==================== block 1
==> block_1/final_clocks.png <==
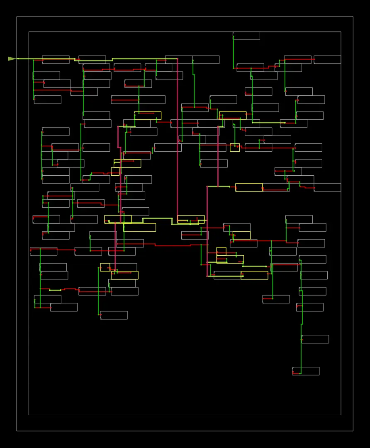
==> block_1/pins.png <==
Pins as bars across the die edge, other pins in grey.
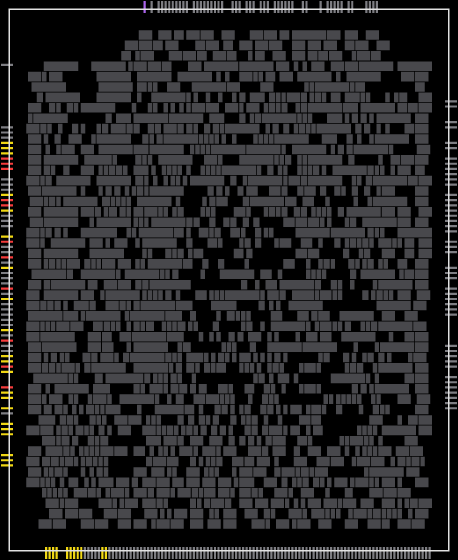
$ cat src/rtl/mem_access_ctrl_pkg.sv
// Shared codes for the load/store sequencer: access sizes,
// FSM states, target regions and default region bases.
package mem_access_ctrl_pkg;

  localparam logic [1:0] SIZE_WORD = 2'b00;
  localparam logic [1:0] SIZE_HALF = 2'b01;
  localparam logic [1:0] SIZE_BYTE = 2'b10;
  localparam logic [1:0] SIZE_ILL  = 2'b11;

  localparam logic [31:0] DEF_DMEM_BASE = 32'h1001_0000;
  localparam logic [31:0] DEF_VGA_BASE  = 32'hB800_0000;

  typedef enum logic [2:0] {
    ST_IDLE,
    ST_ERR,
    ST_RD,
    ST_RDATA,
    ST_MERGE,
    ST_WR
  } state_t;

  typedef enum logic [1:0] {
    RG_NONE,
    RG_DMEM,
    RG_VGA
  } region_t;

endpackage

$ cat src/rtl/mem_access_ctrl_lane_merge.sv
// Inserts right-justified store data into the big-endian lane of an old word.
// Ports: i_old word, i_new data, i_size code, i_off byte offset -> o_merged.
module mem_access_ctrl_lane_merge
  import mem_access_ctrl_pkg::*;
(
  input  logic [31:0] i_old,
  input  logic [31:0] i_new,
  input  logic [1:0]  i_size,
  input  logic [1:0]  i_off,
  output logic [31:0] o_merged
);

  always_comb begin
    o_merged = i_old;
    case (i_size)
      SIZE_WORD: o_merged = i_new;
      SIZE_HALF: begin
        if (i_off[1]) o_merged[15:0]  = i_new[15:0];
        else          o_merged[31:16] = i_new[15:0];
      end
      SIZE_BYTE: begin
        case (i_off)
          2'd0:    o_merged[31:24] = i_new[7:0];
          2'd1:    o_merged[23:16] = i_new[7:0];
          2'd2:    o_merged[15:8]  = i_new[7:0];
          default: o_merged[7:0]   = i_new[7:0];
        endcase
      end
      default: o_merged = i_old;
    endcase
  end

endmodule

$ cat src/rtl/mem_access_ctrl.sv
// CPU load/store sequencer for data memory and VGA framebuffer (sync-read).
// Ports: req_* CPU handshake, resp_* completion, dmem_*/vga_* memory ports.
module mem_access_ctrl
  import mem_access_ctrl_pkg::*;
#(
  parameter logic [31:0] DMEM_BASE  = DEF_DMEM_BASE,
  parameter int          DMEM_WORDS = 2048,
  parameter logic [31:0] VGA_BASE   = DEF_VGA_BASE,
  parameter int          VGA_WORDS  = 1024,
  localparam int DAW = $clog2(DMEM_WORDS),
  localparam int VAW = $clog2(VGA_WORDS)
) (
  input  logic           clk,
  input  logic           rst,
  input  logic           req_valid,
  output logic           req_ready,
  input  logic           req_write,
  input  logic [31:0]    req_addr,
  input  logic [1:0]     req_size,
  input  logic           req_bitext,
  input  logic [31:0]    req_wdata,
  output logic           resp_valid,
  output logic [31:0]    resp_rdata,
  output logic           resp_err,
  output logic           dmem_en,
  output logic           dmem_we,
  output logic [DAW-1:0] dmem_addr,
  output logic [31:0]    dmem_wdata,
  input  logic [31:0]    dmem_rdata,
  output logic           vga_en,
  output logic           vga_we,
  output logic [VAW-1:0] vga_addr,
  output logic [31:0]    vga_wdata,
  input  logic [31:0]    vga_rdata
);

  localparam logic [31:0] DM_BYTES = 32'(DMEM_WORDS) << 2;
  localparam logic [31:0] VG_BYTES = 32'(VGA_WORDS) << 2;

  state_t         r_state;
  region_t        r_region;
  logic [1:0]     r_size;
  logic [1:0]     r_off;
  logic           r_bitext;
  logic           r_write;
  logic [31:0]    r_wdata;
  logic           r_ready;
  logic           r_resp_valid;
  logic           r_resp_err;
  logic           r_dmem_en;
  logic           r_dmem_we;
  logic [DAW-1:0] r_dmem_addr;
  logic [31:0]    r_dmem_wdata;
  logic           r_vga_en;
  logic           r_vga_we;
  logic [VAW-1:0] r_vga_addr;
  logic [31:0]    r_vga_wdata;

  logic [31:0]    w_dm_off;
  logic [31:0]    w_vg_off;
  logic           w_in_dm;
  logic           w_in_vg;
  region_t        w_region;
  logic           w_err;
  logic [31:0]    w_sel_rdata;
  logic [31:0]    w_merged;

  // Unsigned offset compare doubles as a lower and upper bound check.
  assign w_dm_off = req_addr - DMEM_BASE;
  assign w_vg_off = req_addr - VGA_BASE;
  assign w_in_dm  = w_dm_off < DM_BYTES;
  assign w_in_vg  = w_vg_off < VG_BYTES;

  always_comb begin
    w_region = RG_NONE;
    if (w_in_dm)      w_region = RG_DMEM;
    else if (w_in_vg) w_region = RG_VGA;
    w_err = (req_size == SIZE_ILL)
         || (req_size == SIZE_WORD && req_addr[1:0] != 2'b00)
         || (req_size == SIZE_HALF && req_addr[0])
         || (w_region == RG_NONE);
  end

  assign w_sel_rdata = (r_region == RG_VGA) ? vga_rdata : dmem_rdata;

  mem_access_ctrl_lane_merge u_merge (
    .i_old    (w_sel_rdata),
    .i_new    (r_wdata),
    .i_size   (r_size),
    .i_off    (r_off),
    .o_merged (w_merged)
  );

  function automatic logic [31:0] load_extract(
    input logic [31:0] w,
    input logic [1:0]  sz,
    input logic [1:0]  off,
    input logic        zx
  );
    logic [7:0]  b;
    logic [15:0] h;
    logic [31:0] res;
    case (off)
      2'd0:    b = w[31:24];
      2'd1:    b = w[23:16];
      2'd2:    b = w[15:8];
      default: b = w[7:0];
    endcase
    h = off[1] ? w[15:0] : w[31:16];
    case (sz)
      SIZE_HALF: res = zx ? {16'h0, h} : {{16{h[15]}}, h};
      SIZE_BYTE: res = zx ? {24'h0, b} : {{24{b[7]}}, b};
      default:   res = w;
    endcase
    return res;
  endfunction

  always_ff @(posedge clk or posedge rst) begin
    if (rst) begin
      r_state      <= ST_IDLE;
      r_region     <= RG_NONE;
      r_size       <= SIZE_WORD;
      r_off        <= 2'b00;
      r_bitext     <= 1'b0;
      r_write      <= 1'b0;
      r_wdata      <= '0;
      r_ready      <= 1'b1;
      r_resp_valid <= 1'b0;
      r_resp_err   <= 1'b0;
      r_dmem_en    <= 1'b0;
      r_dmem_we    <= 1'b0;
      r_dmem_addr  <= '0;
      r_dmem_wdata <= '0;
      r_vga_en     <= 1'b0;
      r_vga_we     <= 1'b0;
      r_vga_addr   <= '0;
      r_vga_wdata  <= '0;
    end else begin
      r_resp_valid <= 1'b0;
      r_resp_err   <= 1'b0;
      r_dmem_en    <= 1'b0;
      r_dmem_we    <= 1'b0;
      r_vga_en     <= 1'b0;
      r_vga_we     <= 1'b0;
      case (r_state)
        ST_IDLE: begin
          if (req_valid) begin
            r_ready  <= 1'b0;
            r_region <= w_region;
            r_size   <= req_size;
            r_off    <= req_addr[1:0];
            r_bitext <= req_bitext;
            r_write  <= req_write;
            r_wdata  <= req_wdata;
            if (w_in_dm) r_dmem_addr <= w_dm_off[DAW+1:2];
            if (w_in_vg) r_vga_addr  <= w_vg_off[VAW+1:2];
            if (w_err) begin
              r_state      <= ST_ERR;
              r_resp_valid <= 1'b1;
              r_resp_err   <= 1'b1;
            end else if (req_write && req_size == SIZE_WORD) begin
              // Whole-word stores skip the read and finish next cycle.
              r_state      <= ST_WR;
              r_resp_valid <= 1'b1;
              r_dmem_en    <= (w_region == RG_DMEM);
              r_dmem_we    <= (w_region == RG_DMEM);
              r_vga_en     <= (w_region == RG_VGA);
              r_vga_we     <= (w_region == RG_VGA);
              r_dmem_wdata <= req_wdata;
              r_vga_wdata  <= req_wdata;
            end else begin
              r_state   <= ST_RD;
              r_dmem_en <= (w_region == RG_DMEM);
              r_vga_en  <= (w_region == RG_VGA);
            end
          end
        end
        ST_RD: begin
          if (r_write) begin
            r_state <= ST_MERGE;
          end else begin
            r_state      <= ST_RDATA;
            r_resp_valid <= 1'b1;
          end
        end
        ST_MERGE: begin
          // Read data is live this cycle; the merged word is captured here.
          r_state      <= ST_WR;
          r_resp_valid <= 1'b1;
          r_dmem_en    <= (r_region == RG_DMEM);
          r_dmem_we    <= (r_region == RG_DMEM);
          r_vga_en     <= (r_region == RG_VGA);
          r_vga_we     <= (r_region == RG_VGA);
          r_dmem_wdata <= w_merged;
          r_vga_wdata  <= w_merged;
        end
        default: begin
          r_state <= ST_IDLE;
          r_ready <= 1'b1;
        end
      endcase
    end
  end

  assign req_ready  = r_ready;
  assign resp_valid = r_resp_valid;
  assign resp_err   = r_resp_err;
  assign resp_rdata = (r_state == ST_RDATA)
                    ? load_extract(w_sel_rdata, r_size, r_off, r_bitext)
                    : 32'h0;
  assign dmem_en    = r_dmem_en;
  assign dmem_we    = r_dmem_we;
  assign dmem_addr  = r_dmem_addr;
  assign dmem_wdata = r_dmem_wdata;
  assign vga_en     = r_vga_en;
  assign vga_we     = r_vga_we;
  assign vga_addr   = r_vga_addr;
  assign vga_wdata  = r_vga_wdata;

endmodule

$ cat config.mk
export PLATFORM = sky130hd
export DESIGN_NAME = mem_access_ctrl
export DESIGN_NICKNAME = d
export VERILOG_FILES = /design/src/rtl/mem_access_ctrl_pkg.sv /design/src/rtl/mem_access_ctrl_lane_merge.sv /design/src/rtl/mem_access_ctrl.sv
export SDC_FILE = /design/constraint.sdc
export NUM_CORES = 1
export LEC_CHECK = 0
export ABC_AREA = 1
export ABC_CLOCK_PERIOD_IN_PS = 8050
export CAP_MARGIN = 5
export CORE_ASPECT_RATIO = 1.25
export CORE_MARGIN = 4
export CORE_UTILIZATION = 49
export DETAILED_ROUTE_END_ITERATION = 8
export GPL_TIMING_DRIVEN = 0
export HOLD_SLACK_MARGIN = 0.06
export PLACE_DENSITY_LB_ADDON = 0.3
export SLEW_MARGIN = 10
export SYNTH_ARGS = -nofsm -noshare
export SYNTH_HDL_FRONTEND = slang
export SYNTH_SLANG_ARGS = --single-unit
$ cat constraint.sdc
create_clock -name clk -period 8.05 [get_ports clk]
set_input_delay 1.2075 -clock clk [delete_from_list [all_inputs] [get_ports clk]]
set_output_delay 1.2075 -clock clk [all_outputs]
set_load 0.05 [all_outputs]
==> run notes <==
run metrics: met3 usage=0.0550, Reg power frac=0.247, Final min period=5020 ps, core area=around 14000 sq um, Post-Place Cells=approximately 1400, Achievable Freq=~200 MHz, cells along the critical path=clkdlybuf4s50_1 -> inv_1 -> nand2_1 -> o21ai_0 -> o21ai_0 -> a221oi_1 -> a211oi_1 -> clkdlybuf4s50_1, worst setup path startpoint=dmem_rdata[28], Startpoint Class=input port, Net Count, Synth=approximately 1100, DR iter-0 viols=about 570, simple-gate share of the synthesized area=0.283, Root Buffer=clkbuf_16, Leak=slightly below 5 nW, CP endpoint kind=primary output, Finish-stage setup viols=0, vias post-DR=between 7000 and 8000, vias in the first global route=just under 8000, CP Capture Point=resp_rdata[4], R2R setup slack=roughly 5600 ps, Logic pwr share=0.617, clk_skew=approximately 10 ps, Setup Fix Bufs, Post-CTS=0, worst r2r dst=vga_wdata[11], outcome=finished, final reports clean, final instance area=about 10000 sq um, GR Util met1=0.365, ys cells=~1000, Synth Seq Share=0.371, Hold Fails Final Rpt=0, CTS tree=yes, Routed WL=about 25 mm, ys flops=about 100, total global routing overflow=0, Top power group=combinational cells, area fraction in full adders, half adders and majority gates=0.0108, YS warnings=0, CP bufs+invs=3, GP Congestion=0.970, ys flop type=dfrtp_1, mux frac, synth=0.00288, Met3 Routed Length=between 1.5 and 2 mm
Notes on block_1/final_clocks.png above:
Clk. pwr: 0.455 mW
Clock Buffer Count: 9

Notes on block_1/pins.png above:
Yellow is `req_addr`, pins 32, direction input, edge 21 west, 11 south. Purple is `resp_err`, pins 1, direction output, edge north. Red is `dmem_addr`, pins 11, direction output, edge west.
All pins by edge: 108 south, 58 west, 49 north, 44 east.
die width: 115 um
# port buffers: 258
die height: 141 um

## final cells by class
class	count	area, sq um
timing repair buffer	259	2610
sequential	103	2580
tap	175	219
fill	1163	3780
clock buffer	9	225
multi-input combinational	694	3400
inverter	124	468
clock inverter	6	80.1
buffer	79	503
## cells in the mapped netlist (2+ instances only)
master / number / area, sq um
clkbuf_1: 23 / 86.3
o211ai_1: 8 / 60.1
nand2_2: 9 / 56.3
inv_2: 6 / 22.5
nand3_1: 44 / 220
nand2_1: 301 / 1130
nand4_1: 5 / 31.3
nor3_1: 4 / 20.0
or2_1: 2 / 12.5
nor2_4: 4 / 45.0
buf_1: 5 / 18.8
o21ai_0: 80 / 400
o221ai_1: 16 / 140
inv_1: 117 / 439
dfrtp_1: 102 / 2550
o21a_1: 2 / 15.0
ha_1: 6 / 75.1
nor2_1: 72 / 270
buf_6: 10 / 113
nand2_4: 2 / 22.5
and2_0: 6 / 37.5
a21oi_2: 7 / 61.3
a21oi_1: 62 / 310
a211oi_1: 7 / 52.6
buf_2: 9 / 45.0
mux2i_1: 2 / 20.0
nor2_2: 6 / 37.5
a221oi_1: 15 / 131
o21ai_1: 18 / 90.1
buf_4: 32 / 240

==================== block 2
==> block_2/registers.png <==
Scale bar: 20 um.
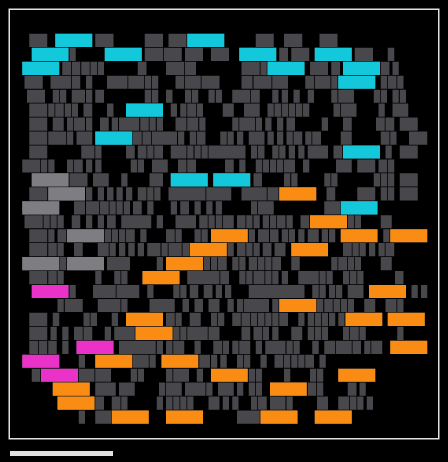
==> block_2/gate_families.png <==
Scale bar: 20 um.
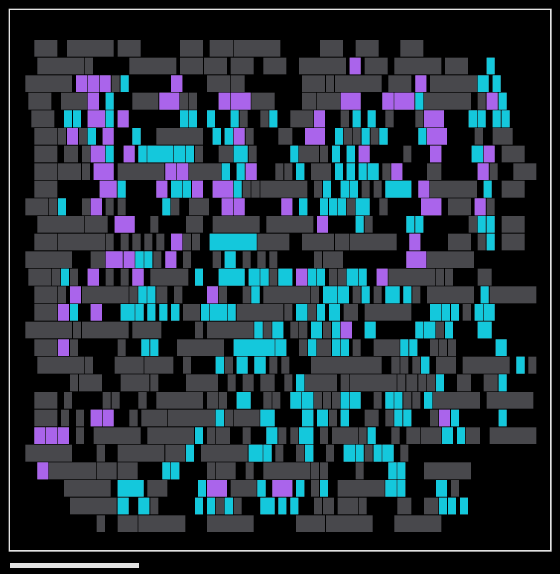
## src/rtl/service_2_countdown_pkg.sv

```systemverilog
// Shared types and constants for the MM:SS countdown service.
// The optional alarm blink feature is selected by SERVICE2_ALARM_BLINK_EN.
package service_pkg;

  typedef enum logic [1:0] {
    IDLE  = 2'd0,
    PAUSE = 2'd1,
    RUN   = 2'd2,
    DONE  = 2'd3
  } state_t;

  localparam logic [3:0] SEL_ALL  = 4'b1111;
  localparam logic [3:0] SEL_NONE = 4'b0000;

  localparam int DIG_W = 4;
  localparam int MIN_T = 12;
  localparam int MIN_O = 8;
  localparam int SEC_T = 4;
  localparam int SEC_O = 0;

  // One digit of the borrow chain: returns {new_digit, borrow_out}.
  function automatic logic [DIG_W:0] dig_dec(input logic [DIG_W-1:0] d,
                                             input logic [DIG_W-1:0] wrap,
                                             input logic             bin);
    if (!bin) return {d, 1'b0};
    if (d == '0) return {wrap, 1'b1};
    return {d - 1'b1, 1'b0};
  endfunction

endpackage

```

## src/rtl/service_2_countdown_sec_tick_gen.sv

```systemverilog
// One-second prescaler: tick on the last count of each second, half_tick on
// both the mid-second and last counts.
module sec_tick_gen #(
  parameter int TICKS_PER_SEC = 100_000_000,
  parameter int CNT_W         = 27
) (
  input  logic clk,
  input  logic resetn,
  input  logic en,
  input  logic clr,
  output logic tick,
  output logic half_tick
);

  localparam logic [CNT_W-1:0] LAST = CNT_W'(TICKS_PER_SEC - 1);
  localparam logic [CNT_W-1:0] HALF = CNT_W'(TICKS_PER_SEC / 2 - 1);

  logic [CNT_W-1:0] cnt;

  assign tick      = en & (cnt == LAST);
  assign half_tick = en & ((cnt == HALF) | (cnt == LAST));

  always_ff @(posedge clk) begin
    if (!resetn || clr) cnt <= '0;
    else if (tick)      cnt <= '0;
    else if (en)        cnt <= cnt + 1'b1;
  end

endmodule

```

## src/rtl/service_2_countdown.sv

```systemverilog
// Latches a BCD MM:SS value from the time-set service and counts it down once
// per second; define SERVICE2_ALARM_BLINK_EN to blink the digits while in DONE.
module service_2_countdown
  import service_pkg::*;
#(
  parameter int TICKS_PER_SEC = 100_000_000,
  parameter int CNT_W         = 27
) (
  input  logic        clk,
  input  logic        resetn,
  input  logic        load,
  input  logic [15:0] time_in,
  input  logic        spdt2,
  input  logic        push_c,
  output logic [15:0] num,
  output logic [3:0]  sel,
  output logic        running,
  output logic        done
);

  state_t      state, state_d;
  logic        load_q, armed, load_rise;
  logic        tick, half_tick, tick_en, tick_clr;
  logic [15:0] num_dec, num_d;
  logic [3:0]  sel_d;

  function automatic logic [15:0] bcd_dec(input logic [15:0] t);
    logic [15:0] r;
    logic        b;
    r = t;
    {r[SEC_O +: DIG_W], b} = dig_dec(t[SEC_O +: DIG_W], 4'd9, 1'b1);
    {r[SEC_T +: DIG_W], b} = dig_dec(t[SEC_T +: DIG_W], 4'd5, b);
    {r[MIN_O +: DIG_W], b} = dig_dec(t[MIN_O +: DIG_W], 4'd9, b);
    {r[MIN_T +: DIG_W], b} = dig_dec(t[MIN_T +: DIG_W], 4'd9, b);
    return r;
  endfunction

  assign num_dec = bcd_dec(num);

  // Interface: load is a level whose rising edge requests a load, honoured
  // only in IDLE and never queued; a level already high across reset must
  // fall before it can request again. push_c is a one-cycle pulse that
  // cancels in RUN/PAUSE and acknowledges in DONE. No back-pressure exists.
  always_ff @(posedge clk) begin
    if (!resetn) begin
      load_q <= 1'b0;
      armed  <= ~load;
    end else begin
      load_q <= load;
      armed  <= armed | ~load;
    end
  end

  assign load_rise = load & ~load_q & armed;

`ifdef SERVICE2_ALARM_BLINK_EN
  assign tick_en = ~push_c & (((state == RUN) & spdt2) | (state == DONE));
`else
  assign tick_en = ~push_c & (state == RUN) & spdt2;
`endif
  assign tick_clr = (state == IDLE);

  sec_tick_gen #(
    .TICKS_PER_SEC(TICKS_PER_SEC),
    .CNT_W        (CNT_W)
  ) u_tick (
    .clk      (clk),
    .resetn   (resetn),
    .en       (tick_en),
    .clr      (tick_clr),
    .tick     (tick),
    .half_tick(half_tick)
  );

  always_ff @(posedge clk) begin
    if (!resetn) state <= IDLE;
    else         state <= state_d;
  end

  always_comb begin
    state_d = state;
    case (state)
      IDLE:    if (load_rise) state_d = (time_in == '0) ? DONE : (spdt2 ? RUN : PAUSE);
      PAUSE:   if (push_c) state_d = IDLE; else if (spdt2) state_d = RUN;
      RUN: begin
        if (push_c)                     state_d = IDLE;
        else if (!spdt2)                state_d = PAUSE;
        else if (tick && num_dec == '0) state_d = DONE;
      end
      DONE:    if (push_c) state_d = IDLE;
      default: state_d = IDLE;
    endcase
  end

  // Cancel wins over a coincident tick, so num_d never sees the decrement.
  always_comb begin
    num_d = num;
    sel_d = sel;
    case (state)
      IDLE: if (load_rise) begin
        num_d = time_in;
        sel_d = SEL_ALL;
      end
      PAUSE, RUN: begin
        if (push_c) begin
          num_d = '0;
          sel_d = SEL_NONE;
        end else if (state == RUN && tick) begin
          num_d = num_dec;
        end
      end
      DONE: begin
        if (push_c) begin
          num_d = '0;
          sel_d = SEL_NONE;
        end else if (half_tick) begin
          sel_d = ~sel;
        end
      end
      default: begin
        num_d = '0;
        sel_d = SEL_NONE;
      end
    endcase
  end

  always_ff @(posedge clk) begin
    if (!resetn) begin
      num     <= '0;
      sel     <= SEL_NONE;
      running <= 1'b0;
      done    <= 1'b0;
    end else begin
      num     <= num_d;
      sel     <= sel_d;
      running <= (state_d == RUN);
      done    <= (state_d == DONE);
    end
  end

endmodule

```

## config.mk

```make
export PLATFORM = sky130hd
export DESIGN_NAME = service_2_countdown
export DESIGN_NICKNAME = d
export VERILOG_FILES = /design/src/rtl/service_2_countdown_pkg.sv /design/src/rtl/service_2_countdown_sec_tick_gen.sv /design/src/rtl/service_2_countdown.sv
export SDC_FILE = /design/constraint.sdc
export NUM_CORES = 1
export LEC_CHECK = 0
export ABC_AREA = 1
export CORE_MARGIN = 2
export CORE_UTILIZATION = 55
export CTS_BUF_LIST = sky130_fd_sc_hd__clkbuf_8 sky130_fd_sc_hd__clkbuf_16
export CTS_CLUSTER_SIZE = 16
export DETAILED_ROUTE_END_ITERATION = 7
export PLACE_DENSITY_LB_ADDON = 0.12
export SYNTH_ARGS = -nofsm -noshare
export SYNTH_HDL_FRONTEND = slang
export SYNTH_HIERARCHICAL = 1
export SYNTH_SLANG_ARGS = --single-unit
```

## constraint.sdc

```tcl
create_clock -name clk -period 4.8 [get_ports clk]
set_clock_uncertainty 0.2 [all_clocks]
set_input_delay 0.96 -clock clk [delete_from_list [all_inputs] [get_ports clk]]
set_output_delay 0.96 -clock clk [all_outputs]
set_load 0.05 [all_outputs]
```

==> run notes <==
run metrics: CTS tree=yes, setup_tns=0 ps, Signal buffers=approximately 44, outcome=finished, final reports clean, total global routing overflow=0, GRT Overall Usage=0.250, Critical Path Fanout Max=25, Clk pin slew, worst setup/hold paths=around 110 ps, CP Data Arrival Time=between 3000 and 4000 ps, Avg Cell Area, Syn=about 6.5 sq um, antenna viol nets, final=0, Synth Seq Share=0.306, ys cells=536, min-delay src=u_tick/cnt[1], biggest area cells=dfxtp_1, nand2_1, nor2_1, VDD IR max=about 0.47 mV, Achievable Freq=285 MHz, final instance area=around 4000 sq um, DR top layer=met4, area fraction in full adders, half adders and majority gates=0.0180, chip area=~7000 sq um, RSZ-0062 raised after global routing=no, initial antenna violation count=0, placed cell area=3910 sq um, met3 usage=0.0415, xor+xnor area frac=0.0303, ys flop type=dfxtp_1, die width=83.5 um
Notes on block_2/registers.png above:
Orange is `u_tick/cnt`, sequential cells 27. Cyan is `num`, sequential cells 16. Magenta is `sel`, sequential cells 4, where south-west.
sequential power: 0.632 mW
storage element area: 1060 sq um
final core occ: 0.669
fraction of area in registers: 0.263

Notes on block_2/gate_families.png above:
Purple is inverting AOI/OAI gates, cells 72. Cyan is NAND gates, cells 189, where spread over the die.
most used logic cell in the final layout: nand2_1
Comb area share: 0.511

layout by cell type, fill, tap and decap left out, types with 2 or more instances in the layout:
master,count
nor2_8,2
xnor2_1,3
or2_2,2
a221oi_1,11
inv_2,3
nand2_1,136
nor2_1,88
a21oi_1,31
ha_1,5
nand4_1,9
inv_1,67
dfxtp_1,53
clkdlybuf4s50_1,42
nand2_4,4
xor2_1,9
buf_4,2
nor2_4,7
nor3_1,5
nor2_2,13
nand3_1,34
nor4_1,4
o21ai_0,22
clkbuf_8,5
a21oi_2,2
nand2_2,3
inv_6,2
sequential cells by signal (all words and copies together), names as in the netlist:
signal and cells:
done 1, load_q 1, armed 1, u_tick/cnt 27
state 2, sel 4, num 16, running 1
where the power goes:
group	internal [mW]	switching [mW]	leakage [nW]
sequential	0.535	0.0977	0.433
clock	0.159	0.164	0.0591
combinational	0.452	0.970	1.12
total	1.15	1.23	1.61
worst max-delay path: stages:
cell and delay (ps):
clkdlybuf4s50_1 500, inv_1 90, nor3_1 260, nand2_1 70
nand3b_1 150, nor2_1 190, nand2_4 110, inv_1 90
a21oi_1 100, nor3_4 340, inv_2 260, a221oi_1 290
a211oi_1 80

==================== block 3
`config.mk`:
```
export PLATFORM = sky130hd
export DESIGN_NAME = riscv_pipe_core
export DESIGN_NICKNAME = d
export VERILOG_FILES = /design/src/rtl/riscv_pipe_core.sv
export SDC_FILE = /design/constraint.sdc
export NUM_CORES = 2
export LEC_CHECK = 0
export CAP_MARGIN = 5
export CORE_MARGIN = 2
export CORE_UTILIZATION = 65
export DETAILED_ROUTE_END_ITERATION = 6
export PLACE_DENSITY = 0.83
export SYNTH_ARGS = -nofsm -noshare
export SYNTH_HDL_FRONTEND = slang
export SYNTH_SLANG_ARGS = --single-unit
```
`constraint.sdc`:
```
create_clock -name clock -period 19.1 [get_ports clock]
set_clock_uncertainty 0.2 [all_clocks]
set_input_delay 3.82 -clock clock [delete_from_list [all_inputs] [get_ports clock]]
set_output_delay 3.82 -clock clock [all_outputs]
set_load 0.01 [all_outputs]
```
`src/rtl/riscv_pipe_core.sv`:
```
// Five-stage in-order RV32I subset pipeline (IF, ID, EX, MEM, WB).
// Branches resolve in ID, EX has full forwarding, load-use and branch-source
// hazards stall ID by one bubble. ECALL drains the pipe and freezes the core.
module riscv_pipe_core #(
  parameter logic [31:0] RESET_PC = 32'h0,
  parameter int unsigned IMEM_AW  = 10,
  parameter int unsigned DMEM_AW  = 10,
  parameter int unsigned CNT_W    = 32
) (
  input  logic               clock,
  input  logic               resetn,
  output logic [IMEM_AW-1:0] imem_addr,
  input  logic [31:0]        imem_rdata,
  output logic [DMEM_AW-1:0] dmem_addr,
  output logic [31:0]        dmem_wdata,
  output logic               dmem_we,
  input  logic [31:0]        dmem_rdata,
  output logic               halted,
  output logic [CNT_W-1:0]   retire_count
);

  typedef enum logic [2:0] {AluAdd, AluSub, AluAnd, AluOr, AluSlt} alu_op_e;

  localparam logic [31:0] EcallInstr = 32'h0000_0073;

  // Fetch / IF-ID state
  logic [31:0] r_pc;
  logic        r_fetch_stop;
  logic        r_ifid_valid;
  logic [31:0] r_ifid_pc;
  logic [31:0] r_ifid_instr;

  // ID-EX state
  logic        r_idex_valid;
  logic [4:0]  r_idex_rd;
  logic [4:0]  r_idex_rs1;
  logic [4:0]  r_idex_rs2;
  logic [31:0] r_idex_rs1_val;
  logic [31:0] r_idex_rs2_val;
  logic [31:0] r_idex_imm;
  alu_op_e     r_idex_alu_op;
  logic        r_idex_use_imm;
  logic        r_idex_wen;
  logic        r_idex_is_lw;
  logic        r_idex_is_sw;
  logic        r_idex_is_ecall;

  // EX-MEM state
  logic        r_exmem_valid;
  logic [31:0] r_exmem_alu;
  logic [31:0] r_exmem_sdata;
  logic [4:0]  r_exmem_rd;
  logic        r_exmem_wen;
  logic        r_exmem_is_lw;
  logic        r_exmem_is_sw;
  logic        r_exmem_is_ecall;

  // MEM-WB state
  logic        r_memwb_valid;
  logic [31:0] r_memwb_val;
  logic [4:0]  r_memwb_rd;
  logic        r_memwb_wen;
  logic        r_memwb_is_ecall;

  logic [31:0]      r_rf [32];
  logic             r_halted;
  logic [CNT_W-1:0] r_retire;

  // ID decode
  logic [6:0]  w_opcode;
  logic [2:0]  w_f3;
  logic [6:0]  w_f7;
  logic [4:0]  w_rd;
  logic [4:0]  w_rs1;
  logic [4:0]  w_rs2;
  logic [31:0] w_i_imm;
  logic [31:0] w_s_imm;
  logic [31:0] w_b_imm;
  logic        w_dec_wen;
  logic        w_dec_lw;
  logic        w_dec_sw;
  logic        w_dec_beq;
  logic        w_dec_bne;
  logic        w_dec_ecall;
  logic        w_dec_use_imm;
  logic        w_dec_use_rs1;
  logic        w_dec_use_rs2;
  logic [31:0] w_dec_imm;
  alu_op_e     w_dec_alu_op;

  // Hazards, register read and branch resolution
  logic        w_wb_we;
  logic [31:0] w_rs1_rf;
  logic [31:0] w_rs2_rf;
  logic [31:0] w_br_a;
  logic [31:0] w_br_b;
  logic        w_load_use;
  logic        w_br_hazard;
  logic        w_stall;
  logic        w_br_taken;
  logic [31:0] w_br_target;
  logic        w_id_ecall;

  // EX datapath
  logic [31:0] w_fwd_a;
  logic [31:0] w_fwd_b;
  logic [31:0] w_alu_b;
  logic [31:0] w_alu_res;
  logic [31:0] w_mem_val;

  assign w_opcode = r_ifid_instr[6:0];
  assign w_f3     = r_ifid_instr[14:12];
  assign w_f7     = r_ifid_instr[31:25];
  assign w_rd     = r_ifid_instr[11:7];
  assign w_rs1    = r_ifid_instr[19:15];
  assign w_rs2    = r_ifid_instr[24:20];
  assign w_i_imm  = {{20{r_ifid_instr[31]}}, r_ifid_instr[31:20]};
  assign w_s_imm  = {{20{r_ifid_instr[31]}}, r_ifid_instr[31:25], r_ifid_instr[11:7]};
  assign w_b_imm  = {{19{r_ifid_instr[31]}}, r_ifid_instr[31], r_ifid_instr[7],
                     r_ifid_instr[30:25], r_ifid_instr[11:8], 1'b0};

  // Instruction decode; unrecognised encodings fall through as side-effect-free no-ops
  always_comb begin
    w_dec_wen     = 1'b0;
    w_dec_lw      = 1'b0;
    w_dec_sw      = 1'b0;
    w_dec_beq     = 1'b0;
    w_dec_bne     = 1'b0;
    w_dec_ecall   = 1'b0;
    w_dec_use_imm = 1'b0;
    w_dec_use_rs1 = 1'b0;
    w_dec_use_rs2 = 1'b0;
    w_dec_imm     = w_i_imm;
    w_dec_alu_op  = AluAdd;
    if (r_ifid_instr == EcallInstr) begin
      w_dec_ecall = 1'b1;
    end else begin
      case (w_opcode)
        7'b0000011: begin
          if (w_f3 == 3'b010) begin
            w_dec_lw      = 1'b1;
            w_dec_wen     = 1'b1;
            w_dec_use_imm = 1'b1;
            w_dec_use_rs1 = 1'b1;
          end
        end
        7'b0100011: begin
          if (w_f3 == 3'b010) begin
            w_dec_sw      = 1'b1;
            w_dec_use_imm = 1'b1;
            w_dec_imm     = w_s_imm;
            w_dec_use_rs1 = 1'b1;
            w_dec_use_rs2 = 1'b1;
          end
        end
        7'b1100011: begin
          if (w_f3 == 3'b000 || w_f3 == 3'b001) begin
            w_dec_beq     = (w_f3 == 3'b000);
            w_dec_bne     = (w_f3 == 3'b001);
            w_dec_use_rs1 = 1'b1;
            w_dec_use_rs2 = 1'b1;
          end
        end
        7'b0110011: begin
          if (w_f7 == 7'b0000000) begin
            case (w_f3)
              3'b000:  begin w_dec_wen = 1'b1; w_dec_alu_op = AluAdd; end
              3'b111:  begin w_dec_wen = 1'b1; w_dec_alu_op = AluAnd; end
              3'b110:  begin w_dec_wen = 1'b1; w_dec_alu_op = AluOr;  end
              3'b010:  begin w_dec_wen = 1'b1; w_dec_alu_op = AluSlt; end
              default: ;
            endcase
          end else if (w_f7 == 7'b0100000 && w_f3 == 3'b000) begin
            w_dec_wen    = 1'b1;
            w_dec_alu_op = AluSub;
          end
          w_dec_use_rs1 = w_dec_wen;
          w_dec_use_rs2 = w_dec_wen;
        end
        7'b0010011: begin
          case (w_f3)
            3'b000:  begin w_dec_wen = 1'b1; w_dec_alu_op = AluAdd; end
            3'b010:  begin w_dec_wen = 1'b1; w_dec_alu_op = AluSlt; end
            3'b111:  begin w_dec_wen = 1'b1; w_dec_alu_op = AluAnd; end
            3'b110:  begin w_dec_wen = 1'b1; w_dec_alu_op = AluOr;  end
            default: ;
          endcase
          w_dec_use_imm = w_dec_wen;
          w_dec_use_rs1 = w_dec_wen;
        end
        default: ;
      endcase
    end
  end

  // Register read with write-through from the WB stage; x0 always reads zero
  always_comb begin
    w_wb_we = r_memwb_valid && r_memwb_wen && (r_memwb_rd != 5'd0);
    if (w_rs1 == 5'd0)                       w_rs1_rf = 32'h0;
    else if (w_wb_we && r_memwb_rd == w_rs1) w_rs1_rf = r_memwb_val;
    else                                     w_rs1_rf = r_rf[w_rs1];
    if (w_rs2 == 5'd0)                       w_rs2_rf = 32'h0;
    else if (w_wb_we && r_memwb_rd == w_rs2) w_rs2_rf = r_memwb_val;
    else                                     w_rs2_rf = r_rf[w_rs2];
  end

  // Branch operands: an ALU result sitting in MEM is forwarded back into ID
  always_comb begin
    w_br_a = w_rs1_rf;
    w_br_b = w_rs2_rf;
    if (r_exmem_valid && r_exmem_wen && !r_exmem_is_lw && r_exmem_rd != 5'd0) begin
      if (r_exmem_rd == w_rs1) w_br_a = r_exmem_alu;
      if (r_exmem_rd == w_rs2) w_br_b = r_exmem_alu;
    end
  end

  // Hazard detection and branch decision; a stall always overrides the branch
  always_comb begin
    w_load_use  = r_ifid_valid && r_idex_valid && r_idex_is_lw && (r_idex_rd != 5'd0) &&
                  ((w_dec_use_rs1 && r_idex_rd == w_rs1) ||
                   (w_dec_use_rs2 && r_idex_rd == w_rs2));
    w_br_hazard = r_ifid_valid && (w_dec_beq || w_dec_bne) &&
                  ((r_idex_valid && r_idex_wen && (r_idex_rd != 5'd0) &&
                    (r_idex_rd == w_rs1 || r_idex_rd == w_rs2)) ||
                   (r_exmem_valid && r_exmem_is_lw && (r_exmem_rd != 5'd0) &&
                    (r_exmem_rd == w_rs1 || r_exmem_rd == w_rs2)));
    w_stall     = w_load_use || w_br_hazard;
    w_br_taken  = r_ifid_valid && !w_stall &&
                  ((w_dec_beq && (w_br_a == w_br_b)) || (w_dec_bne && (w_br_a != w_br_b)));
    w_br_target = r_ifid_pc + w_b_imm;
    w_id_ecall  = r_ifid_valid && w_dec_ecall;
  end

  // EX operand forwarding: EX/MEM ALU result first, then MEM/WB value, then ID/EX copy
  always_comb begin
    w_fwd_a = r_idex_rs1_val;
    w_fwd_b = r_idex_rs2_val;
    if (r_exmem_valid && r_exmem_wen && !r_exmem_is_lw && r_exmem_rd != 5'd0 &&
        r_exmem_rd == r_idex_rs1) begin
      w_fwd_a = r_exmem_alu;
    end else if (r_memwb_valid && r_memwb_wen && r_memwb_rd != 5'd0 &&
                 r_memwb_rd == r_idex_rs1) begin
      w_fwd_a = r_memwb_val;
    end
    if (r_exmem_valid && r_exmem_wen && !r_exmem_is_lw && r_exmem_rd != 5'd0 &&
        r_exmem_rd == r_idex_rs2) begin
      w_fwd_b = r_exmem_alu;
    end else if (r_memwb_valid && r_memwb_wen && r_memwb_rd != 5'd0 &&
                 r_memwb_rd == r_idex_rs2) begin
      w_fwd_b = r_memwb_val;
    end
    w_alu_b = r_idex_use_imm ? r_idex_imm : w_fwd_b;
  end

  // ALU
  always_comb begin
    w_alu_res = 32'h0;
    unique case (r_idex_alu_op)
      AluAdd:  w_alu_res = w_fwd_a + w_alu_b;
      AluSub:  w_alu_res = w_fwd_a - w_alu_b;
      AluAnd:  w_alu_res = w_fwd_a & w_alu_b;
      AluOr:   w_alu_res = w_fwd_a | w_alu_b;
      AluSlt:  w_alu_res = {31'h0, $signed(w_fwd_a) < $signed(w_alu_b)};
      default: w_alu_res = 32'h0;
    endcase
  end

  assign w_mem_val = r_exmem_is_lw ? dmem_rdata : r_exmem_alu;

  // PC and IF/ID: stall holds, taken branch squashes, ECALL stops fetch for good
  always_ff @(posedge clock) begin
    if (!resetn) begin
      r_pc         <= RESET_PC;
      r_fetch_stop <= 1'b0;
      r_ifid_valid <= 1'b0;
      r_ifid_pc    <= 32'h0;
      r_ifid_instr <= 32'h0;
    end else if (!r_halted && !w_stall) begin
      if (w_br_taken) begin
        r_pc         <= w_br_target;
        r_ifid_valid <= 1'b0;
      end else if (r_fetch_stop || w_id_ecall) begin
        r_fetch_stop <= 1'b1;
        r_ifid_valid <= 1'b0;
      end else begin
        r_pc         <= r_pc + 32'd4;
        r_ifid_valid <= 1'b1;
        r_ifid_pc    <= r_pc;
        r_ifid_instr <= imem_rdata;
      end
    end
  end

  // ID/EX register; a stall injects a bubble
  always_ff @(posedge clock) begin
    if (!resetn) begin
      r_idex_valid    <= 1'b0;
      r_idex_rd       <= 5'd0;
      r_idex_rs1      <= 5'd0;
      r_idex_rs2      <= 5'd0;
      r_idex_rs1_val  <= 32'h0;
      r_idex_rs2_val  <= 32'h0;
      r_idex_imm      <= 32'h0;
      r_idex_alu_op   <= AluAdd;
      r_idex_use_imm  <= 1'b0;
      r_idex_wen      <= 1'b0;
      r_idex_is_lw    <= 1'b0;
      r_idex_is_sw    <= 1'b0;
      r_idex_is_ecall <= 1'b0;
    end else if (!r_halted) begin
      r_idex_valid    <= r_ifid_valid && !w_stall;
      r_idex_rd       <= w_rd;
      r_idex_rs1      <= w_dec_use_rs1 ? w_rs1 : 5'd0;
      r_idex_rs2      <= w_dec_use_rs2 ? w_rs2 : 5'd0;
      r_idex_rs1_val  <= w_rs1_rf;
      r_idex_rs2_val  <= w_rs2_rf;
      r_idex_imm      <= w_dec_imm;
      r_idex_alu_op   <= w_dec_alu_op;
      r_idex_use_imm  <= w_dec_use_imm;
      r_idex_wen      <= w_dec_wen;
      r_idex_is_lw    <= w_dec_lw;
      r_idex_is_sw    <= w_dec_sw;
      r_idex_is_ecall <= w_dec_ecall;
    end
  end

  // EX/MEM and MEM/WB registers
  always_ff @(posedge clock) begin
    if (!resetn) begin
      r_exmem_valid    <= 1'b0;
      r_exmem_alu      <= 32'h0;
      r_exmem_sdata    <= 32'h0;
      r_exmem_rd       <= 5'd0;
      r_exmem_wen      <= 1'b0;
      r_exmem_is_lw    <= 1'b0;
      r_exmem_is_sw    <= 1'b0;
      r_exmem_is_ecall <= 1'b0;
      r_memwb_valid    <= 1'b0;
      r_memwb_val      <= 32'h0;
      r_memwb_rd       <= 5'd0;
      r_memwb_wen      <= 1'b0;
      r_memwb_is_ecall <= 1'b0;
    end else if (!r_halted) begin
      r_exmem_valid    <= r_idex_valid;
      r_exmem_alu      <= w_alu_res;
      r_exmem_sdata    <= w_fwd_b;
      r_exmem_rd       <= r_idex_rd;
      r_exmem_wen      <= r_idex_wen;
      r_exmem_is_lw    <= r_idex_is_lw;
      r_exmem_is_sw    <= r_idex_is_sw;
      r_exmem_is_ecall <= r_idex_is_ecall;
      r_memwb_valid    <= r_exmem_valid;
      r_memwb_val      <= w_mem_val;
      r_memwb_rd       <= r_exmem_rd;
      r_memwb_wen      <= r_exmem_wen;
      r_memwb_is_ecall <= r_exmem_is_ecall;
    end
  end

  // Register file write in WB; x0 is never written
  always_ff @(posedge clock) begin
    if (!resetn) begin
      for (int i = 0; i < 32; i++) r_rf[i] <= 32'h0;
    end else if (!r_halted && w_wb_we) begin
      r_rf[r_memwb_rd] <= r_memwb_val;
    end
  end

  // Retire counter (saturating) and halt flag set as ECALL leaves WB
  always_ff @(posedge clock) begin
    if (!resetn) begin
      r_retire <= '0;
      r_halted <= 1'b0;
    end else if (!r_halted && r_memwb_valid) begin
      if (r_retire != {CNT_W{1'b1}}) r_retire <= r_retire + CNT_W'(1);
      if (r_memwb_is_ecall) r_halted <= 1'b1;
    end
  end

  assign imem_addr    = r_pc[IMEM_AW+1:2];
  assign dmem_addr    = r_exmem_alu[DMEM_AW+1:2];
  assign dmem_wdata   = r_exmem_sdata;
  assign dmem_we      = r_exmem_valid && r_exmem_is_sw && resetn && !r_halted;
  assign halted       = r_halted;
  assign retire_count = r_retire;

endmodule

```
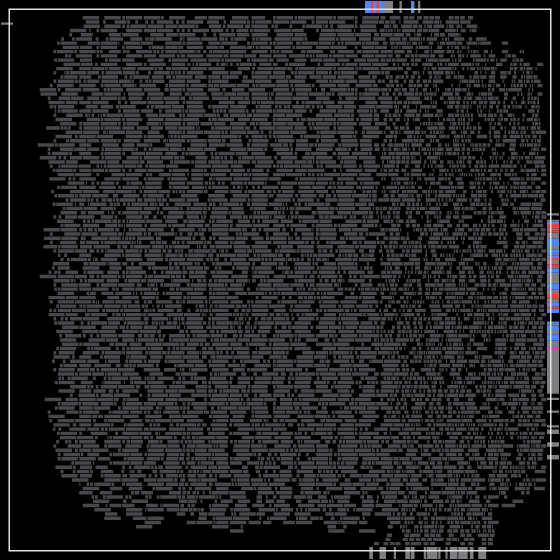
(block_3/pins.png)
Pins as bars across the die edge, other pins in grey.
Blue is `dmem_rdata`, pins 32, direction input, edge 22 east, 10 north. Red is `dmem_addr`, pins 10, direction output, edge 8 east, 2 north. Magenta is `halted`, pins 1, direction output, edge east.
All pins by edge: 88 east, 40 south, 23 north, 1 west.

==> run notes <==
run metrics: Mapped Cells=6248, Design Power=roughly 7.0 mW, chip area=roughly 120000 sq um, Max-cap violations=1, aoi share=0.0741, Final #Nets=between 6000 and 7000, Cell Area, Synth=around 76000 sq um, DR pass1 iterations=7, cells along the critical path=buf_4 -> inv_8 -> nor2_1 -> and3_1 -> clkdlybuf4s50_1, R2R setup slack=9960 ps, die width=around 350 um, Synth Seq Share=0.486, GR met2 Demand/Resource=0.625, PostCTS Resize Cnt=0, first-pass GRT wire length=between 300 and 400 mm, Pint=roughly 5.1 mW, simple-gate share of the synthesized area=0.139, CTS tree=yes, CP Capture Point=dmem_we, ys flop type=edfxtp_1, Critical Path Fanout Max=~120, Routed WL=between 200 and 250 mm, Reg power frac=0.483, GR Util met1=0.498, VDD IR max=slightly below 0.1 mV, Remaining DRCs=4, worst setup path startpoint=resetn, setup_tns=0 ps, Finish-stage setup viols=0, failing checks=DRC, capacitance limit, slew limit, outcome=complete, but fails checks, area fraction in full adders, half adders and majority gates=0.0198, worst r2r dst=r_ifid_instr[9], Setup Fix Bufs, Post-CTS=0, Required @ worst endpoint=15080 ps, Largest logic family=multiplexers, Hold Fails Final Rpt=0, Hold EP=r_idex_rs2_val[27], top cells by count=edfxtp_1, and2_1, mux4_2, fin. max-slew vios=1
-- registers in the layout, indices dropped and copies added (netlist names), 3 cells and up, named ones only --
register / cells
r_idex_imm: 12
r_idex_alu_op: 3
r_idex_rs1: 5
r_idex_rs2: 5
r_ifid_instr: 32
r_idex_rs2_val: 32
r_memwb_rd: 5
retire_count: 32
r_pc: 11
dmem_wdata: 32
r_exmem_alu: 32
r_memwb_val: 32
r_ifid_pc: 11
r_idex_rs1_val: 32
r_exmem_rd: 5
r_idex_rd: 5
r_rf: 1024
-- power groups by stage --
stage | Combinational (mW) | Sequential, mW | Clock, mW
2_1_floorplan | 0.683 | 3.35 | 0
3_3_place_gp | 0.934 | 3.41 | 0
3_5_place_dp | 0.951 | 3.42 | 0
4_1_cts | 0.958 | 3.36 | 2.59
5_1_grt | 1.04 | 3.38 | 2.70
6_report | 1.00 | 3.37 | 2.60
-- area by class of cell --
cell class	instances	area (sq um)	area share
Clock buffer	176	3720	0.0450
Sequential cell	1337	37000	0.448
Antenna cell	9	22.5	0.000272
Timing Repair Buffer	305	2720	0.0328
Tap cell	1524	1910	0.0230
Inverter	143	554	0.00670
Clock inverter	78	519	0.00628
Multi-Input combinational cell	4167	36200	0.438

==================== block 4
==> block_4/pins.png <==
Pins as bars across the die edge, other pins in grey.
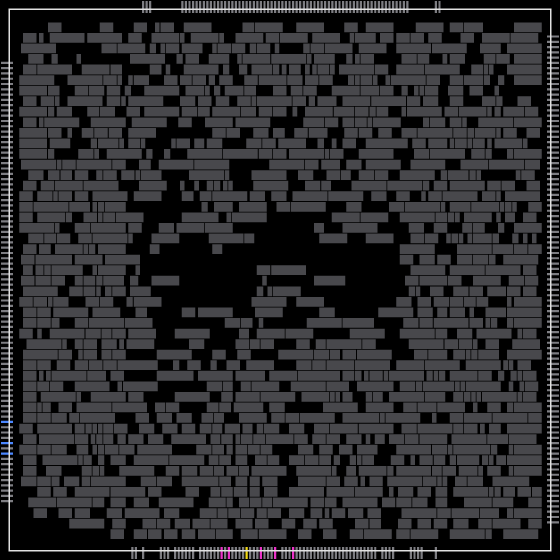
==> block_4/gate_families.png <==
Scale bar: 50 um.
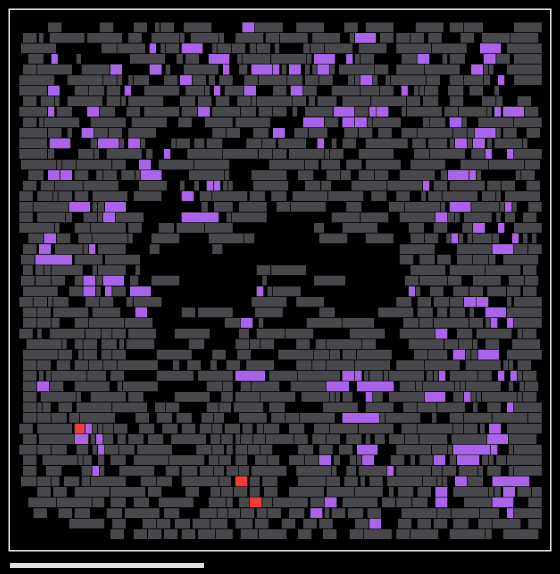
<file path="src/rtl/id_ex_stage.sv">
// ID/EX pipeline register with EX/MEM and MEM/WB operand forwarding and ALU control decode.
// Feeds the execute-stage ALU and carries memory/writeback control to the EX/MEM latch.
module id_ex_stage #(
    parameter int unsigned WIDTH    = 32,
    parameter int unsigned REG_BITS = 5
) (
    input  logic                clk,
    input  logic                rst_n,
    input  logic                stall,
    input  logic                flush,
    input  logic                id_valid,
    input  logic [WIDTH-1:0]    id_rs_data,
    input  logic [WIDTH-1:0]    id_rt_data,
    input  logic [WIDTH-1:0]    id_imm,
    input  logic [REG_BITS-1:0] id_rs,
    input  logic [REG_BITS-1:0] id_rt,
    input  logic [REG_BITS-1:0] id_rd,
    input  logic [5:0]          id_funct,
    input  logic [1:0]          id_alu_op,
    input  logic                id_alu_src,
    input  logic                id_reg_dst,
    input  logic                id_reg_write,
    input  logic                id_mem_read,
    input  logic                id_mem_write,
    input  logic                id_mem_to_reg,
    input  logic                exm_reg_write,
    input  logic [REG_BITS-1:0] exm_rd,
    input  logic [WIDTH-1:0]    exm_result,
    input  logic                wb_reg_write,
    input  logic [REG_BITS-1:0] wb_rd,
    input  logic [WIDTH-1:0]    wb_data,
    output logic [WIDTH-1:0]    alu_a,
    output logic [WIDTH-1:0]    alu_b,
    output logic [2:0]          alu_control,
    output logic [WIDTH-1:0]    store_data,
    output logic [REG_BITS-1:0] ex_write_reg,
    output logic                ex_valid,
    output logic                ex_reg_write,
    output logic                ex_mem_read,
    output logic                ex_mem_write,
    output logic                ex_mem_to_reg,
    output logic                illegal_funct
);

    typedef enum logic [1:0] {
        OP_ADD   = 2'b00,
        OP_SUB   = 2'b01,
        OP_FUNCT = 2'b10,
        OP_OR    = 2'b11
    } alu_op_t;

    logic                valid;
    logic [WIDTH-1:0]    rs_data;
    logic [WIDTH-1:0]    rt_data;
    logic [WIDTH-1:0]    imm;
    logic [REG_BITS-1:0] rs;
    logic [REG_BITS-1:0] rt;
    logic [REG_BITS-1:0] rd;
    logic [5:0]          funct;
    alu_op_t             alu_op;
    logic                alu_src;
    logic                reg_dst;
    logic                reg_write;
    logic                mem_read;
    logic                mem_write;
    logic                mem_to_reg;

    logic [WIDTH-1:0]    fwd_rs;
    logic [WIDTH-1:0]    fwd_rt;
    logic                funct_known;

    // Flush clears only valid and control; data fields may stay stale.
    always_ff @(posedge clk or negedge rst_n) begin
        if (!rst_n) begin
            valid      <= 1'b0;
            rs_data    <= '0;
            rt_data    <= '0;
            imm        <= '0;
            rs         <= '0;
            rt         <= '0;
            rd         <= '0;
            funct      <= '0;
            alu_op     <= OP_ADD;
            alu_src    <= 1'b0;
            reg_dst    <= 1'b0;
            reg_write  <= 1'b0;
            mem_read   <= 1'b0;
            mem_write  <= 1'b0;
            mem_to_reg <= 1'b0;
        end else if (flush) begin
            valid      <= 1'b0;
            alu_op     <= OP_ADD;
            alu_src    <= 1'b0;
            reg_dst    <= 1'b0;
            reg_write  <= 1'b0;
            mem_read   <= 1'b0;
            mem_write  <= 1'b0;
            mem_to_reg <= 1'b0;
        end else if (!stall) begin
            valid      <= id_valid;
            rs_data    <= id_rs_data;
            rt_data    <= id_rt_data;
            imm        <= id_imm;
            rs         <= id_rs;
            rt         <= id_rt;
            rd         <= id_rd;
            funct      <= id_funct;
            alu_op     <= alu_op_t'(id_alu_op);
            alu_src    <= id_alu_src;
            reg_dst    <= id_reg_dst;
            reg_write  <= id_reg_write;
            mem_read   <= id_mem_read;
            mem_write  <= id_mem_write;
            mem_to_reg <= id_mem_to_reg;
        end
    end

    // EX/MEM has priority over MEM/WB; register 0 is never forwarded.
    always_comb begin
        fwd_rs = rs_data;
        if (exm_reg_write && (exm_rd != '0) && (exm_rd == rs)) begin
            fwd_rs = exm_result;
        end else if (wb_reg_write && (wb_rd != '0) && (wb_rd == rs)) begin
            fwd_rs = wb_data;
        end
    end

    always_comb begin
        fwd_rt = rt_data;
        if (exm_reg_write && (exm_rd != '0) && (exm_rd == rt)) begin
            fwd_rt = exm_result;
        end else if (wb_reg_write && (wb_rd != '0) && (wb_rd == rt)) begin
            fwd_rt = wb_data;
        end
    end

    always_comb begin
        alu_control = 3'b010;
        funct_known = 1'b1;
        unique case (alu_op)
            OP_ADD: alu_control = 3'b010;
            OP_SUB: alu_control = 3'b110;
            OP_OR:  alu_control = 3'b001;
            OP_FUNCT: begin
                case (funct)
                    6'b100000: alu_control = 3'b010;
                    6'b100010: alu_control = 3'b110;
                    6'b100100: alu_control = 3'b000;
                    6'b100101: alu_control = 3'b001;
                    6'b101010: alu_control = 3'b111;
                    6'b100111: alu_control = 3'b100;
                    6'b101100: alu_control = 3'b011;
                    default: begin
                        alu_control = 3'b010;
                        funct_known = 1'b0;
                    end
                endcase
            end
            default: alu_control = 3'b010;
        endcase
    end

    assign alu_a         = fwd_rs;
    assign alu_b         = alu_src ? imm : fwd_rt;
    assign store_data    = fwd_rt;
    assign ex_write_reg  = reg_dst ? rd : rt;
    assign ex_valid      = valid;
    assign ex_reg_write  = valid & reg_write;
    assign ex_mem_read   = valid & mem_read;
    assign ex_mem_write  = valid & mem_write;
    assign ex_mem_to_reg = valid & mem_to_reg;
    assign illegal_funct = valid & (alu_op == OP_FUNCT) & ~funct_known;

endmodule

</file>
<file path="config.mk">
export PLATFORM = sky130hd
export DESIGN_NAME = id_ex_stage
export DESIGN_NICKNAME = d
export VERILOG_FILES = /design/src/rtl/id_ex_stage.sv
export SDC_FILE = /design/constraint.sdc
export NUM_CORES = 1
export LEC_CHECK = 0
export CORE_MARGIN = 2
export CORE_UTILIZATION = 40
export DETAILED_ROUTE_END_ITERATION = 12
export PLACE_DENSITY = 0.77
export SKIP_CTS_REPAIR_TIMING = 1
export SLEW_MARGIN = 30
export SYNTH_ARGS = -nofsm -noshare
export SYNTH_HDL_FRONTEND = slang
export SYNTH_SLANG_ARGS = --single-unit
</file>
<file path="constraint.sdc">
create_clock -name clk -period 2.82 [get_ports clk]
set_input_delay 0.423 -clock clk [delete_from_list [all_inputs] [get_ports clk]]
set_output_delay 0.423 -clock clk [all_outputs]
set_load 0.05 [all_outputs]
</file>
==> run notes <==
run metrics: ys flops=between 100 and 150, sequential power=about 2.2 mW, Worst R2R Start=alu_src, DR top layer=met4, Hold Worst Slack=roughly 15 ps, Cell Rows=49, mux frac, synth=0.239, Met3 Routed Length=about 1.9 mm, failing checks=setup timing, Inverters excl. clock=33, Power Dens Cells=~610 nW/um^2, Finish-stage setup viols=33, aoi share=0.139, Clk pin slew, worst setup/hold paths=around 60 ps, Crit Path Class=flip-flop to primary output, Switch Pwr=~2.9 mW, area leader, netlist=dfrtp_1, VDD IR max=approximately 0.43 mV, placed cell area=12000 sq um, Log Warnings=28, Max Buffers Root-to-Sink=2, final instance area=between 10000 and 15000 sq um, setup ws final=-137 ps, Worst-Skew Late Latency=approximately 400 ps, hpwl dp=around 18 mm, Top-area cell share=0.432, Post-synth EDFFs=0, Final min period=2960 ps, Final #Nets=~1300, setup_tns=-2410 ps, vias in the first global route=approximately 7000, fraction of area in registers=0.238, clk_skew=0 ps, outcome=complete, but fails checks, Pint=5.22 mW, clock network area share=0.0425, storage element area=~3200 sq um, Mapped Cells=~700, Comb area=between 4000 and 5000 sq um, ys cells=699, Worst Tran Pin Value=about 670 ps, GP Congestion=approximately 0.89
## Picture notes: block_4/pins.png
Yellow is `exm_reg_write`, pins 1, direction input, edge south. Blue is `alu_control`, pins 3, direction output, edge west. Magenta is `id_rs`, pins 5, direction input, edge south.
die height: 139 um
die width: 139 um
# port buffers: 315

## Picture notes: block_4/gate_families.png
Purple is inverting AOI/OAI gates, cells 134, where spread over the die. Red is AND-OR and OR-AND gates, cells 3.

## cells in the final DEF, fill, tap and decap left out, types with 2 or more instances in the layout
cell,Yosys,layout
xnor2_1,7,7
or4_1,2,2
dlymetal6s2s_1,0,9
dfrtp_2,0,2
xor2_1,15,15
a21oi_1,33,7
a221oi_4,0,6
bufinv_16,0,2
clkdlybuf4s50_1,0,208
a21oi_2,0,24
inv_1,33,33
o21ai_2,0,30
nand2b_1,2,2
mux2i_2,0,16
nor3b_1,2,2
buf_6,1,9
mux2i_4,0,4
diode_2,0,2
o21a_2,0,2
dfrtp_1,126,123
mux2i_1,73,53
and4_4,0,2
buf_4,4,38
and2_1,4,4
nor2_2,0,4
o21ai_0,37,35
nor3_1,36,34
nor2_1,46,41
clkbuf_16,0,29
nor3_2,0,2
mux2_2,90,90
o21ai_1,30,2
buf_12,6,106
nand2_1,66,66
clkinv_2,0,4
clkinvlp_4,0,4
a221oi_2,30,26
clkbuf_1,27,2
a21oi_4,0,2
## worst max-delay path, cell delays in order, from the launching register on
cell and delay (ps):
dfrtp_2 430, xor2_1 150, nor3_1 210, buf_4 160, nand4_4 140, buf_12 200, buf_6 130, mux2i_2 160
a221oi_2 310, clkbuf_16 220

==================== block 5
==> block_5/gate_families.png <==
Scale bar: 10 um.
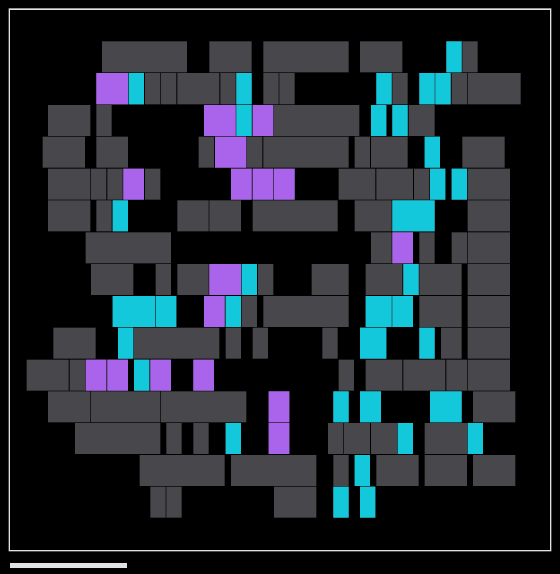
==> block_5/pins.png <==
Pins as bars across the die edge, other pins in grey.
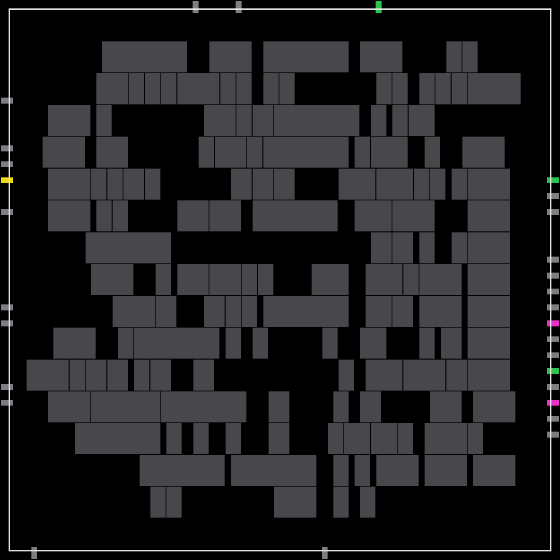
`src/rtl/ex_hazard_ctrl.sv`:
```
// Execute-stage forwarding select and load-use hazard controller with MEM/WB shadow tracking.
// Optional event counters (lu_stall_cnt, fwd_cnt) are built when EX_HAZARD_STATS_EN is defined.
module ex_hazard_ctrl #(
  parameter int unsigned REGIDX_W = 3
) (
  input  logic                clk,
  input  logic                reset,
  input  logic                ex_valid,
  input  logic [REGIDX_W-1:0] ex_sr1,
  input  logic [REGIDX_W-1:0] ex_sr2,
  input  logic                ex_uses_sr1,
  input  logic                ex_uses_sr2,
  input  logic                ex_alumux_sel,
  input  logic                ex_is_store,
  input  logic [REGIDX_W-1:0] ex_dest,
  input  logic                ex_ld_regfile,
  input  logic                ex_is_load,
  input  logic                mem_stall,
  input  logic                pip_flush,
  output logic [1:0]          opAmux_sel,
  output logic [1:0]          opBmux_sel,
  output logic [1:0]          opSrmux_sel,
  output logic                stall_front,
  output logic                mem_bubble,
`ifdef EX_HAZARD_STATS_EN
  output logic [15:0]         lu_stall_cnt,
  output logic [15:0]         fwd_cnt,
`endif
  output logic                lu_active
);

  typedef enum logic [0:0] {StRun, StLuStall} state_e;

  state_e              state_q, state_d;
  logic                mem_v_q, mem_v_d;
  logic [REGIDX_W-1:0] mem_dest_q, mem_dest_d;
  logic                mem_ld_q, mem_ld_d;
  logic                mem_isld_q, mem_isld_d;
  logic                wb_v_q, wb_v_d;
  logic [REGIDX_W-1:0] wb_dest_q, wb_dest_d;
  logic                wb_ld_q, wb_ld_d;

  logic need_a, need_b, need_sr;
  logic mem_fwd_ok, mem_load_ok, wb_fwd_ok;
  logic hazard;

  // Branch flushes are resolved upstream; the EX packet is tracked unchanged.
  logic unused_pip_flush;
  assign unused_pip_flush = pip_flush;

  function automatic logic [1:0] fwd_sel(input logic                need,
                                         input logic [REGIDX_W-1:0] idx,
                                         input logic                mem_ok,
                                         input logic [REGIDX_W-1:0] mem_idx,
                                         input logic                wb_ok,
                                         input logic [REGIDX_W-1:0] wb_idx);
    logic [1:0] sel;
    sel = 2'b00;
    if (need && mem_ok && (idx == mem_idx)) begin
      sel = 2'b01;
    end else if (need && wb_ok && (idx == wb_idx)) begin
      sel = 2'b10;
    end
    return sel;
  endfunction

  always_comb begin
    need_a      = ex_valid & ex_uses_sr1;
    need_b      = ex_valid & ex_uses_sr2 & ~ex_alumux_sel;
    need_sr     = ex_valid & ex_is_store;
    // A load in MEM has no data yet, so it can only cause a stall, never a forward.
    mem_fwd_ok  = mem_v_q & mem_ld_q & ~mem_isld_q;
    mem_load_ok = mem_v_q & mem_ld_q & mem_isld_q;
    wb_fwd_ok   = wb_v_q & wb_ld_q;

    opAmux_sel  = fwd_sel(need_a, ex_sr1, mem_fwd_ok, mem_dest_q, wb_fwd_ok, wb_dest_q);
    opBmux_sel  = fwd_sel(need_b, ex_sr2, mem_fwd_ok, mem_dest_q, wb_fwd_ok, wb_dest_q);
    opSrmux_sel = fwd_sel(need_sr, ex_sr2, mem_fwd_ok, mem_dest_q, wb_fwd_ok, wb_dest_q);

    hazard = mem_load_ok & ((need_a & (ex_sr1 == mem_dest_q)) |
                            ((need_b | need_sr) & (ex_sr2 == mem_dest_q)));

    stall_front = (state_q == StRun) & hazard;
    mem_bubble  = stall_front;
    lu_active   = (state_q == StLuStall);
  end

  always_comb begin
    state_d    = state_q;
    mem_v_d    = mem_v_q;
    mem_dest_d = mem_dest_q;
    mem_ld_d   = mem_ld_q;
    mem_isld_d = mem_isld_q;
    wb_v_d     = wb_v_q;
    wb_dest_d  = wb_dest_q;
    wb_ld_d    = wb_ld_q;

    if (!mem_stall) begin
      wb_v_d    = mem_v_q;
      wb_dest_d = mem_dest_q;
      wb_ld_d   = mem_ld_q;
      if (stall_front) begin
        mem_v_d    = 1'b0;
        mem_dest_d = '0;
        mem_ld_d   = 1'b0;
        mem_isld_d = 1'b0;
      end else begin
        mem_v_d    = ex_valid;
        mem_dest_d = ex_dest;
        mem_ld_d   = ex_ld_regfile;
        mem_isld_d = ex_is_load;
      end

      unique case (state_q)
        StRun:     if (hazard) state_d = StLuStall;
        StLuStall: state_d = StRun;
        default:   state_d = StRun;
      endcase
    end
  end

`ifdef EX_HAZARD_STATS_EN
  logic [15:0] lu_stall_cnt_q, lu_stall_cnt_d;
  logic [15:0] fwd_cnt_q, fwd_cnt_d;

  always_comb begin
    lu_stall_cnt_d = lu_stall_cnt_q;
    fwd_cnt_d      = fwd_cnt_q;
    if (!mem_stall) begin
      if (stall_front && (lu_stall_cnt_q != 16'hFFFF)) lu_stall_cnt_d = lu_stall_cnt_q + 16'd1;
      if (((opAmux_sel | opBmux_sel | opSrmux_sel) != 2'b00) && (fwd_cnt_q != 16'hFFFF)) begin
        fwd_cnt_d = fwd_cnt_q + 16'd1;
      end
    end
  end

  assign lu_stall_cnt = lu_stall_cnt_q;
  assign fwd_cnt      = fwd_cnt_q;
`endif

  always_ff @(posedge clk) begin
    if (reset) begin
      state_q    <= StRun;
      mem_v_q    <= 1'b0;
      mem_dest_q <= '0;
      mem_ld_q   <= 1'b0;
      mem_isld_q <= 1'b0;
      wb_v_q     <= 1'b0;
      wb_dest_q  <= '0;
      wb_ld_q    <= 1'b0;
`ifdef EX_HAZARD_STATS_EN
      lu_stall_cnt_q <= '0;
      fwd_cnt_q      <= '0;
`endif
    end else begin
      state_q    <= state_d;
      mem_v_q    <= mem_v_d;
      mem_dest_q <= mem_dest_d;
      mem_ld_q   <= mem_ld_d;
      mem_isld_q <= mem_isld_d;
      wb_v_q     <= wb_v_d;
      wb_dest_q  <= wb_dest_d;
      wb_ld_q    <= wb_ld_d;
`ifdef EX_HAZARD_STATS_EN
      lu_stall_cnt_q <= lu_stall_cnt_d;
      fwd_cnt_q      <= fwd_cnt_d;
`endif
    end
  end

endmodule

```
`config.mk`:
```
export PLATFORM = sky130hd
export DESIGN_NAME = ex_hazard_ctrl
export DESIGN_NICKNAME = d
export VERILOG_FILES = /design/src/rtl/ex_hazard_ctrl.sv
export SDC_FILE = /design/constraint.sdc
export NUM_CORES = 1
export LEC_CHECK = 0
export ABC_AREA = 1
export CAP_MARGIN = 20
export CORE_UTILIZATION = 39
export CTS_CLUSTER_SIZE = 20
export DETAILED_ROUTE_END_ITERATION = 10
export MAX_ROUTING_LAYER = met4
export PLACE_DENSITY = 0.68
export SLEW_MARGIN = 5
export SYNTH_ARGS = -nofsm -noshare
export SYNTH_HDL_FRONTEND = slang
export SYNTH_SLANG_ARGS = --single-unit
```
`constraint.sdc`:
```
create_clock -name clk -period 2.2 [get_ports clk]
set_input_delay 0.22 -clock clk [delete_from_list [all_inputs] [get_ports clk]]
set_output_delay 0.22 -clock clk [all_outputs]
set_load 0.005 [all_outputs]
```
==> run notes <==
run metrics: Post-Place Cells=about 170, Final min period=roughly 2100 ps, DR iter-0 viols=12, chip area=approximately 2100 sq um, antenna viol nets, final=0, top cells by count=nand2_1, inv_1, nor2_1, Top-Level Pins=29, Signal buffers=28, clock network area share=0.0209, Power Dens Cells=roughly 450 nW/um^2, Sw Ratio=0.269, GRT Overall Usage=0.176, worst r2r dst=mem_v_q, storage element area=240 sq um, floorplan utilization=0.427, CP Data Arrival Time=between 1500 and 2000 ps, mux frac, synth=0, Final #Nets=roughly 170, antenna cell count=0, pre-CTS setup slack=~120 ps, sequential cell count=12, outcome=finished, final reports clean, simple-gate share of the synthesized area=0.362, worst setup path startpoint=ex_valid, TritonCTS Buffers=3, aoi share=0.125, combinational gate power=between 0.1 and 0.15 mW, initial antenna violation count=0, Logic pwr share=0.236, DR top layer=met4, die height=46.2 um, cycle use final=0.943, biggest area cells=dfxtp_1, nand2_1, inv_1, xor+xnor area frac=0.0806, Async S/R FF share, synth=0, Hold/Removal Path Class=flip-flop to flip-flop, Comb area=432 sq um, hpwl dp=1.37 mm, Reg power frac=0.504, Mapped Cells=approximately 120, setup ws final=125 ps, Design Power=between 0.4 and 0.5 mW, total global routing overflow=0
About block_5/gate_families.png:
Purple is inverting AOI/OAI gates, cells 17. Cyan is NAND gates, cells 34.

About block_5/pins.png:
Green is `ex_sr2`, pins 3, direction input, edge 2 east, 1 north. Magenta is `opBmux_sel`, pins 2, direction output, edge east. Yellow is `mem_stall`, pins 1, direction input, edge west.
All pins by edge: 15 east, 9 west, 3 north, 2 south.

==> critical path, cell delays in order <==
cell,delay [ps]
clkdlybuf4s50_1,550
nand2_1,100
nor2_2,150
nand3_2,100
nand2_2,100
nand2_1,70
inv_1,70
clkdlybuf4s50_1,490
==> state kept, by name, indices dropped and copies added, names as in the netlist <==
name / flops
mem_dest_q: 3
lu_active: 1
mem_isld_q: 1
wb_ld_q: 1
wb_v_q: 1
mem_ld_q: 1
wb_dest_q: 3
mem_v_q: 1
==> layout by cell type, fill, tap and decap left out, drive strengths merged <==
master / Yosys / layout
nand4: 1 / 1
buf: 3 / 1
nor2: 16 / 16
inv: 19 / 19
a21oi: 4 / 4
clkbuf: 0 / 3
clkdlybuf4s50: 0 / 26
nand2: 27 / 27
or2: 1 / 1
xor2: 2 / 2
a211oi: 4 / 4
dfxtp: 12 / 12
nand3b: 1 / 1
o21ai: 9 / 9
xnor2: 5 / 5
nand3: 5 / 5
nor3: 6 / 6
dlymetal6s2s: 0 / 1
==> timing repair <==
item,in CTS,in global routing
endpoints found under the setup margin,0,2
buffers inserted,0,0
resized,0,1
hold endpoints to repair,0,0

==================== block 6
==> block_6/final_clocks.png <==
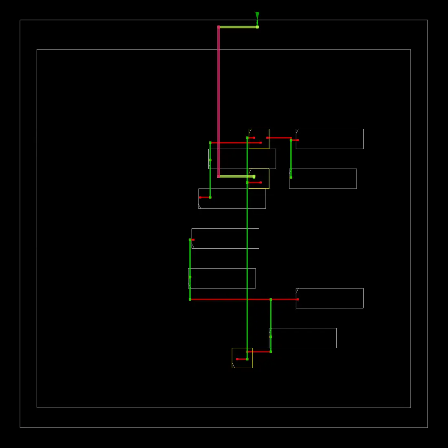
==> block_6/cell_classes.png <==
Fill, decap, tap and diode cells in grey.
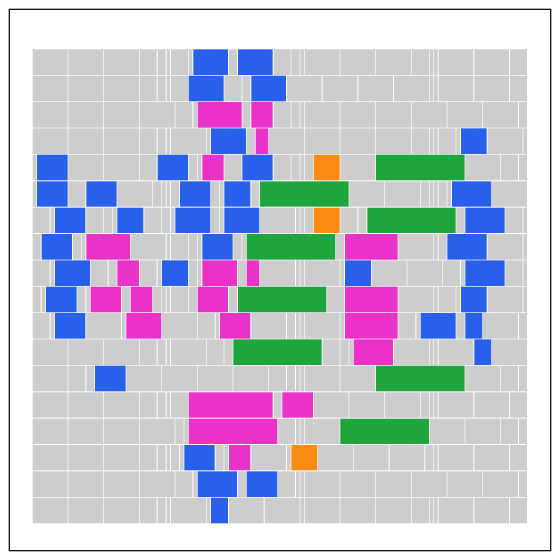
==> block_6/pins.png <==
Pins as bars across the die edge, other pins in grey.
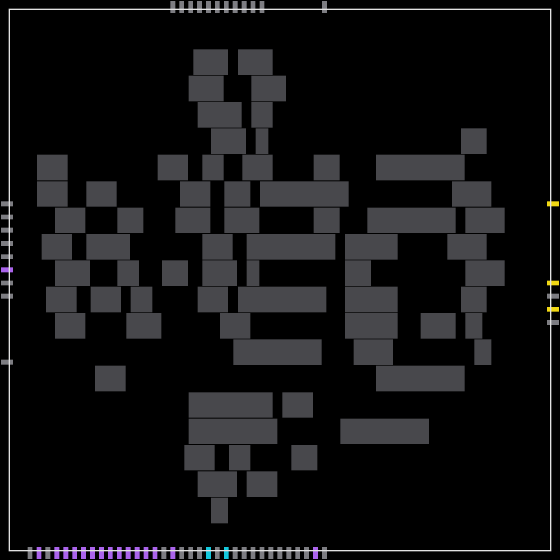
--- config.mk ---
export PLATFORM = sky130hd
export DESIGN_NAME = flag_gen
export DESIGN_NICKNAME = d
export VERILOG_FILES = /design/src/rtl/flag_pkg.sv /design/src/rtl/flag_calc.sv /design/src/rtl/flag_gen.sv
export SDC_FILE = /design/constraint.sdc
export NUM_CORES = 1
export LEC_CHECK = 0
export CAP_MARGIN = 20
export CELL_PAD_IN_SITES_DETAIL_PLACEMENT = 1
export CELL_PAD_IN_SITES_GLOBAL_PLACEMENT = 1
export CORE_MARGIN = 2
export CORE_UTILIZATION = 14
export CTS_BUF_LIST = sky130_fd_sc_hd__clkbuf_4
export CTS_CLUSTER_DIAMETER = 150
export DETAILED_ROUTE_END_ITERATION = 8
export PLACE_DENSITY = 0.81
export SETUP_SLACK_MARGIN = 0.5
export SLEW_MARGIN = 20
export SYNTH_ARGS = -nofsm -noshare
export SYNTH_HDL_FRONTEND = slang
export SYNTH_SLANG_ARGS = --single-unit
--- constraint.sdc ---
create_clock -name clk -period 1.2 [get_ports clk]
set_input_delay 0.24 -clock clk [delete_from_list [all_inputs] [get_ports clk]]
set_output_delay 0.24 -clock clk [all_outputs]
set_load 0.01 [all_outputs]
--- src/rtl/flag_pkg.sv ---
// Shared encodings and constants for the N/V/Z flag generator.
// FLG_Z names the Z-only update class, so the Z bit index is FLG_Z_BIT.
package flag_pkg;

  localparam int DATA_W = 16;

  localparam int FLG_N     = 2;
  localparam int FLG_V     = 1;
  localparam int FLG_Z_BIT = 0;

  typedef enum logic [1:0] {
    FLG_NONE = 2'b00,
    FLG_Z    = 2'b01,
    FLG_NVZ  = 2'b10
  } opClass_e;

  localparam logic [2:0] MASK_Z   = 3'b001;
  localparam logic [2:0] MASK_NVZ = 3'b111;

endpackage

--- src/rtl/flag_calc.sv ---
// Combinational N/V/Z computation from the EX-stage ALU operands and result.
module flag_calc
  import flag_pkg::*;
(
  input  logic              alu_sub_i,
  input  logic [DATA_W-1:0] alu_a_i,
  input  logic [DATA_W-1:0] alu_b_i,
  input  logic [DATA_W-1:0] alu_result_i,
  output logic [2:0]        nvz_o
);

  logic aSign;
  logic bSign;
  logic rSign;
  logic unusedLowBits;

  assign aSign = alu_a_i[DATA_W-1];
  assign bSign = alu_b_i[DATA_W-1];
  assign rSign = alu_result_i[DATA_W-1];

  // Only the operand sign bits matter for overflow.
  assign unusedLowBits = ^{alu_a_i[DATA_W-2:0], alu_b_i[DATA_W-2:0]};

  // Operands are pre-inversion, so subtract overflows when the signs differ.
  always_comb begin
    nvz_o            = 3'b000;
    nvz_o[FLG_N]     = rSign;
    nvz_o[FLG_Z_BIT] = (alu_result_i == '0);
    if (alu_sub_i) begin
      nvz_o[FLG_V] = (aSign != bSign) & (rSign != aSign);
    end else begin
      nvz_o[FLG_V] = (aSign == bSign) & (rSign != aSign);
    end
  end

endmodule

--- src/rtl/flag_gen.sv ---
// Condition-flag generator: one pending stage followed by the committed register.
// Define FLAG_BYPASS_EN to forward pending flags onto NVZflag and tie flag_busy low.
module flag_gen
  import flag_pkg::*;
(
  input  logic              clk,
  input  logic              rst_n,
  input  logic              ex_valid,
  input  logic              stall,
  input  logic              flush,
  input  logic [1:0]        op_class,
  input  logic              alu_sub,
  input  logic [DATA_W-1:0] alu_a,
  input  logic [DATA_W-1:0] alu_b,
  input  logic [DATA_W-1:0] alu_result,
  output logic [2:0]        NVZflag,
  output logic              flag_busy
);

  logic [2:0] calcFlags;
  logic [2:0] captureMask;
  logic       capture;

  logic [2:0] flags_q,     flags_d;
  logic [2:0] pendFlags_q, pendFlags_d;
  logic [2:0] pendMask_q,  pendMask_d;
  logic       pendValid_q, pendValid_d;
  logic [2:0] mergedFlags;

  flag_calc u_flag_calc (
    .alu_sub_i    (alu_sub),
    .alu_a_i      (alu_a),
    .alu_b_i      (alu_b),
    .alu_result_i (alu_result),
    .nvz_o        (calcFlags)
  );

  // Reserved class 11 behaves like "none" and never captures.
  always_comb begin
    captureMask = 3'b000;
    case (op_class)
      FLG_Z:   captureMask = MASK_Z;
      FLG_NVZ: captureMask = MASK_NVZ;
      default: captureMask = 3'b000;
    endcase
  end

  assign capture     = ex_valid & ~stall & ~flush & (captureMask != 3'b000);
  assign mergedFlags = (flags_q & ~pendMask_q) | (pendFlags_q & pendMask_q);

  // A pending update always commits; a same-edge capture refills the stage.
  always_comb begin
    flags_d     = pendValid_q ? mergedFlags : flags_q;
    pendValid_d = 1'b0;
    pendFlags_d = 3'b000;
    pendMask_d  = 3'b000;
    if (capture) begin
      pendValid_d = 1'b1;
      pendFlags_d = calcFlags;
      pendMask_d  = captureMask;
    end
  end

  always_ff @(posedge clk or negedge rst_n) begin
    if (!rst_n) begin
      flags_q     <= 3'b000;
      pendFlags_q <= 3'b000;
      pendMask_q  <= 3'b000;
      pendValid_q <= 1'b0;
    end else begin
      flags_q     <= flags_d;
      pendFlags_q <= pendFlags_d;
      pendMask_q  <= pendMask_d;
      pendValid_q <= pendValid_d;
    end
  end

`ifdef FLAG_BYPASS_EN
  assign NVZflag   = pendValid_q ? mergedFlags : flags_q;
  assign flag_busy = 1'b0;
`else
  assign NVZflag   = flags_q;
  assign flag_busy = pendValid_q;
`endif

endmodule

==> run notes <==
run metrics: Power Dens Cells=between 700 and 800 nW/um^2, outcome=finished, final reports clean, Finish-stage setup viols=0, CP bufs+invs=1, top cells by count=dfrtp_1, nor4_1, and2_2, mux2_2, DR top layer=met4, cycle use final=0.847, Met3 Routed Length=about 72 um, Mapped Cells=29, Top-Level Pins=~60, Avg Cell Area, Syn=12.9 sq um, floorplan utilization=0.150, CTS tree=yes, Largest logic family=simple AND/OR/NAND/NOR gates, sequential cell count=8, antenna cell count=0, vias per cell=between 3 and 4, Leak=between 0.4 and 0.5 nW, CP Data Arrival Time=about 1100 ps, Yosys chip area=between 300 and 400 sq um, # port buffers=29, ys flop type=dfrtp_1, Async S/R FF share, synth=1.00, DR pass1 iterations=2, Routed WL=approximately 1 mm, Pint=0.466 mW, Startpoint Class=flip-flop, CP delay by family, top=flip-flops, GRT Overall Usage=0.0764, biggest area cells=dfrtp_1, mux2_2, nor4_1, die width=between 50 and 60 um
Notes on block_6/final_clocks.png above:
Worst-Skew Late Latency: 250 ps
TritonCTS Buffers: 3
# clock sinks: 8
clk_skew: 2.49 ps
Clock Buffer Count: 3

Notes on block_6/cell_classes.png above:
Green is flip-flops, cells 8. Blue is other buffers and delay cells, cells 37. Magenta is all other logic, cells 21. Orange is cells driving clock nets, cells 3.
final core occ: 0.325
core area: 2500 sq um
fraction of area in registers: 0.246
final instance area: 813 sq um
Cell Rows: 18

Notes on block_6/pins.png above:
Cyan is `op_class`, pins 2, direction input, edge south. Yellow is `NVZflag`, pins 3, direction output, edge east. Purple is `alu_a`, pins 16, direction input, edge 15 south, 1 west.
All pins by edge: 34 south, 12 north, 9 west, 5 east.

-- stage by stage --
stage,cell area (sq um),setup WS (ps)
final,813,183
after global routing,813,147
after CTS,786,163
after detailed placement,764,-451
after global placement,764,-429
after floorplan,407,139
-- final timing paths --
check | depth (start not counted) | slack (ps) | from | to
setup reg to reg | 3 | 180 | flag_busy | flip-flop
setup / recovery | 3 | 180 | flag_busy | flip-flop
hold / removal | 1 | 260 | rst_n | asynchronous set/reset pin
min in group clk | 3 | 320 | op_class[1] | flag_busy
max in group asynchronous | 1 | 680 | rst_n | pendFlags_q[0]
hold reg to reg | 1 | 470 | pendFlags_q[0] | flip-flop
-- power by group through the flow --
stage	clock network, mW	logic (mW)	registers, mW
6_report	0.195	0.117	0.274
2_1_floorplan	0	0.0283	0.280
5_1_grt	0.218	0.130	0.274
4_1_cts	0.217	0.119	0.274
3_5_place_dp	0	0.134	0.279
3_3_place_gp	0	0.131	0.279
-- timing repair --
action,4_1_cts,5_1_grt
resized,42,4
setup endpoints to repair,12,12
setup buffers,3,1
gates cloned,0,0
pin swaps,8,1
-- worst register-to-register path, stage by stage, from the launching register on --
cell	delay, ps
dfrtp_1	380
buf_4	150
nand2_4	70
mux2_4	290

==================== block 7
==> block_7/final_clocks.png <==
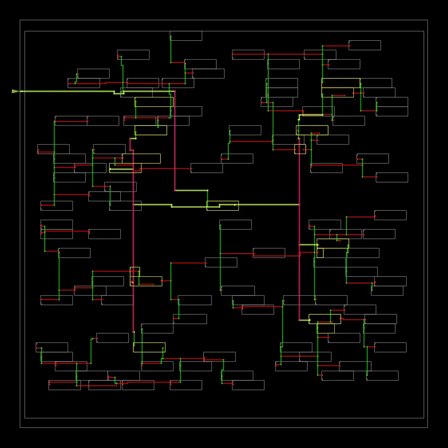
==> block_7/pins.png <==
Pins as bars across the die edge, other pins in grey.
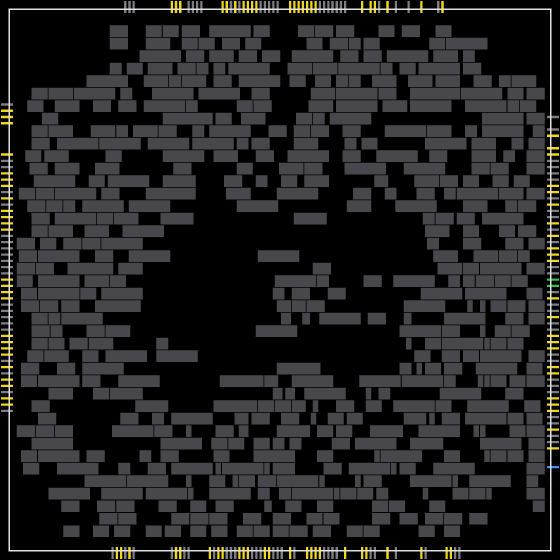
`src/rtl/core_pkg.sv`:
```
// core_pkg: shared IF/ID pipeline types, FSM state encoding and the default NOP encoding.
package core_pkg;
   typedef struct packed {
      logic [31:0] pc;
      logic [31:0] instruction;
      logic [31:0] pc_plus4;
   } if_id_data_t;

   typedef enum logic [1:0] {
      ST_EMPTY  = 2'd0,
      ST_VALID  = 2'd1,
      ST_HOLD   = 2'd2,
      ST_BUBBLE = 2'd3
   } ifid_state_e;

   localparam logic [31:0] NOP_INSTR_DEFAULT = 32'h0000_0013;
endpackage

```
`src/rtl/IF2ID_if.sv`:
```
// IF2ID_if: fetch-to-decode bundle; IF drives as MASTER, the IF/ID register receives as SLAVE.
interface IF2ID_if;
   import core_pkg::*;
   if_id_data_t data;
   modport MASTER (output data);
   modport SLAVE  (input  data);
endinterface

```
`src/rtl/sat_counter.sv`:
```
// sat_counter: up-counter that sticks at all-ones instead of wrapping.
module sat_counter #(
   parameter int WIDTH = 32
) (
   input  logic             clk,
   input  logic             rst_n,
   input  logic             inc_i,
   output logic [WIDTH-1:0] cnt_o
);
   logic [WIDTH-1:0] cnt_q, cnt_d;

   always_comb cnt_d = (inc_i && !(&cnt_q)) ? cnt_q + 1'b1 : cnt_q;

   always_ff @(posedge clk or negedge rst_n)
      if (!rst_n) cnt_q <= '0;
      else        cnt_q <= cnt_d;

   assign cnt_o = cnt_q;
endmodule

```
`src/rtl/if_id_pipe_reg.sv`:
```
// if_id_pipe_reg: IF/ID pipeline register with stall hold, flush bubble and validity FSM
module if_id_pipe_reg
  import core_pkg::*;
#(
  parameter logic [31:0] NOP_INSTR = NOP_INSTR_DEFAULT,
  parameter int PERF_CNT_WIDTH = 32
) (
  input  logic        clk,
  input  logic        rst_n,
  input  logic        stall_i,
  input  logic        flush_i,
  IF2ID_if.SLAVE      bus_in,
  output if_id_data_t data_o,
  output logic        valid_o,
  output logic [1:0]  state_o
`ifdef IFID_PERF_CNT_EN
  , output logic [PERF_CNT_WIDTH-1:0] stall_cnt_o
  , output logic [PERF_CNT_WIDTH-1:0] flush_cnt_o
`endif
);
  ifid_state_e state_q, state_d;
  if_id_data_t data_q, data_d;
  logic valid_q, valid_d;
  always_comb begin
    state_d = flush_i ? ST_BUBBLE : stall_i ? ((state_q == ST_VALID) ? ST_HOLD : state_q) : ST_VALID;
    data_d  = flush_i ? '{pc: bus_in.data.pc, instruction: NOP_INSTR, pc_plus4: bus_in.data.pc_plus4}
            : stall_i ? data_q : bus_in.data;
    valid_d = (state_d == ST_VALID) || (state_d == ST_HOLD);
  end
  always_ff @(posedge clk or negedge rst_n)
    if (!rst_n) begin
      state_q <= ST_EMPTY;
      data_q  <= '{pc: 32'd0, instruction: NOP_INSTR, pc_plus4: 32'd0};
      valid_q <= 1'b0;
    end else begin
      state_q <= state_d;
      data_q  <= data_d;
      valid_q <= valid_d;
    end
  assign data_o  = data_q;
  assign valid_o = valid_q;
  assign state_o = state_q;
`ifdef IFID_PERF_CNT_EN
  sat_counter #(.WIDTH(PERF_CNT_WIDTH)) u_stall_cnt (.clk(clk), .rst_n(rst_n), .inc_i(stall_i && !flush_i), .cnt_o(stall_cnt_o));
  sat_counter #(.WIDTH(PERF_CNT_WIDTH)) u_flush_cnt (.clk(clk), .rst_n(rst_n), .inc_i(flush_i), .cnt_o(flush_cnt_o));
`endif
endmodule

```
`src/flat_wrapper.sv`:
```
// flat-port wrapper written by rule: the top's interface ports become plain ports
module if_id_pipe_reg_flat import core_pkg::*;
#(
  parameter logic [31:0] NOP_INSTR = NOP_INSTR_DEFAULT,
  parameter int PERF_CNT_WIDTH = 32
)
  (clk, rst_n, stall_i, flush_i, data_o, valid_o, state_o, bus_in_data);
  IF2ID_if bus_in_i ();
  input  logic clk;
  input  logic rst_n;
  input  logic stall_i;
  input  logic flush_i;
  output if_id_data_t data_o;
  output logic valid_o;
  output logic [1:0] state_o;
  input wire logic [$bits(bus_in_i.data)-1:0] bus_in_data;
  assign bus_in_i.data = bus_in_data;
  if_id_pipe_reg #(.NOP_INSTR(NOP_INSTR), .PERF_CNT_WIDTH(PERF_CNT_WIDTH)) u_core (.clk(clk), .rst_n(rst_n), .stall_i(stall_i), .flush_i(flush_i), .bus_in(bus_in_i), .data_o(data_o), .valid_o(valid_o), .state_o(state_o));
endmodule
```
`config.mk`:
```
export PLATFORM = sky130hd
export DESIGN_NAME = if_id_pipe_reg_flat
export DESIGN_NICKNAME = d
export VERILOG_FILES = /design/src/rtl/core_pkg.sv /design/src/rtl/IF2ID_if.sv /design/src/rtl/sat_counter.sv /design/src/rtl/if_id_pipe_reg.sv /design/src/flat_wrapper.sv
export SDC_FILE = /design/constraint.sdc
export NUM_CORES = 1
export LEC_CHECK = 0
export CORE_UTILIZATION = 30
export CTS_CLUSTER_DIAMETER = 30
export DETAILED_ROUTE_END_ITERATION = 16
export PLACE_DENSITY_LB_ADDON = 0.3
export SLEW_MARGIN = 20
export SYNTH_ARGS = -nofsm -noshare
export SYNTH_HDL_FRONTEND = slang
export SYNTH_SLANG_ARGS = --single-unit
export TNS_END_PERCENT = 50
```
`constraint.sdc`:
```
create_clock -name clk -period 0.95 [get_ports clk]
set_input_delay 0.285 -clock clk [delete_from_list [all_inputs] [get_ports clk]]
set_output_delay 0.285 -clock clk [all_outputs]
set_load 0.02 [all_outputs]
```
==> run notes <==
run metrics: outcome=complete, but fails checks, failing checks=setup timing, Post-Place Cells=roughly 630, final core occ=0.568, worst r2r dst=u_core.data_o[29], final cell count without fillers=roughly 690, Hold Fails Final Rpt=0, CTS tree=yes, Reg power frac=0.409, Startpoint Class=flip-flop, floorplan utilization=0.312, core area=around 13000 sq um, initial antenna violation count=0, Hold/Removal Path Class=input port to asynchronous set/reset pin, CP Capture Point=data_o[32], setup ws final=-335 ps, share of post-route cells with drive strength above 1=0.497, total global routing overflow=0, vias post-DR=approximately 2900, Root Buffer=clkbuf_16, setup_tns=-21730 ps, CP delay by family, top=flip-flops, Max Buffers Root-to-Sink=2, vias in the first global route=approximately 3100, Finish-stage setup viols=around 130, slowest CP cell=dfstp_2, die height=~120 um, cells along the critical path=buf_6, Cell Rows=just over 40, Achievable Freq=between 700 and 800 MHz, PostCTS Resize Cnt=608, placed cell area=between 6000 and 7000 sq um, area leader, netlist=dfrtp_1, Clk pin slew, worst setup/hold paths=70 ps, Cell Area, Synth=4000 sq um, Design Power=11.7 mW, CP bufs+invs=1, antenna viol nets, final=0, GRT Overall Usage=0.150, Max-cap violations=0, max_slew headroom=0.774, ys cells=248, Net Count, Synth=roughly 350, Setup Fix Bufs, Post-CTS=27
## Picture notes: block_7/final_clocks.png
TritonCTS Buffers: 9
Worst-Skew Late Latency: 340 ps
sequential cell count: 99
Clock Buffer Count: 10

## Picture notes: block_7/pins.png
Blue is `rst_n`, pins 1, direction input, edge east. Green is `state_o`, pins 2, direction output, edge east. Yellow is `bus_in_data`, pins 96, direction input, edge 25 south, 25 west, 23 north, 23 east.
All pins by edge: 53 east, 52 south, 48 north, 46 west.

==> registers in the layout, summed over array words and instances, names as in the netlist <==
register,cells
u_core.valid_o,1
u_core.data_o,96
u_core.state_o,2
==> final cells by class <==
cell class / instances / area, sq um / area share
timing repair buffer: 270 / 2840 / 0.389
multi-input combinational: 134 / 1400 / 0.192
tap: 172 / 215 / 0.0296
clock inverter: 6 / 111 / 0.0153
clock buffer: 10 / 239 / 0.0328
sequential: 99 / 2480 / 0.341
==> logic make-up after synthesis <==
kind of cell | after synthesis | share of synthesized area
compound gates | 6 | 0.0110
xor+xnor | 1 | 0.00219
buf+inv | 15 | 0.0307
flops | 99 | 0.620
mux | 93 | 0.299
simple gates | 34 | 0.0369
==> routing by layer <==
layer	routed length [um]	share of wire	up-vias	GRT usage
met2	4840	0.49	111	0.240
met1	4320	0.43	1423	0.193
li1	-	-	1382	-
met3	631	0.063	13	0.0407
met5	0	0	-	0
met4	159	0.016	0	0.0585
==> synth_stat cells (all sizes together) <==
cell type / number
a21oi: 1
o21ai: 1
dfstp: 3
xnor2: 1
dfrtp: 96
nand2b: 2
mux2i: 29
a21o: 1
buf: 12
clkbuf: 3
nor2: 29
mux2: 64
a211o: 3
nor2b: 3

==================== block 8
### src/rtl/calc_cmd_driver_if.sv
// Host-side bundle for the calculator command driver:
// command push handshake, result pop handshake and busy flag.
interface calc_cmd_driver_if;
    logic       cmd_valid;
    logic       cmd_ready;
    logic [1:0] cmd_op;
    logic [7:0] cmd_operand;
    logic       res_valid;
    logic       res_ready;
    logic [7:0] res_data;
    logic       busy;

    modport master (
        output cmd_valid, cmd_op, cmd_operand, res_ready,
        input  cmd_ready, res_valid, res_data, busy
    );

    modport slave (
        input  cmd_valid, cmd_op, cmd_operand, res_ready,
        output cmd_ready, res_valid, res_data, busy
    );
endinterface

### src/rtl/calc_cmd_driver.sv
// Command initiator for the 8-bit accumulator calculator:
// queues host ops, sequences entrada/codigo, returns saida.
module calc_cmd_driver #(
    parameter int DEPTH = 4
) (
    input  logic                   clk,
    input  logic                   rst,
    calc_cmd_driver_if.slave       host,
    output logic [7:0]             calc_entrada,
    output logic [2:0]             calc_codigo,
    input  logic [7:0]             calc_saida
);
    localparam int AW = (DEPTH > 1) ? $clog2(DEPTH) : 1;
    localparam logic [AW:0] FULL = (AW + 1)'(DEPTH);

    localparam logic [1:0] OP_PASS  = 2'b00;
    localparam logic [1:0] OP_RDACC = 2'b11;

    localparam logic [2:0] C_ACC  = 3'b011;
    localparam logic [2:0] C_IDLE = 3'b111;

    typedef enum logic [2:0] {
        IDLE,
        ISSUE,
        READ,
        CAPTURE,
        HOLD
    } state_t;

    logic [9:0]    mem [DEPTH];
    logic [AW-1:0] wptr;
    logic [AW-1:0] rptr;
    logic [AW:0]   count;
    logic          push;
    logic          pop;
    logic [1:0]    head_op;
    logic [7:0]    head_val;

    state_t     state_q, state_d;
    logic [2:0] cod_q, cod_d;
    logic [7:0] ent_q, ent_d;
    logic [1:0] op_q, op_d;
    logic       rv_q, rv_d;
    logic [7:0] rd_q, rd_d;

    assign host.cmd_ready = (count != FULL);
    assign push           = host.cmd_valid && host.cmd_ready;
    assign head_op        = mem[rptr][9:8];
    assign head_val       = mem[rptr][7:0];

    assign host.res_valid = rv_q;
    assign host.res_data  = rd_q;
    assign host.busy      = (state_q != IDLE) || (count != '0);
    assign calc_codigo    = cod_q;
    assign calc_entrada   = ent_q;

    // FIFO storage; contents need no reset, count guards them
    always_ff @(posedge clk) begin
        if (push) begin
            mem[wptr] <= {host.cmd_op, host.cmd_operand};
        end
    end

    // FIFO pointers and occupancy
    always_ff @(posedge clk or posedge rst) begin
        if (rst) begin
            wptr  <= '0;
            rptr  <= '0;
            count <= '0;
        end else begin
            if (push) wptr <= wptr + 1'b1;
            if (pop)  rptr <= rptr + 1'b1;
            unique case ({push, pop})
                2'b10:   count <= count + 1'b1;
                2'b01:   count <= count - 1'b1;
                default: count <= count;
            endcase
        end
    end

    // FSM state and registered calculator/result outputs
    always_ff @(posedge clk or posedge rst) begin
        if (rst) begin
            state_q <= IDLE;
            cod_q   <= C_IDLE;
            ent_q   <= '0;
            op_q    <= OP_PASS;
            rv_q    <= 1'b0;
            rd_q    <= '0;
        end else begin
            state_q <= state_d;
            cod_q   <= cod_d;
            ent_q   <= ent_d;
            op_q    <= op_d;
            rv_q    <= rv_d;
            rd_q    <= rd_d;
        end
    end

    // Next-state: pop, drive the op, read back acc, capture, hold
    always_comb begin
        state_d = state_q;
        cod_d   = cod_q;
        ent_d   = ent_q;
        op_d    = op_q;
        rv_d    = rv_q;
        rd_d    = rd_q;
        pop     = 1'b0;
        unique case (state_q)
            IDLE: begin
                if (count != '0) begin
                    pop  = 1'b1;
                    op_d = head_op;
                    if (head_op == OP_RDACC) begin
                        cod_d   = C_ACC;
                        ent_d   = '0;
                        state_d = READ;
                    end else begin
                        cod_d   = {1'b0, head_op};
                        ent_d   = head_val;
                        state_d = ISSUE;
                    end
                end else begin
                    cod_d = C_IDLE;
                    ent_d = '0;
                end
            end
            ISSUE: begin
                if (op_q == OP_PASS) begin
                    cod_d   = C_IDLE;
                    state_d = CAPTURE;
                end else begin
                    cod_d   = C_ACC;
                    state_d = READ;
                end
            end
            READ: begin
                cod_d   = C_IDLE;
                ent_d   = '0;
                state_d = CAPTURE;
            end
            CAPTURE: begin
                rd_d    = calc_saida;
                rv_d    = 1'b1;
                cod_d   = C_IDLE;
                ent_d   = '0;
                state_d = HOLD;
            end
            HOLD: begin
                if (host.res_ready) begin
                    rv_d    = 1'b0;
                    state_d = IDLE;
                end
            end
            default: begin
                state_d = IDLE;
            end
        endcase
    end
endmodule
### src/flat_wrapper.sv
// flat-port wrapper written by rule: the top's interface ports become plain ports
module calc_cmd_driver_flat 
#(
    parameter int DEPTH = 4
)
  (clk, rst, calc_entrada, calc_codigo, calc_saida, host_cmd_valid, host_cmd_op, host_cmd_operand, host_res_ready, host_cmd_ready, host_res_valid, host_res_data, host_busy);
  calc_cmd_driver_if host_i ();
  input  logic clk;
  input  logic rst;
  output logic [7:0] calc_entrada;
  output logic [2:0] calc_codigo;
  input  logic [7:0] calc_saida;
  input wire logic [$bits(host_i.cmd_valid)-1:0] host_cmd_valid;
  input wire logic [$bits(host_i.cmd_op)-1:0] host_cmd_op;
  input wire logic [$bits(host_i.cmd_operand)-1:0] host_cmd_operand;
  input wire logic [$bits(host_i.res_ready)-1:0] host_res_ready;
  output wire logic [$bits(host_i.cmd_ready)-1:0] host_cmd_ready;
  output wire logic [$bits(host_i.res_valid)-1:0] host_res_valid;
  output wire logic [$bits(host_i.res_data)-1:0] host_res_data;
  output wire logic [$bits(host_i.busy)-1:0] host_busy;
  assign host_i.cmd_valid = host_cmd_valid;
  assign host_i.cmd_op = host_cmd_op;
  assign host_i.cmd_operand = host_cmd_operand;
  assign host_i.res_ready = host_res_ready;
  assign host_cmd_ready = host_i.cmd_ready;
  assign host_res_valid = host_i.res_valid;
  assign host_res_data = host_i.res_data;
  assign host_busy = host_i.busy;
  calc_cmd_driver #(.DEPTH(DEPTH)) u_core (.clk(clk), .rst(rst), .host(host_i), .calc_entrada(calc_entrada), .calc_codigo(calc_codigo), .calc_saida(calc_saida));
endmodule
### config.mk
export PLATFORM = sky130hd
export DESIGN_NAME = calc_cmd_driver_flat
export DESIGN_NICKNAME = d
export VERILOG_FILES = /design/src/rtl/calc_cmd_driver_if.sv /design/src/rtl/calc_cmd_driver.sv /design/src/flat_wrapper.sv
export SDC_FILE = /design/constraint.sdc
export NUM_CORES = 1
export LEC_CHECK = 0
export ABC_AREA = 1
export CAP_MARGIN = 20
export CORE_MARGIN = 5
export CORE_UTILIZATION = 40
export CTS_BUF_LIST = sky130_fd_sc_hd__clkbuf_16
export DETAILED_ROUTE_END_ITERATION = 7
export MAX_ROUTING_LAYER = met4
export RECOVER_POWER = 50
export SLEW_MARGIN = 20
export SYNTH_ARGS = -nofsm -noshare
export SYNTH_HDL_FRONTEND = slang
export SYNTH_SLANG_ARGS = --single-unit
### constraint.sdc
create_clock -name clk -period 3 [get_ports clk]
set_input_delay 0.75 -clock clk [delete_from_list [all_inputs] [get_ports clk]]
set_output_delay 0.75 -clock clk [all_outputs]
set_load 0.005 [all_outputs]
==> run notes <==
run metrics: Critical Path Fanout Max=3, cycle use final=0.809, fin. max-slew vios=0, Power Dens Cells=about 1000 nW/um^2, Startpoint Class=flip-flop, Achievable Freq=roughly 400 MHz, Cell Area, Synth=a little over 3000 sq um, initial antenna violation count=0, TritonCTS Buffers=9, fill count=a little under 700, Yosys chip area=around 3000 sq um, area fraction in full adders, half adders and majority gates=0.0274, CP delay by family, top=simple AND/OR/NAND/NOR gates, Comb area=between 800 and 900 sq um, ys flop type=edfxtp_1, placed cell area=about 3600 sq um, setup_tns=0 ps, GRT Overall Usage=0.134, drt wl/cell=13.8 um, outcome=finished, final reports clean, Max-cap violations=0, ys cells=approximately 260
==> final cells by class <==
class                      count  share of cell area
sequential                    72               0.523
inverter                      30              0.0297
multi-input combinational    152               0.217
clock inverter                 6              0.0160
clock buffer                   9              0.0587
timing repair buffer          49               0.124
tap                           99              0.0323
==> worst register-to-register path, cell delays in order (launching register included) <==
cell	delay, ps
dfrtp_1	420
nor3_4	290
nand2_1	180
clkinv_2	190
ha_1	180
inv_1	70
fa_1	370
a21oi_1	140
o21ai_0	110
xnor2_1	140
==> cell usage after synthesis, types with 2 or more instances <==
cell type,count,area (sq um)
mux2_4,8,120
nand2_1,24,90.1
edfxtp_1,40,1200
nor2_1,44,165
buf_2,3,15.0
nand2_4,3,33.8
o21ai_1,4,20.0
dfrtp_1,29,726
ha_1,5,62.6
xor2_1,2,17.5
inv_2,4,15.0
inv_1,25,93.8
a21oi_1,3,15.0
xnor2_1,2,17.5
o21ai_0,26,130
dfstp_2,3,78.8
nand3_1,23,115
==> routing by layer <==
metal | share of wire | vias up | GRT usage
met1 | 0.48 | 922 | 0.172
met4 | 0.0088 | 0 | 0.0389
li1 | - | 973 | -
met5 | 0 | - | -
met3 | 0.046 | 4 | 0.0439
met2 | 0.47 | 51 | 0.205
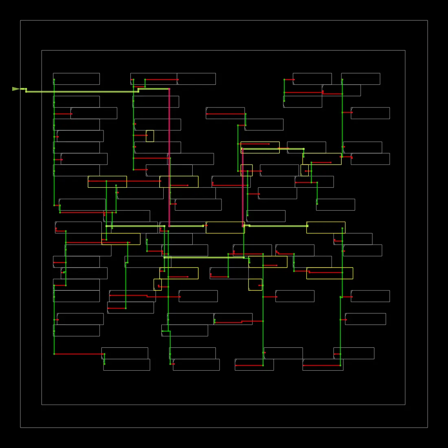
(block_8/final_clocks.png)
Worst-Skew Late Latency: 320 ps
# clock sinks: 72
clk_skew: 5.39 ps

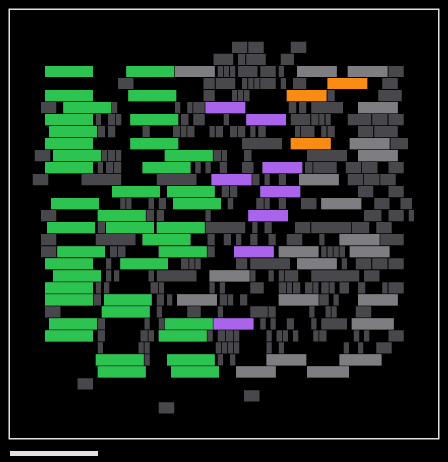
(block_8/registers.png)
Scale bar: 20 um.
Green is `u_core.mem`, sequential cells 40. Orange is `u_core.count`, sequential cells 3. Purple is `u_core.calc_entrada`, sequential cells 8.
Another 21 sequential cells are not coloured.
storage element area: 2010 sq um
final core occ: 0.526

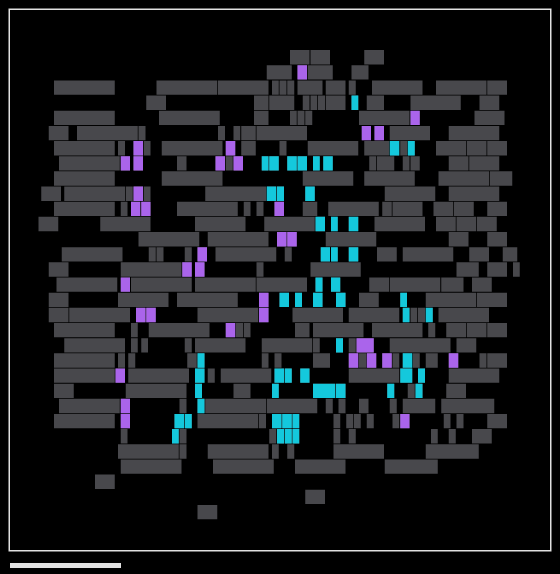
(block_8/gate_families.png)
Scale bar: 20 um.
Purple is inverting AOI/OAI gates, cells 34. Cyan is NAND gates, cells 52.


==================== block 9
==> block_9/metal_stack.png <==
Only two layers are drawn.
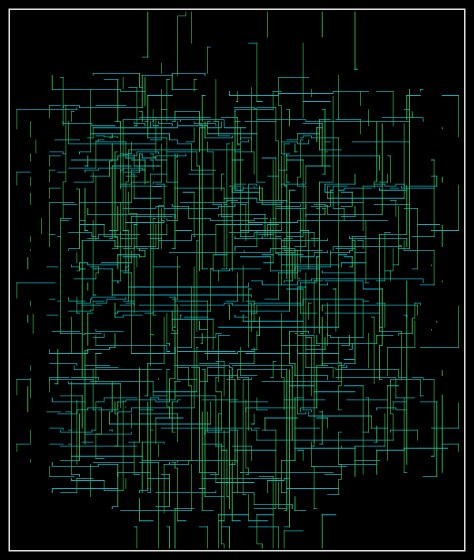
==> block_9/gate_families.png <==
Scale bar: 20 um.
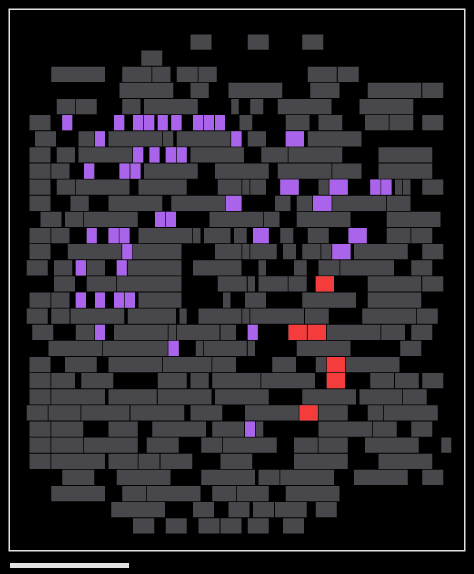
==> block_9/registers.png <==
Scale bar: 20 um.
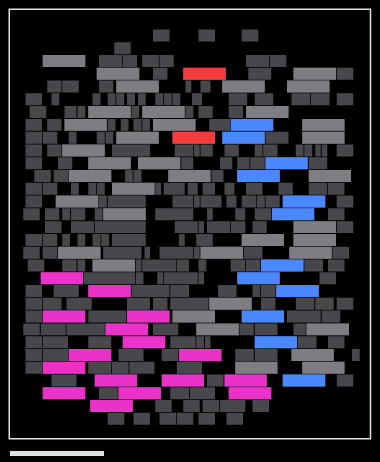
$ cat src/rtl/adder4_seq_ctrl_if.sv
// Requester-side bundle for adder4_seq_ctrl: start/done handshake, operands and results.
// ADDSEQ_ZERO_FLAG_EN adds the registered zero flag.
interface adder4_seq_ctrl_if #(
  parameter int NIBBLES = 4
);
  localparam int W = 4 * NIBBLES;

  logic         start;
  logic         sub;
  logic [W-1:0] a;
  logic [W-1:0] b;
  logic         busy;
  logic         done;
  logic [W-1:0] sum;
  logic         carry;
  logic         overflow;
`ifdef ADDSEQ_ZERO_FLAG_EN
  logic         zero;
`endif

  modport master (
`ifdef ADDSEQ_ZERO_FLAG_EN
    input  zero,
`endif
    output start, sub, a, b,
    input  busy, done, sum, carry, overflow
  );

  modport slave (
`ifdef ADDSEQ_ZERO_FLAG_EN
    output zero,
`endif
    input  start, sub, a, b,
    output busy, done, sum, carry, overflow
  );
endinterface

$ cat src/rtl/adder4_seq_ctrl.sv
// Multi-precision add/subtract sequencer driving one shared 4-bit adder slice per cycle.
// ADDSEQ_ZERO_FLAG_EN enables the registered zero-result flag.
module adder4bit (
  input  logic [3:0] i_a,
  input  logic [3:0] i_b,
  input  logic       i_cin,
  output logic [3:0] o_sum,
  output logic       o_carry,
  output logic       o_overflow
);
  logic w_c3;

  // Carry chain kept in a block-local variable so the ripple is a plain sequence.
  always_comb begin
    logic c;
    c     = i_cin;
    o_sum = '0;
    w_c3  = 1'b0;
    for (int unsigned k = 0; k < 4; k++) begin
      if (k == 3) w_c3 = c;
      o_sum[k] = i_a[k] ^ i_b[k] ^ c;
      c        = (i_a[k] & i_b[k]) | (c & (i_a[k] ^ i_b[k]));
    end
    o_carry = c;
  end

  assign o_overflow = o_carry ^ w_c3;
endmodule

module adder4_seq_ctrl #(
  parameter int NIBBLES = 4
) (
  input  logic               clk,
  input  logic               rst_n,
  adder4_seq_ctrl_if.slave   bus
);
  localparam int W  = 4 * NIBBLES;
  localparam int IW = (NIBBLES > 1) ? $clog2(NIBBLES) : 1;

  typedef enum logic [1:0] {
    S_IDLE,
    S_RUN,
    S_DONE
  } state_t;

  state_t         r_state;
  state_t         w_next;
  logic [IW-1:0]  r_idx;
  logic [W-1:0]   r_opa;
  logic [W-1:0]   r_opb;
  logic [W-1:0]   r_acc;
  logic           r_cin;
  logic [W-1:0]   r_sum;
  logic           r_carry;
  logic           r_ovf;
`ifdef ADDSEQ_ZERO_FLAG_EN
  logic           r_zero;
`endif

  logic           w_launch;
  logic           w_last;
  logic [3:0]     w_nib_a;
  logic [3:0]     w_nib_b;
  logic [3:0]     w_nib_out;
  logic           w_nib_carry;
  logic           w_nib_ovf;
  logic [W-1:0]   w_result;

  assign w_launch = (r_state != S_RUN) && bus.start;
  assign w_last   = (r_state == S_RUN) && (r_idx == IW'(NIBBLES - 1));
  assign w_nib_a  = r_opa[4*r_idx +: 4];
  assign w_nib_b  = r_opb[4*r_idx +: 4];

  adder4bit u_adder (
    .i_a        (w_nib_a),
    .i_b        (w_nib_b),
    .i_cin      (r_cin),
    .o_sum      (w_nib_out),
    .o_carry    (w_nib_carry),
    .o_overflow (w_nib_ovf)
  );

  // On the final slice the top nibble is still in flight; merge it with the accumulator.
  assign w_result = {w_nib_out, r_acc[W-5:0]};

  always_ff @(posedge clk or negedge rst_n) begin
    if (!rst_n) r_state <= S_IDLE;
    else        r_state <= w_next;
  end

  always_comb begin
    w_next = r_state;
    unique case (r_state)
      S_IDLE: if (bus.start) w_next = S_RUN;
      S_RUN:  if (w_last)    w_next = S_DONE;
      S_DONE: w_next = bus.start ? S_RUN : S_IDLE;
      default: w_next = S_IDLE;
    endcase
  end

  always_ff @(posedge clk or negedge rst_n) begin
    if (!rst_n) begin
      r_idx   <= '0;
      r_opa   <= '0;
      r_opb   <= '0;
      r_acc   <= '0;
      r_cin   <= 1'b0;
      r_sum   <= '0;
      r_carry <= 1'b0;
      r_ovf   <= 1'b0;
`ifdef ADDSEQ_ZERO_FLAG_EN
      r_zero  <= 1'b0;
`endif
    end else if (w_launch) begin
      r_opa <= bus.a;
      r_opb <= bus.sub ? ~bus.b : bus.b;
      r_cin <= bus.sub;
      r_idx <= '0;
      r_acc <= '0;
    end else if (r_state == S_RUN) begin
      r_acc[4*r_idx +: 4] <= w_nib_out;
      r_cin               <= w_nib_carry;
      if (w_last) begin
        r_idx   <= '0;
        r_sum   <= w_result;
        r_carry <= w_nib_carry;
        r_ovf   <= w_nib_ovf;
`ifdef ADDSEQ_ZERO_FLAG_EN
        r_zero  <= (w_result == '0);
`endif
      end else begin
        r_idx <= r_idx + 1'b1;
      end
    end
  end

  assign bus.busy     = (r_state == S_RUN);
  assign bus.done     = (r_state == S_DONE);
  assign bus.sum      = r_sum;
  assign bus.carry    = r_carry;
  assign bus.overflow = r_ovf;
`ifdef ADDSEQ_ZERO_FLAG_EN
  assign bus.zero     = r_zero;
`endif
endmodule

$ cat src/flat_wrapper.sv
// flat-port wrapper written by rule: the top's interface ports become plain ports
module adder4_seq_ctrl_flat 
#(
  parameter int NIBBLES = 4
)
  (clk, rst_n, bus_start, bus_sub, bus_a, bus_b, bus_busy, bus_done, bus_sum, bus_carry, bus_overflow);
  adder4_seq_ctrl_if #(.NIBBLES(NIBBLES)) bus_i ();
  input  logic clk;
  input  logic rst_n;
  input wire logic [$bits(bus_i.start)-1:0] bus_start;
  input wire logic [$bits(bus_i.sub)-1:0] bus_sub;
  input wire logic [$bits(bus_i.a)-1:0] bus_a;
  input wire logic [$bits(bus_i.b)-1:0] bus_b;
  output wire logic [$bits(bus_i.busy)-1:0] bus_busy;
  output wire logic [$bits(bus_i.done)-1:0] bus_done;
  output wire logic [$bits(bus_i.sum)-1:0] bus_sum;
  output wire logic [$bits(bus_i.carry)-1:0] bus_carry;
  output wire logic [$bits(bus_i.overflow)-1:0] bus_overflow;
  assign bus_i.start = bus_start;
  assign bus_i.sub = bus_sub;
  assign bus_i.a = bus_a;
  assign bus_i.b = bus_b;
  assign bus_busy = bus_i.busy;
  assign bus_done = bus_i.done;
  assign bus_sum = bus_i.sum;
  assign bus_carry = bus_i.carry;
  assign bus_overflow = bus_i.overflow;
  adder4_seq_ctrl #(.NIBBLES(NIBBLES)) u_core (.clk(clk), .rst_n(rst_n), .bus(bus_i));
endmodule
$ cat config.mk
export PLATFORM = sky130hd
export DESIGN_NAME = adder4_seq_ctrl_flat
export DESIGN_NICKNAME = d
export VERILOG_FILES = /design/src/rtl/adder4_seq_ctrl_if.sv /design/src/rtl/adder4_seq_ctrl.sv /design/src/flat_wrapper.sv
export SDC_FILE = /design/constraint.sdc
export NUM_CORES = 1
export LEC_CHECK = 0
export CAP_MARGIN = 20
export CORE_ASPECT_RATIO = 1.2
export CORE_MARGIN = 2
export CORE_UTILIZATION = 50
export DETAILED_ROUTE_END_ITERATION = 10
export PLACE_DENSITY = 0.76
export REMOVE_ABC_BUFFERS = 1
export SYNTH_ARGS = -nofsm -noshare
export SYNTH_HDL_FRONTEND = slang
export SYNTH_SLANG_ARGS = --single-unit
$ cat constraint.sdc
create_clock -name clk -period 3.71 [get_ports clk]
set_input_delay 0.742 -clock clk [delete_from_list [all_inputs] [get_ports clk]]
set_output_delay 0.742 -clock clk [all_outputs]
set_load 0.005 [all_outputs]
==> run notes <==
run metrics: Signal buffers=just under 60, R2R setup slack=~640 ps, xor+xnor area frac=0.0471, Startpoint Class=flip-flop, outcome=finished, final reports clean, ys cells=around 230, vias post-DR=just under 2000, floorplan utilization=0.519, Clk. pwr=a little under 0.7 mW, top cells by count=dfrtp_1, a21oi_1, mux2_2, # clock sinks=between 60 and 70, Post-synth EDFFs=0, PostCTS Resize Cnt=0, Clk pin slew, worst setup/hold paths=around 70 ps, Final #Nets=329, # hold bufs at CTS=0
Notes on block_9/metal_stack.png above:
Green is met2, wire length 2930 um. Cyan is met1, wire length 2570 um.
GRT Overall Usage: 0.190
Routed WL: 5.81 mm

Notes on block_9/gate_families.png above:
Purple is inverting AOI/OAI gates, cells 44. Red is AND-OR and OR-AND gates, cells 6.

Notes on block_9/registers.png above:
Red is `u_core.r_state`, sequential cells 2. Blue is `u_core.r_acc`, sequential cells 12. Magenta is `u_core.r_opa`, sequential cells 16.
Another 37 sequential cells are not coloured.
fraction of area in registers: 0.423
final core occ: 0.651

[placed cells by master, fill, tap and decap left out, types with 6 or more instances in the layout]
cell and count:
mux2_4 13, dfrtp_1 67, clkdlybuf4s50_1 54, a22o_1 6, mux4_2 8, clkbuf_8 11, inv_1 9, xnor2_1 17
a21oi_1 32, o2bb2ai_1 6, mux2_2 19
[per-stage QoR]
stage                     instances  worst slack [ps]
after floorplan                 215               747
after global placement          355               756
after detailed placement        355               648
after CTS                       371               607
after global routing            372               452
final                           372               636
[per-layer routing]
metal,track usage,vias to the layer above,wire length (um)
li1,-,926,-
met3,0.0527,11,227
met4,0.0758,0,96
met2,0.307,51,2930
met5,0,-,0
met1,0.243,967,2570
[worst max-delay path, cell delays in order (launching register included)]
cell,delay (ps)
dfrtp_1,670
mux4_2,590
inv_1,90
fa_1,180
fa_1,160
inv_1,50
fa_1,430
fa_1,520
mux2_2,280
[sequential cells by signal, summed over array words and instances (netlist names), 2 cells and up]
name,count
u_core.bus.sum,16
u_core.r_opa,16
u_core.r_opb,16
u_core.r_acc,12
u_core.r_idx,2
u_core.r_state,2

==================== block 10
==> block_10/final_clocks.png <==
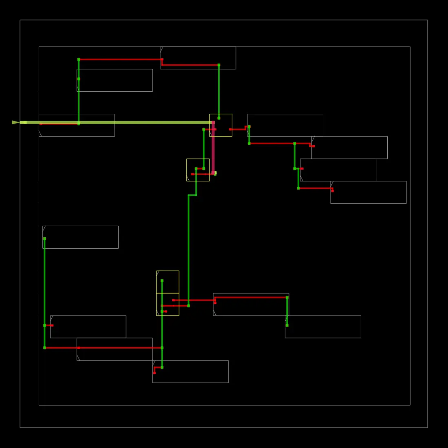
==> block_10/metal_stack.png <==
Only two layers are drawn.
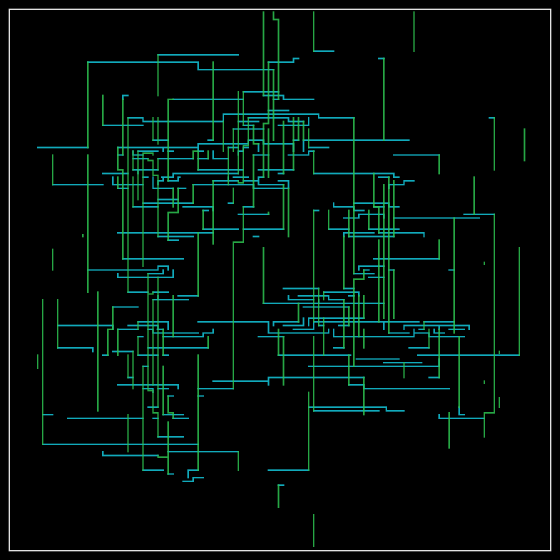
==> block_10/registers.png <==
Scale bar: 10 um.
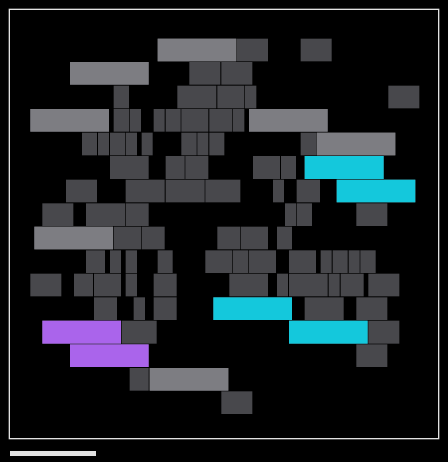
===== src/rtl/bcd_counter_pkg.sv =====
// Shared types and constants for the two-digit BCD counter.
// The optional down-count feature is controlled by BCD_COUNTER_DOWN_EN (see bcd_counter.sv).
package bcd_counter_pkg;

  localparam int BCD_DIGIT_W = 4;
  localparam logic [BCD_DIGIT_W-1:0] BCD_DIGIT_MAX = 4'd9;

  typedef enum logic [1:0] {
    STOPPED = 2'd0,
    RUNNING = 2'd1,
    DONE    = 2'd2
  } bcd_state_t;

endpackage


===== src/rtl/bcd_digit.sv =====
// One BCD digit (0-9) with up/down stepping, parallel load and synchronous clear.
// carry flags the digit sitting at its rollover limit for the current direction.
module bcd_digit
  import bcd_counter_pkg::*;
(
  input  logic                   clock,
  input  logic                   reset_n,
  input  logic                   en,
  input  logic                   down,
  input  logic                   load,
  input  logic [BCD_DIGIT_W-1:0] load_val,
  input  logic                   clear,
  output logic [BCD_DIGIT_W-1:0] value,
  output logic                   carry
);

  logic [BCD_DIGIT_W-1:0] value_next;

  always_comb begin
    if (down) begin
      carry = (value == 4'd0);
    end else begin
      carry = (value == BCD_DIGIT_MAX);
    end
  end

  // Priority: clear, then load, then step; a step past the limit wraps within 0-9.
  always_comb begin
    value_next = value;
    if (clear) begin
      value_next = 4'd0;
    end else if (load) begin
      value_next = load_val;
    end else if (en) begin
      if (down) begin
        if (value == 4'd0) begin
          value_next = BCD_DIGIT_MAX;
        end else begin
          value_next = value - 4'd1;
        end
      end else begin
        if (value >= BCD_DIGIT_MAX) begin
          value_next = 4'd0;
        end else begin
          value_next = value + 4'd1;
        end
      end
    end else begin
      value_next = value;
    end
  end

  always_ff @(posedge clock or negedge reset_n) begin
    if (!reset_n) begin
      value <= 4'd0;
    end else begin
      value <= value_next;
    end
  end

endmodule


===== src/rtl/bcd_counter.sv =====
// Two-digit BCD stopwatch/seconds counter with start/stop, clear and a terminal value.
// Define BCD_COUNTER_DOWN_EN to add the `down` port and decrementing counts.
module bcd_counter
  import bcd_counter_pkg::*;
#(
  parameter int MAX_TENS = 5,
  parameter int MAX_ONES = 9,
  parameter bit WRAP     = 1'b1
) (
  input  logic                   clock,
  input  logic                   reset_n,
  input  logic                   tick,
  input  logic                   start_stop,
  input  logic                   clear,
`ifdef BCD_COUNTER_DOWN_EN
  input  logic                   down,
`endif
  output logic [BCD_DIGIT_W-1:0] ones,
  output logic [BCD_DIGIT_W-1:0] tens,
  output logic                   carry_out,
  output logic                   running
);

  if (MAX_TENS < 0 || MAX_TENS > 9 || MAX_ONES < 0 || MAX_ONES > 9) begin : g_param_check
    $error("bcd_counter: MAX_TENS and MAX_ONES must be in 0..9");
  end

  localparam logic [BCD_DIGIT_W-1:0] MAX_T = 4'(MAX_TENS);
  localparam logic [BCD_DIGIT_W-1:0] MAX_O = 4'(MAX_ONES);

  bcd_state_t             state, state_next;
  logic                   start_stop_q;
  logic                   ss_re, dir, count, terminal, carry_next;
  logic                   wrap_load, dig_clear, ones_en, tens_en;
  logic                   ones_carry, tens_carry;
  logic [BCD_DIGIT_W-1:0] ones_load, tens_load;

`ifdef BCD_COUNTER_DOWN_EN
  assign dir = down;
`else
  assign dir = 1'b0;
`endif

  assign ss_re = start_stop & ~start_stop_q;
  assign count = (state == RUNNING) & tick & ~clear;

  // Going down, 00 is the terminal value; going up it is the programmed {MAX_TENS,MAX_ONES}.
  assign terminal  = dir ? (ones_carry & tens_carry) : ((tens == MAX_T) & (ones == MAX_O));
  assign wrap_load = count & terminal & WRAP;
  assign ones_en   = count & ~terminal;
  assign tens_en   = ones_en & ones_carry;
  assign dig_clear = clear | ((state == DONE) & ss_re);
  assign ones_load = dir ? MAX_O : 4'd0;
  assign tens_load = dir ? MAX_T : 4'd0;

  bcd_digit u_ones (
    .clock    (clock),
    .reset_n  (reset_n),
    .en       (ones_en),
    .down     (dir),
    .load     (wrap_load),
    .load_val (ones_load),
    .clear    (dig_clear),
    .value    (ones),
    .carry    (ones_carry)
  );

  bcd_digit u_tens (
    .clock    (clock),
    .reset_n  (reset_n),
    .en       (tens_en),
    .down     (dir),
    .load     (wrap_load),
    .load_val (tens_load),
    .clear    (dig_clear),
    .value    (tens),
    .carry    (tens_carry)
  );

  // A saturating terminal tick wins over a simultaneous stop request.
  always_comb begin
    state_next = state;
    carry_next = 1'b0;
    if (clear) begin
      if (state == DONE) begin
        state_next = STOPPED;
      end else begin
        state_next = state;
      end
    end else begin
      case (state)
        STOPPED: begin
          if (ss_re) begin
            state_next = RUNNING;
          end else begin
            state_next = STOPPED;
          end
        end
        RUNNING: begin
          carry_next = tick & terminal;
          if (tick & terminal & ~WRAP) begin
            state_next = DONE;
          end else if (ss_re) begin
            state_next = STOPPED;
          end else begin
            state_next = RUNNING;
          end
        end
        DONE: begin
          if (ss_re) begin
            state_next = RUNNING;
          end else begin
            state_next = DONE;
          end
        end
        default: begin
          state_next = STOPPED;
        end
      endcase
    end
  end

  always_ff @(posedge clock or negedge reset_n) begin
    if (!reset_n) begin
      state        <= STOPPED;
      start_stop_q <= 1'b0;
      carry_out    <= 1'b0;
      running      <= 1'b0;
    end else begin
      state        <= state_next;
      start_stop_q <= start_stop;
      carry_out    <= carry_next;
      running      <= (state_next == RUNNING);
    end
  end

endmodule


===== config.mk =====
export PLATFORM = sky130hd
export DESIGN_NAME = bcd_counter
export DESIGN_NICKNAME = d
export VERILOG_FILES = /design/src/rtl/bcd_counter_pkg.sv /design/src/rtl/bcd_digit.sv /design/src/rtl/bcd_counter.sv
export SDC_FILE = /design/constraint.sdc
export NUM_CORES = 1
export LEC_CHECK = 0
export CAP_MARGIN = 0
export CORE_MARGIN = 2
export CORE_UTILIZATION = 35
export CTS_BUF_LIST = sky130_fd_sc_hd__clkbuf_4 sky130_fd_sc_hd__clkbuf_8
export DETAILED_ROUTE_END_ITERATION = 16
export SYNTH_ARGS = -nofsm -noshare
export SYNTH_HDL_FRONTEND = slang
export SYNTH_SLANG_ARGS = --single-unit

===== constraint.sdc =====
create_clock -name clock -period 1.85 [get_ports clock]
set_input_delay 0.185 -clock clock [delete_from_list [all_inputs] [get_ports clock]]
set_output_delay 0.185 -clock clock [all_outputs]
set_load 0.005 [all_outputs]

==> run notes <==
run metrics: Remaining DRCs=0, CP bufs+invs=1, Finish-stage setup viols=0, VDD IR max=0.359 mV, Worst R2R Path Depth=6, Clk pin slew, worst setup/hold paths=roughly 80 ps, Routed WL=around 1.3 mm, DR iter-0 viols=14, share of post-route cells with drive strength above 1=0.108, fill count=206, clock network area share=0.0318, commonest non-fill, non-tap cells in the layout=clkdlybuf4s50_1, dfrtp_1, nand2_1, a21oi_1, Cell Area, Synth=724 sq um, Setup Fix Bufs, Post-CTS=0, Top-Level Pins=15, outcome=finished, final reports clean, GP Congestion=~0.76, max_slew headroom=0.610, Final #Nets=~110
## Picture notes: block_10/final_clocks.png
Clk. pwr: 0.185 mW
Clock Buffer Count: 4
sequential cell count: 13
Worst-Skew Late Latency: 270 ps
clk_skew: 1.74 ps

## Picture notes: block_10/metal_stack.png
Cyan is met1, wire length 627 um. Green is met2, wire length 624 um.

## Picture notes: block_10/registers.png
Cyan is `u_tens.value`, sequential cells 4, where east. Purple is `state`, sequential cells 2.
Another 7 sequential cells are not coloured.
fraction of area in registers: 0.345
final core occ: 0.481
storage element area: 325 sq um
sequential power: 0.320 mW

[Yosys cell counts]
library cell / number / area (sq um)
nor2_1: 6 / 22.5
nand2_1: 8 / 30.0
nor3_1: 3 / 15.0
a2bb2oi_1: 1 / 8.76
or3b_1: 1 / 8.76
nand3_1: 3 / 15.0
a41oi_1: 1 / 8.76
nand3b_1: 1 / 7.51
a22o_1: 1 / 8.76
a21boi_2: 1 / 11.3
o21ai_0: 1 / 5.00
a21oi_1: 7 / 35.0
nand2b_1: 2 / 12.5
a21o_2: 1 / 8.76
o21bai_1: 2 / 15.0
or4_1: 1 / 7.51
and4bb_1: 1 / 12.5
o21ai_1: 1 / 5.00
a31o_1: 2 / 17.5
dfrtp_1: 13 / 325
ha_1: 6 / 75.1
nand2_4: 1 / 11.3
inv_1: 4 / 15.0
nor4b_1: 1 / 8.76
nor2b_1: 2 / 12.5
a32oi_1: 1 / 8.76
and3b_4: 1 / 12.5
[power breakdown]
group          switching, mW  internal, mW  total, mW  leakage (nW)
Combinational         0.0486        0.0574      0.106         0.222
Sequential            0.0190         0.301      0.320         0.175
Clock                 0.0874        0.0981      0.185        0.0184


==> gallery <==
The clock network.
image #1
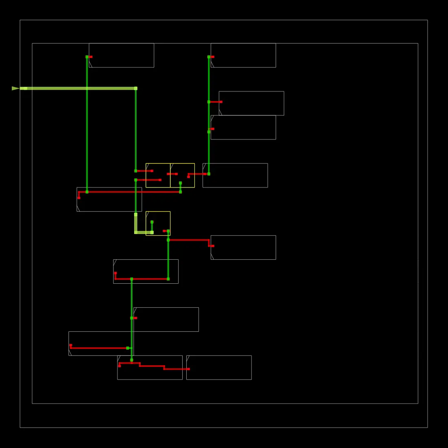
image #2
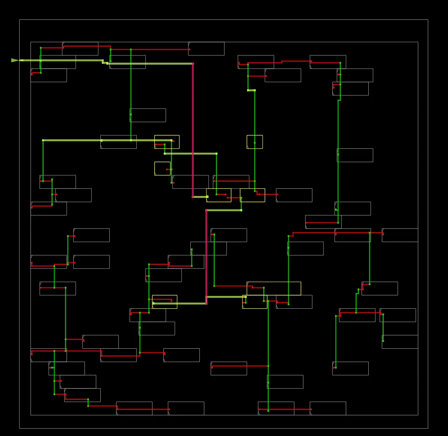
image #3
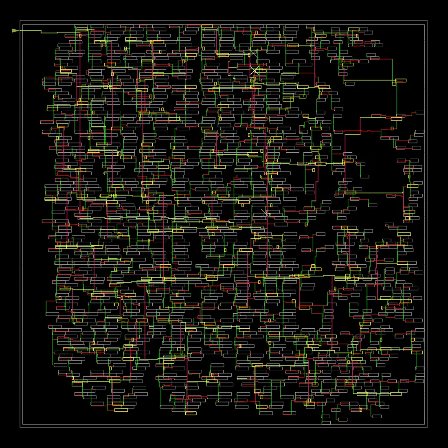
image #4
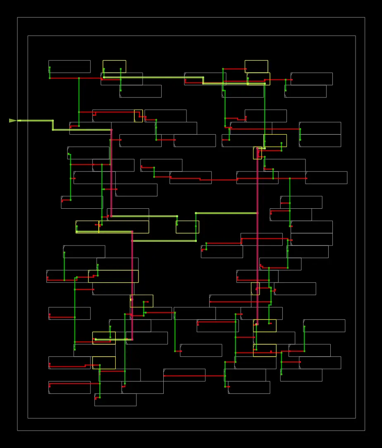
image #5
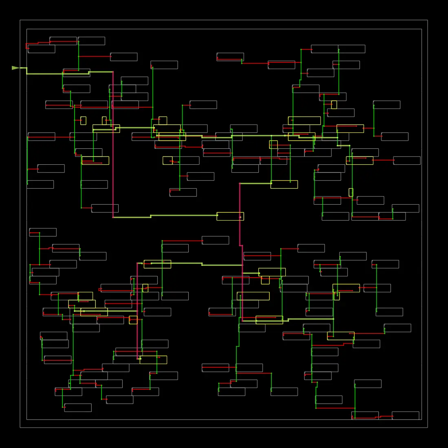
The one with the most clock buffers is image #3.
Image #1 is block 5.
Image #5 is block 4.
Image #3 is block 3.
Image #4 is block 9.
Image #2 is block 2.


==> screenshots <==
Gate-type map.
shot_01.png
Scale bar: 100 um.
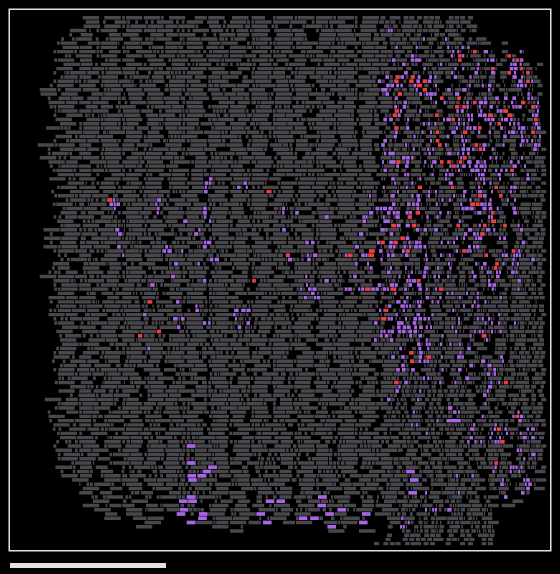
shot_02.png
Scale bar: 20 um.
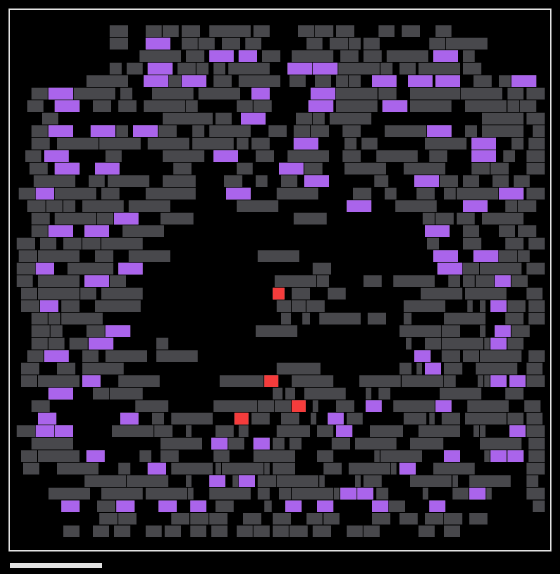
shot_03.png
Scale bar: 20 um.
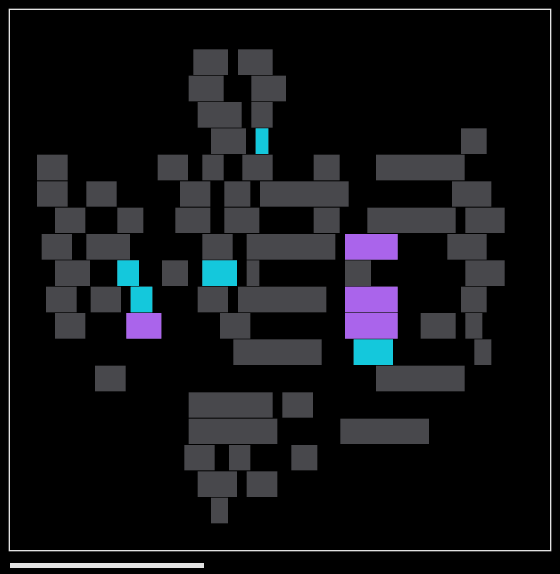
shot_04.png
Scale bar: 20 um.
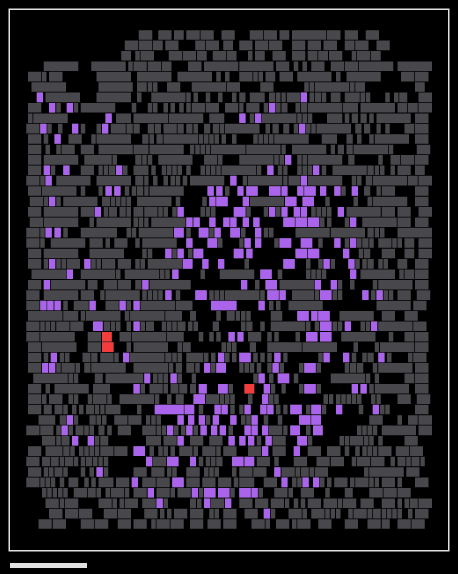
shot_05.png
Scale bar: 10 um.
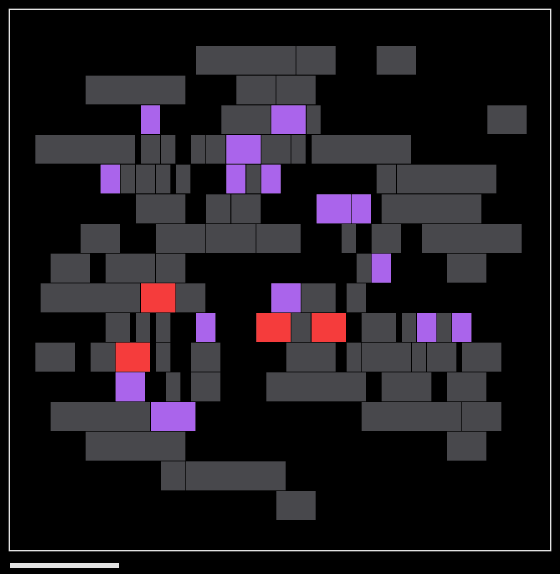
shot_04.png -> block 1
shot_03.png -> block 6
shot_01.png -> block 3
shot_05.png -> block 10
shot_02.png -> block 7
- smallest die: shot_05.png
- most cells: shot_01.png

Key to shot_01.png:
Red is AND-OR and OR-AND gates, cells 102. Purple is inverting AOI/OAI gates, cells 774.

Power figures rest on the tool's default switching activity, not on a simulated workload.
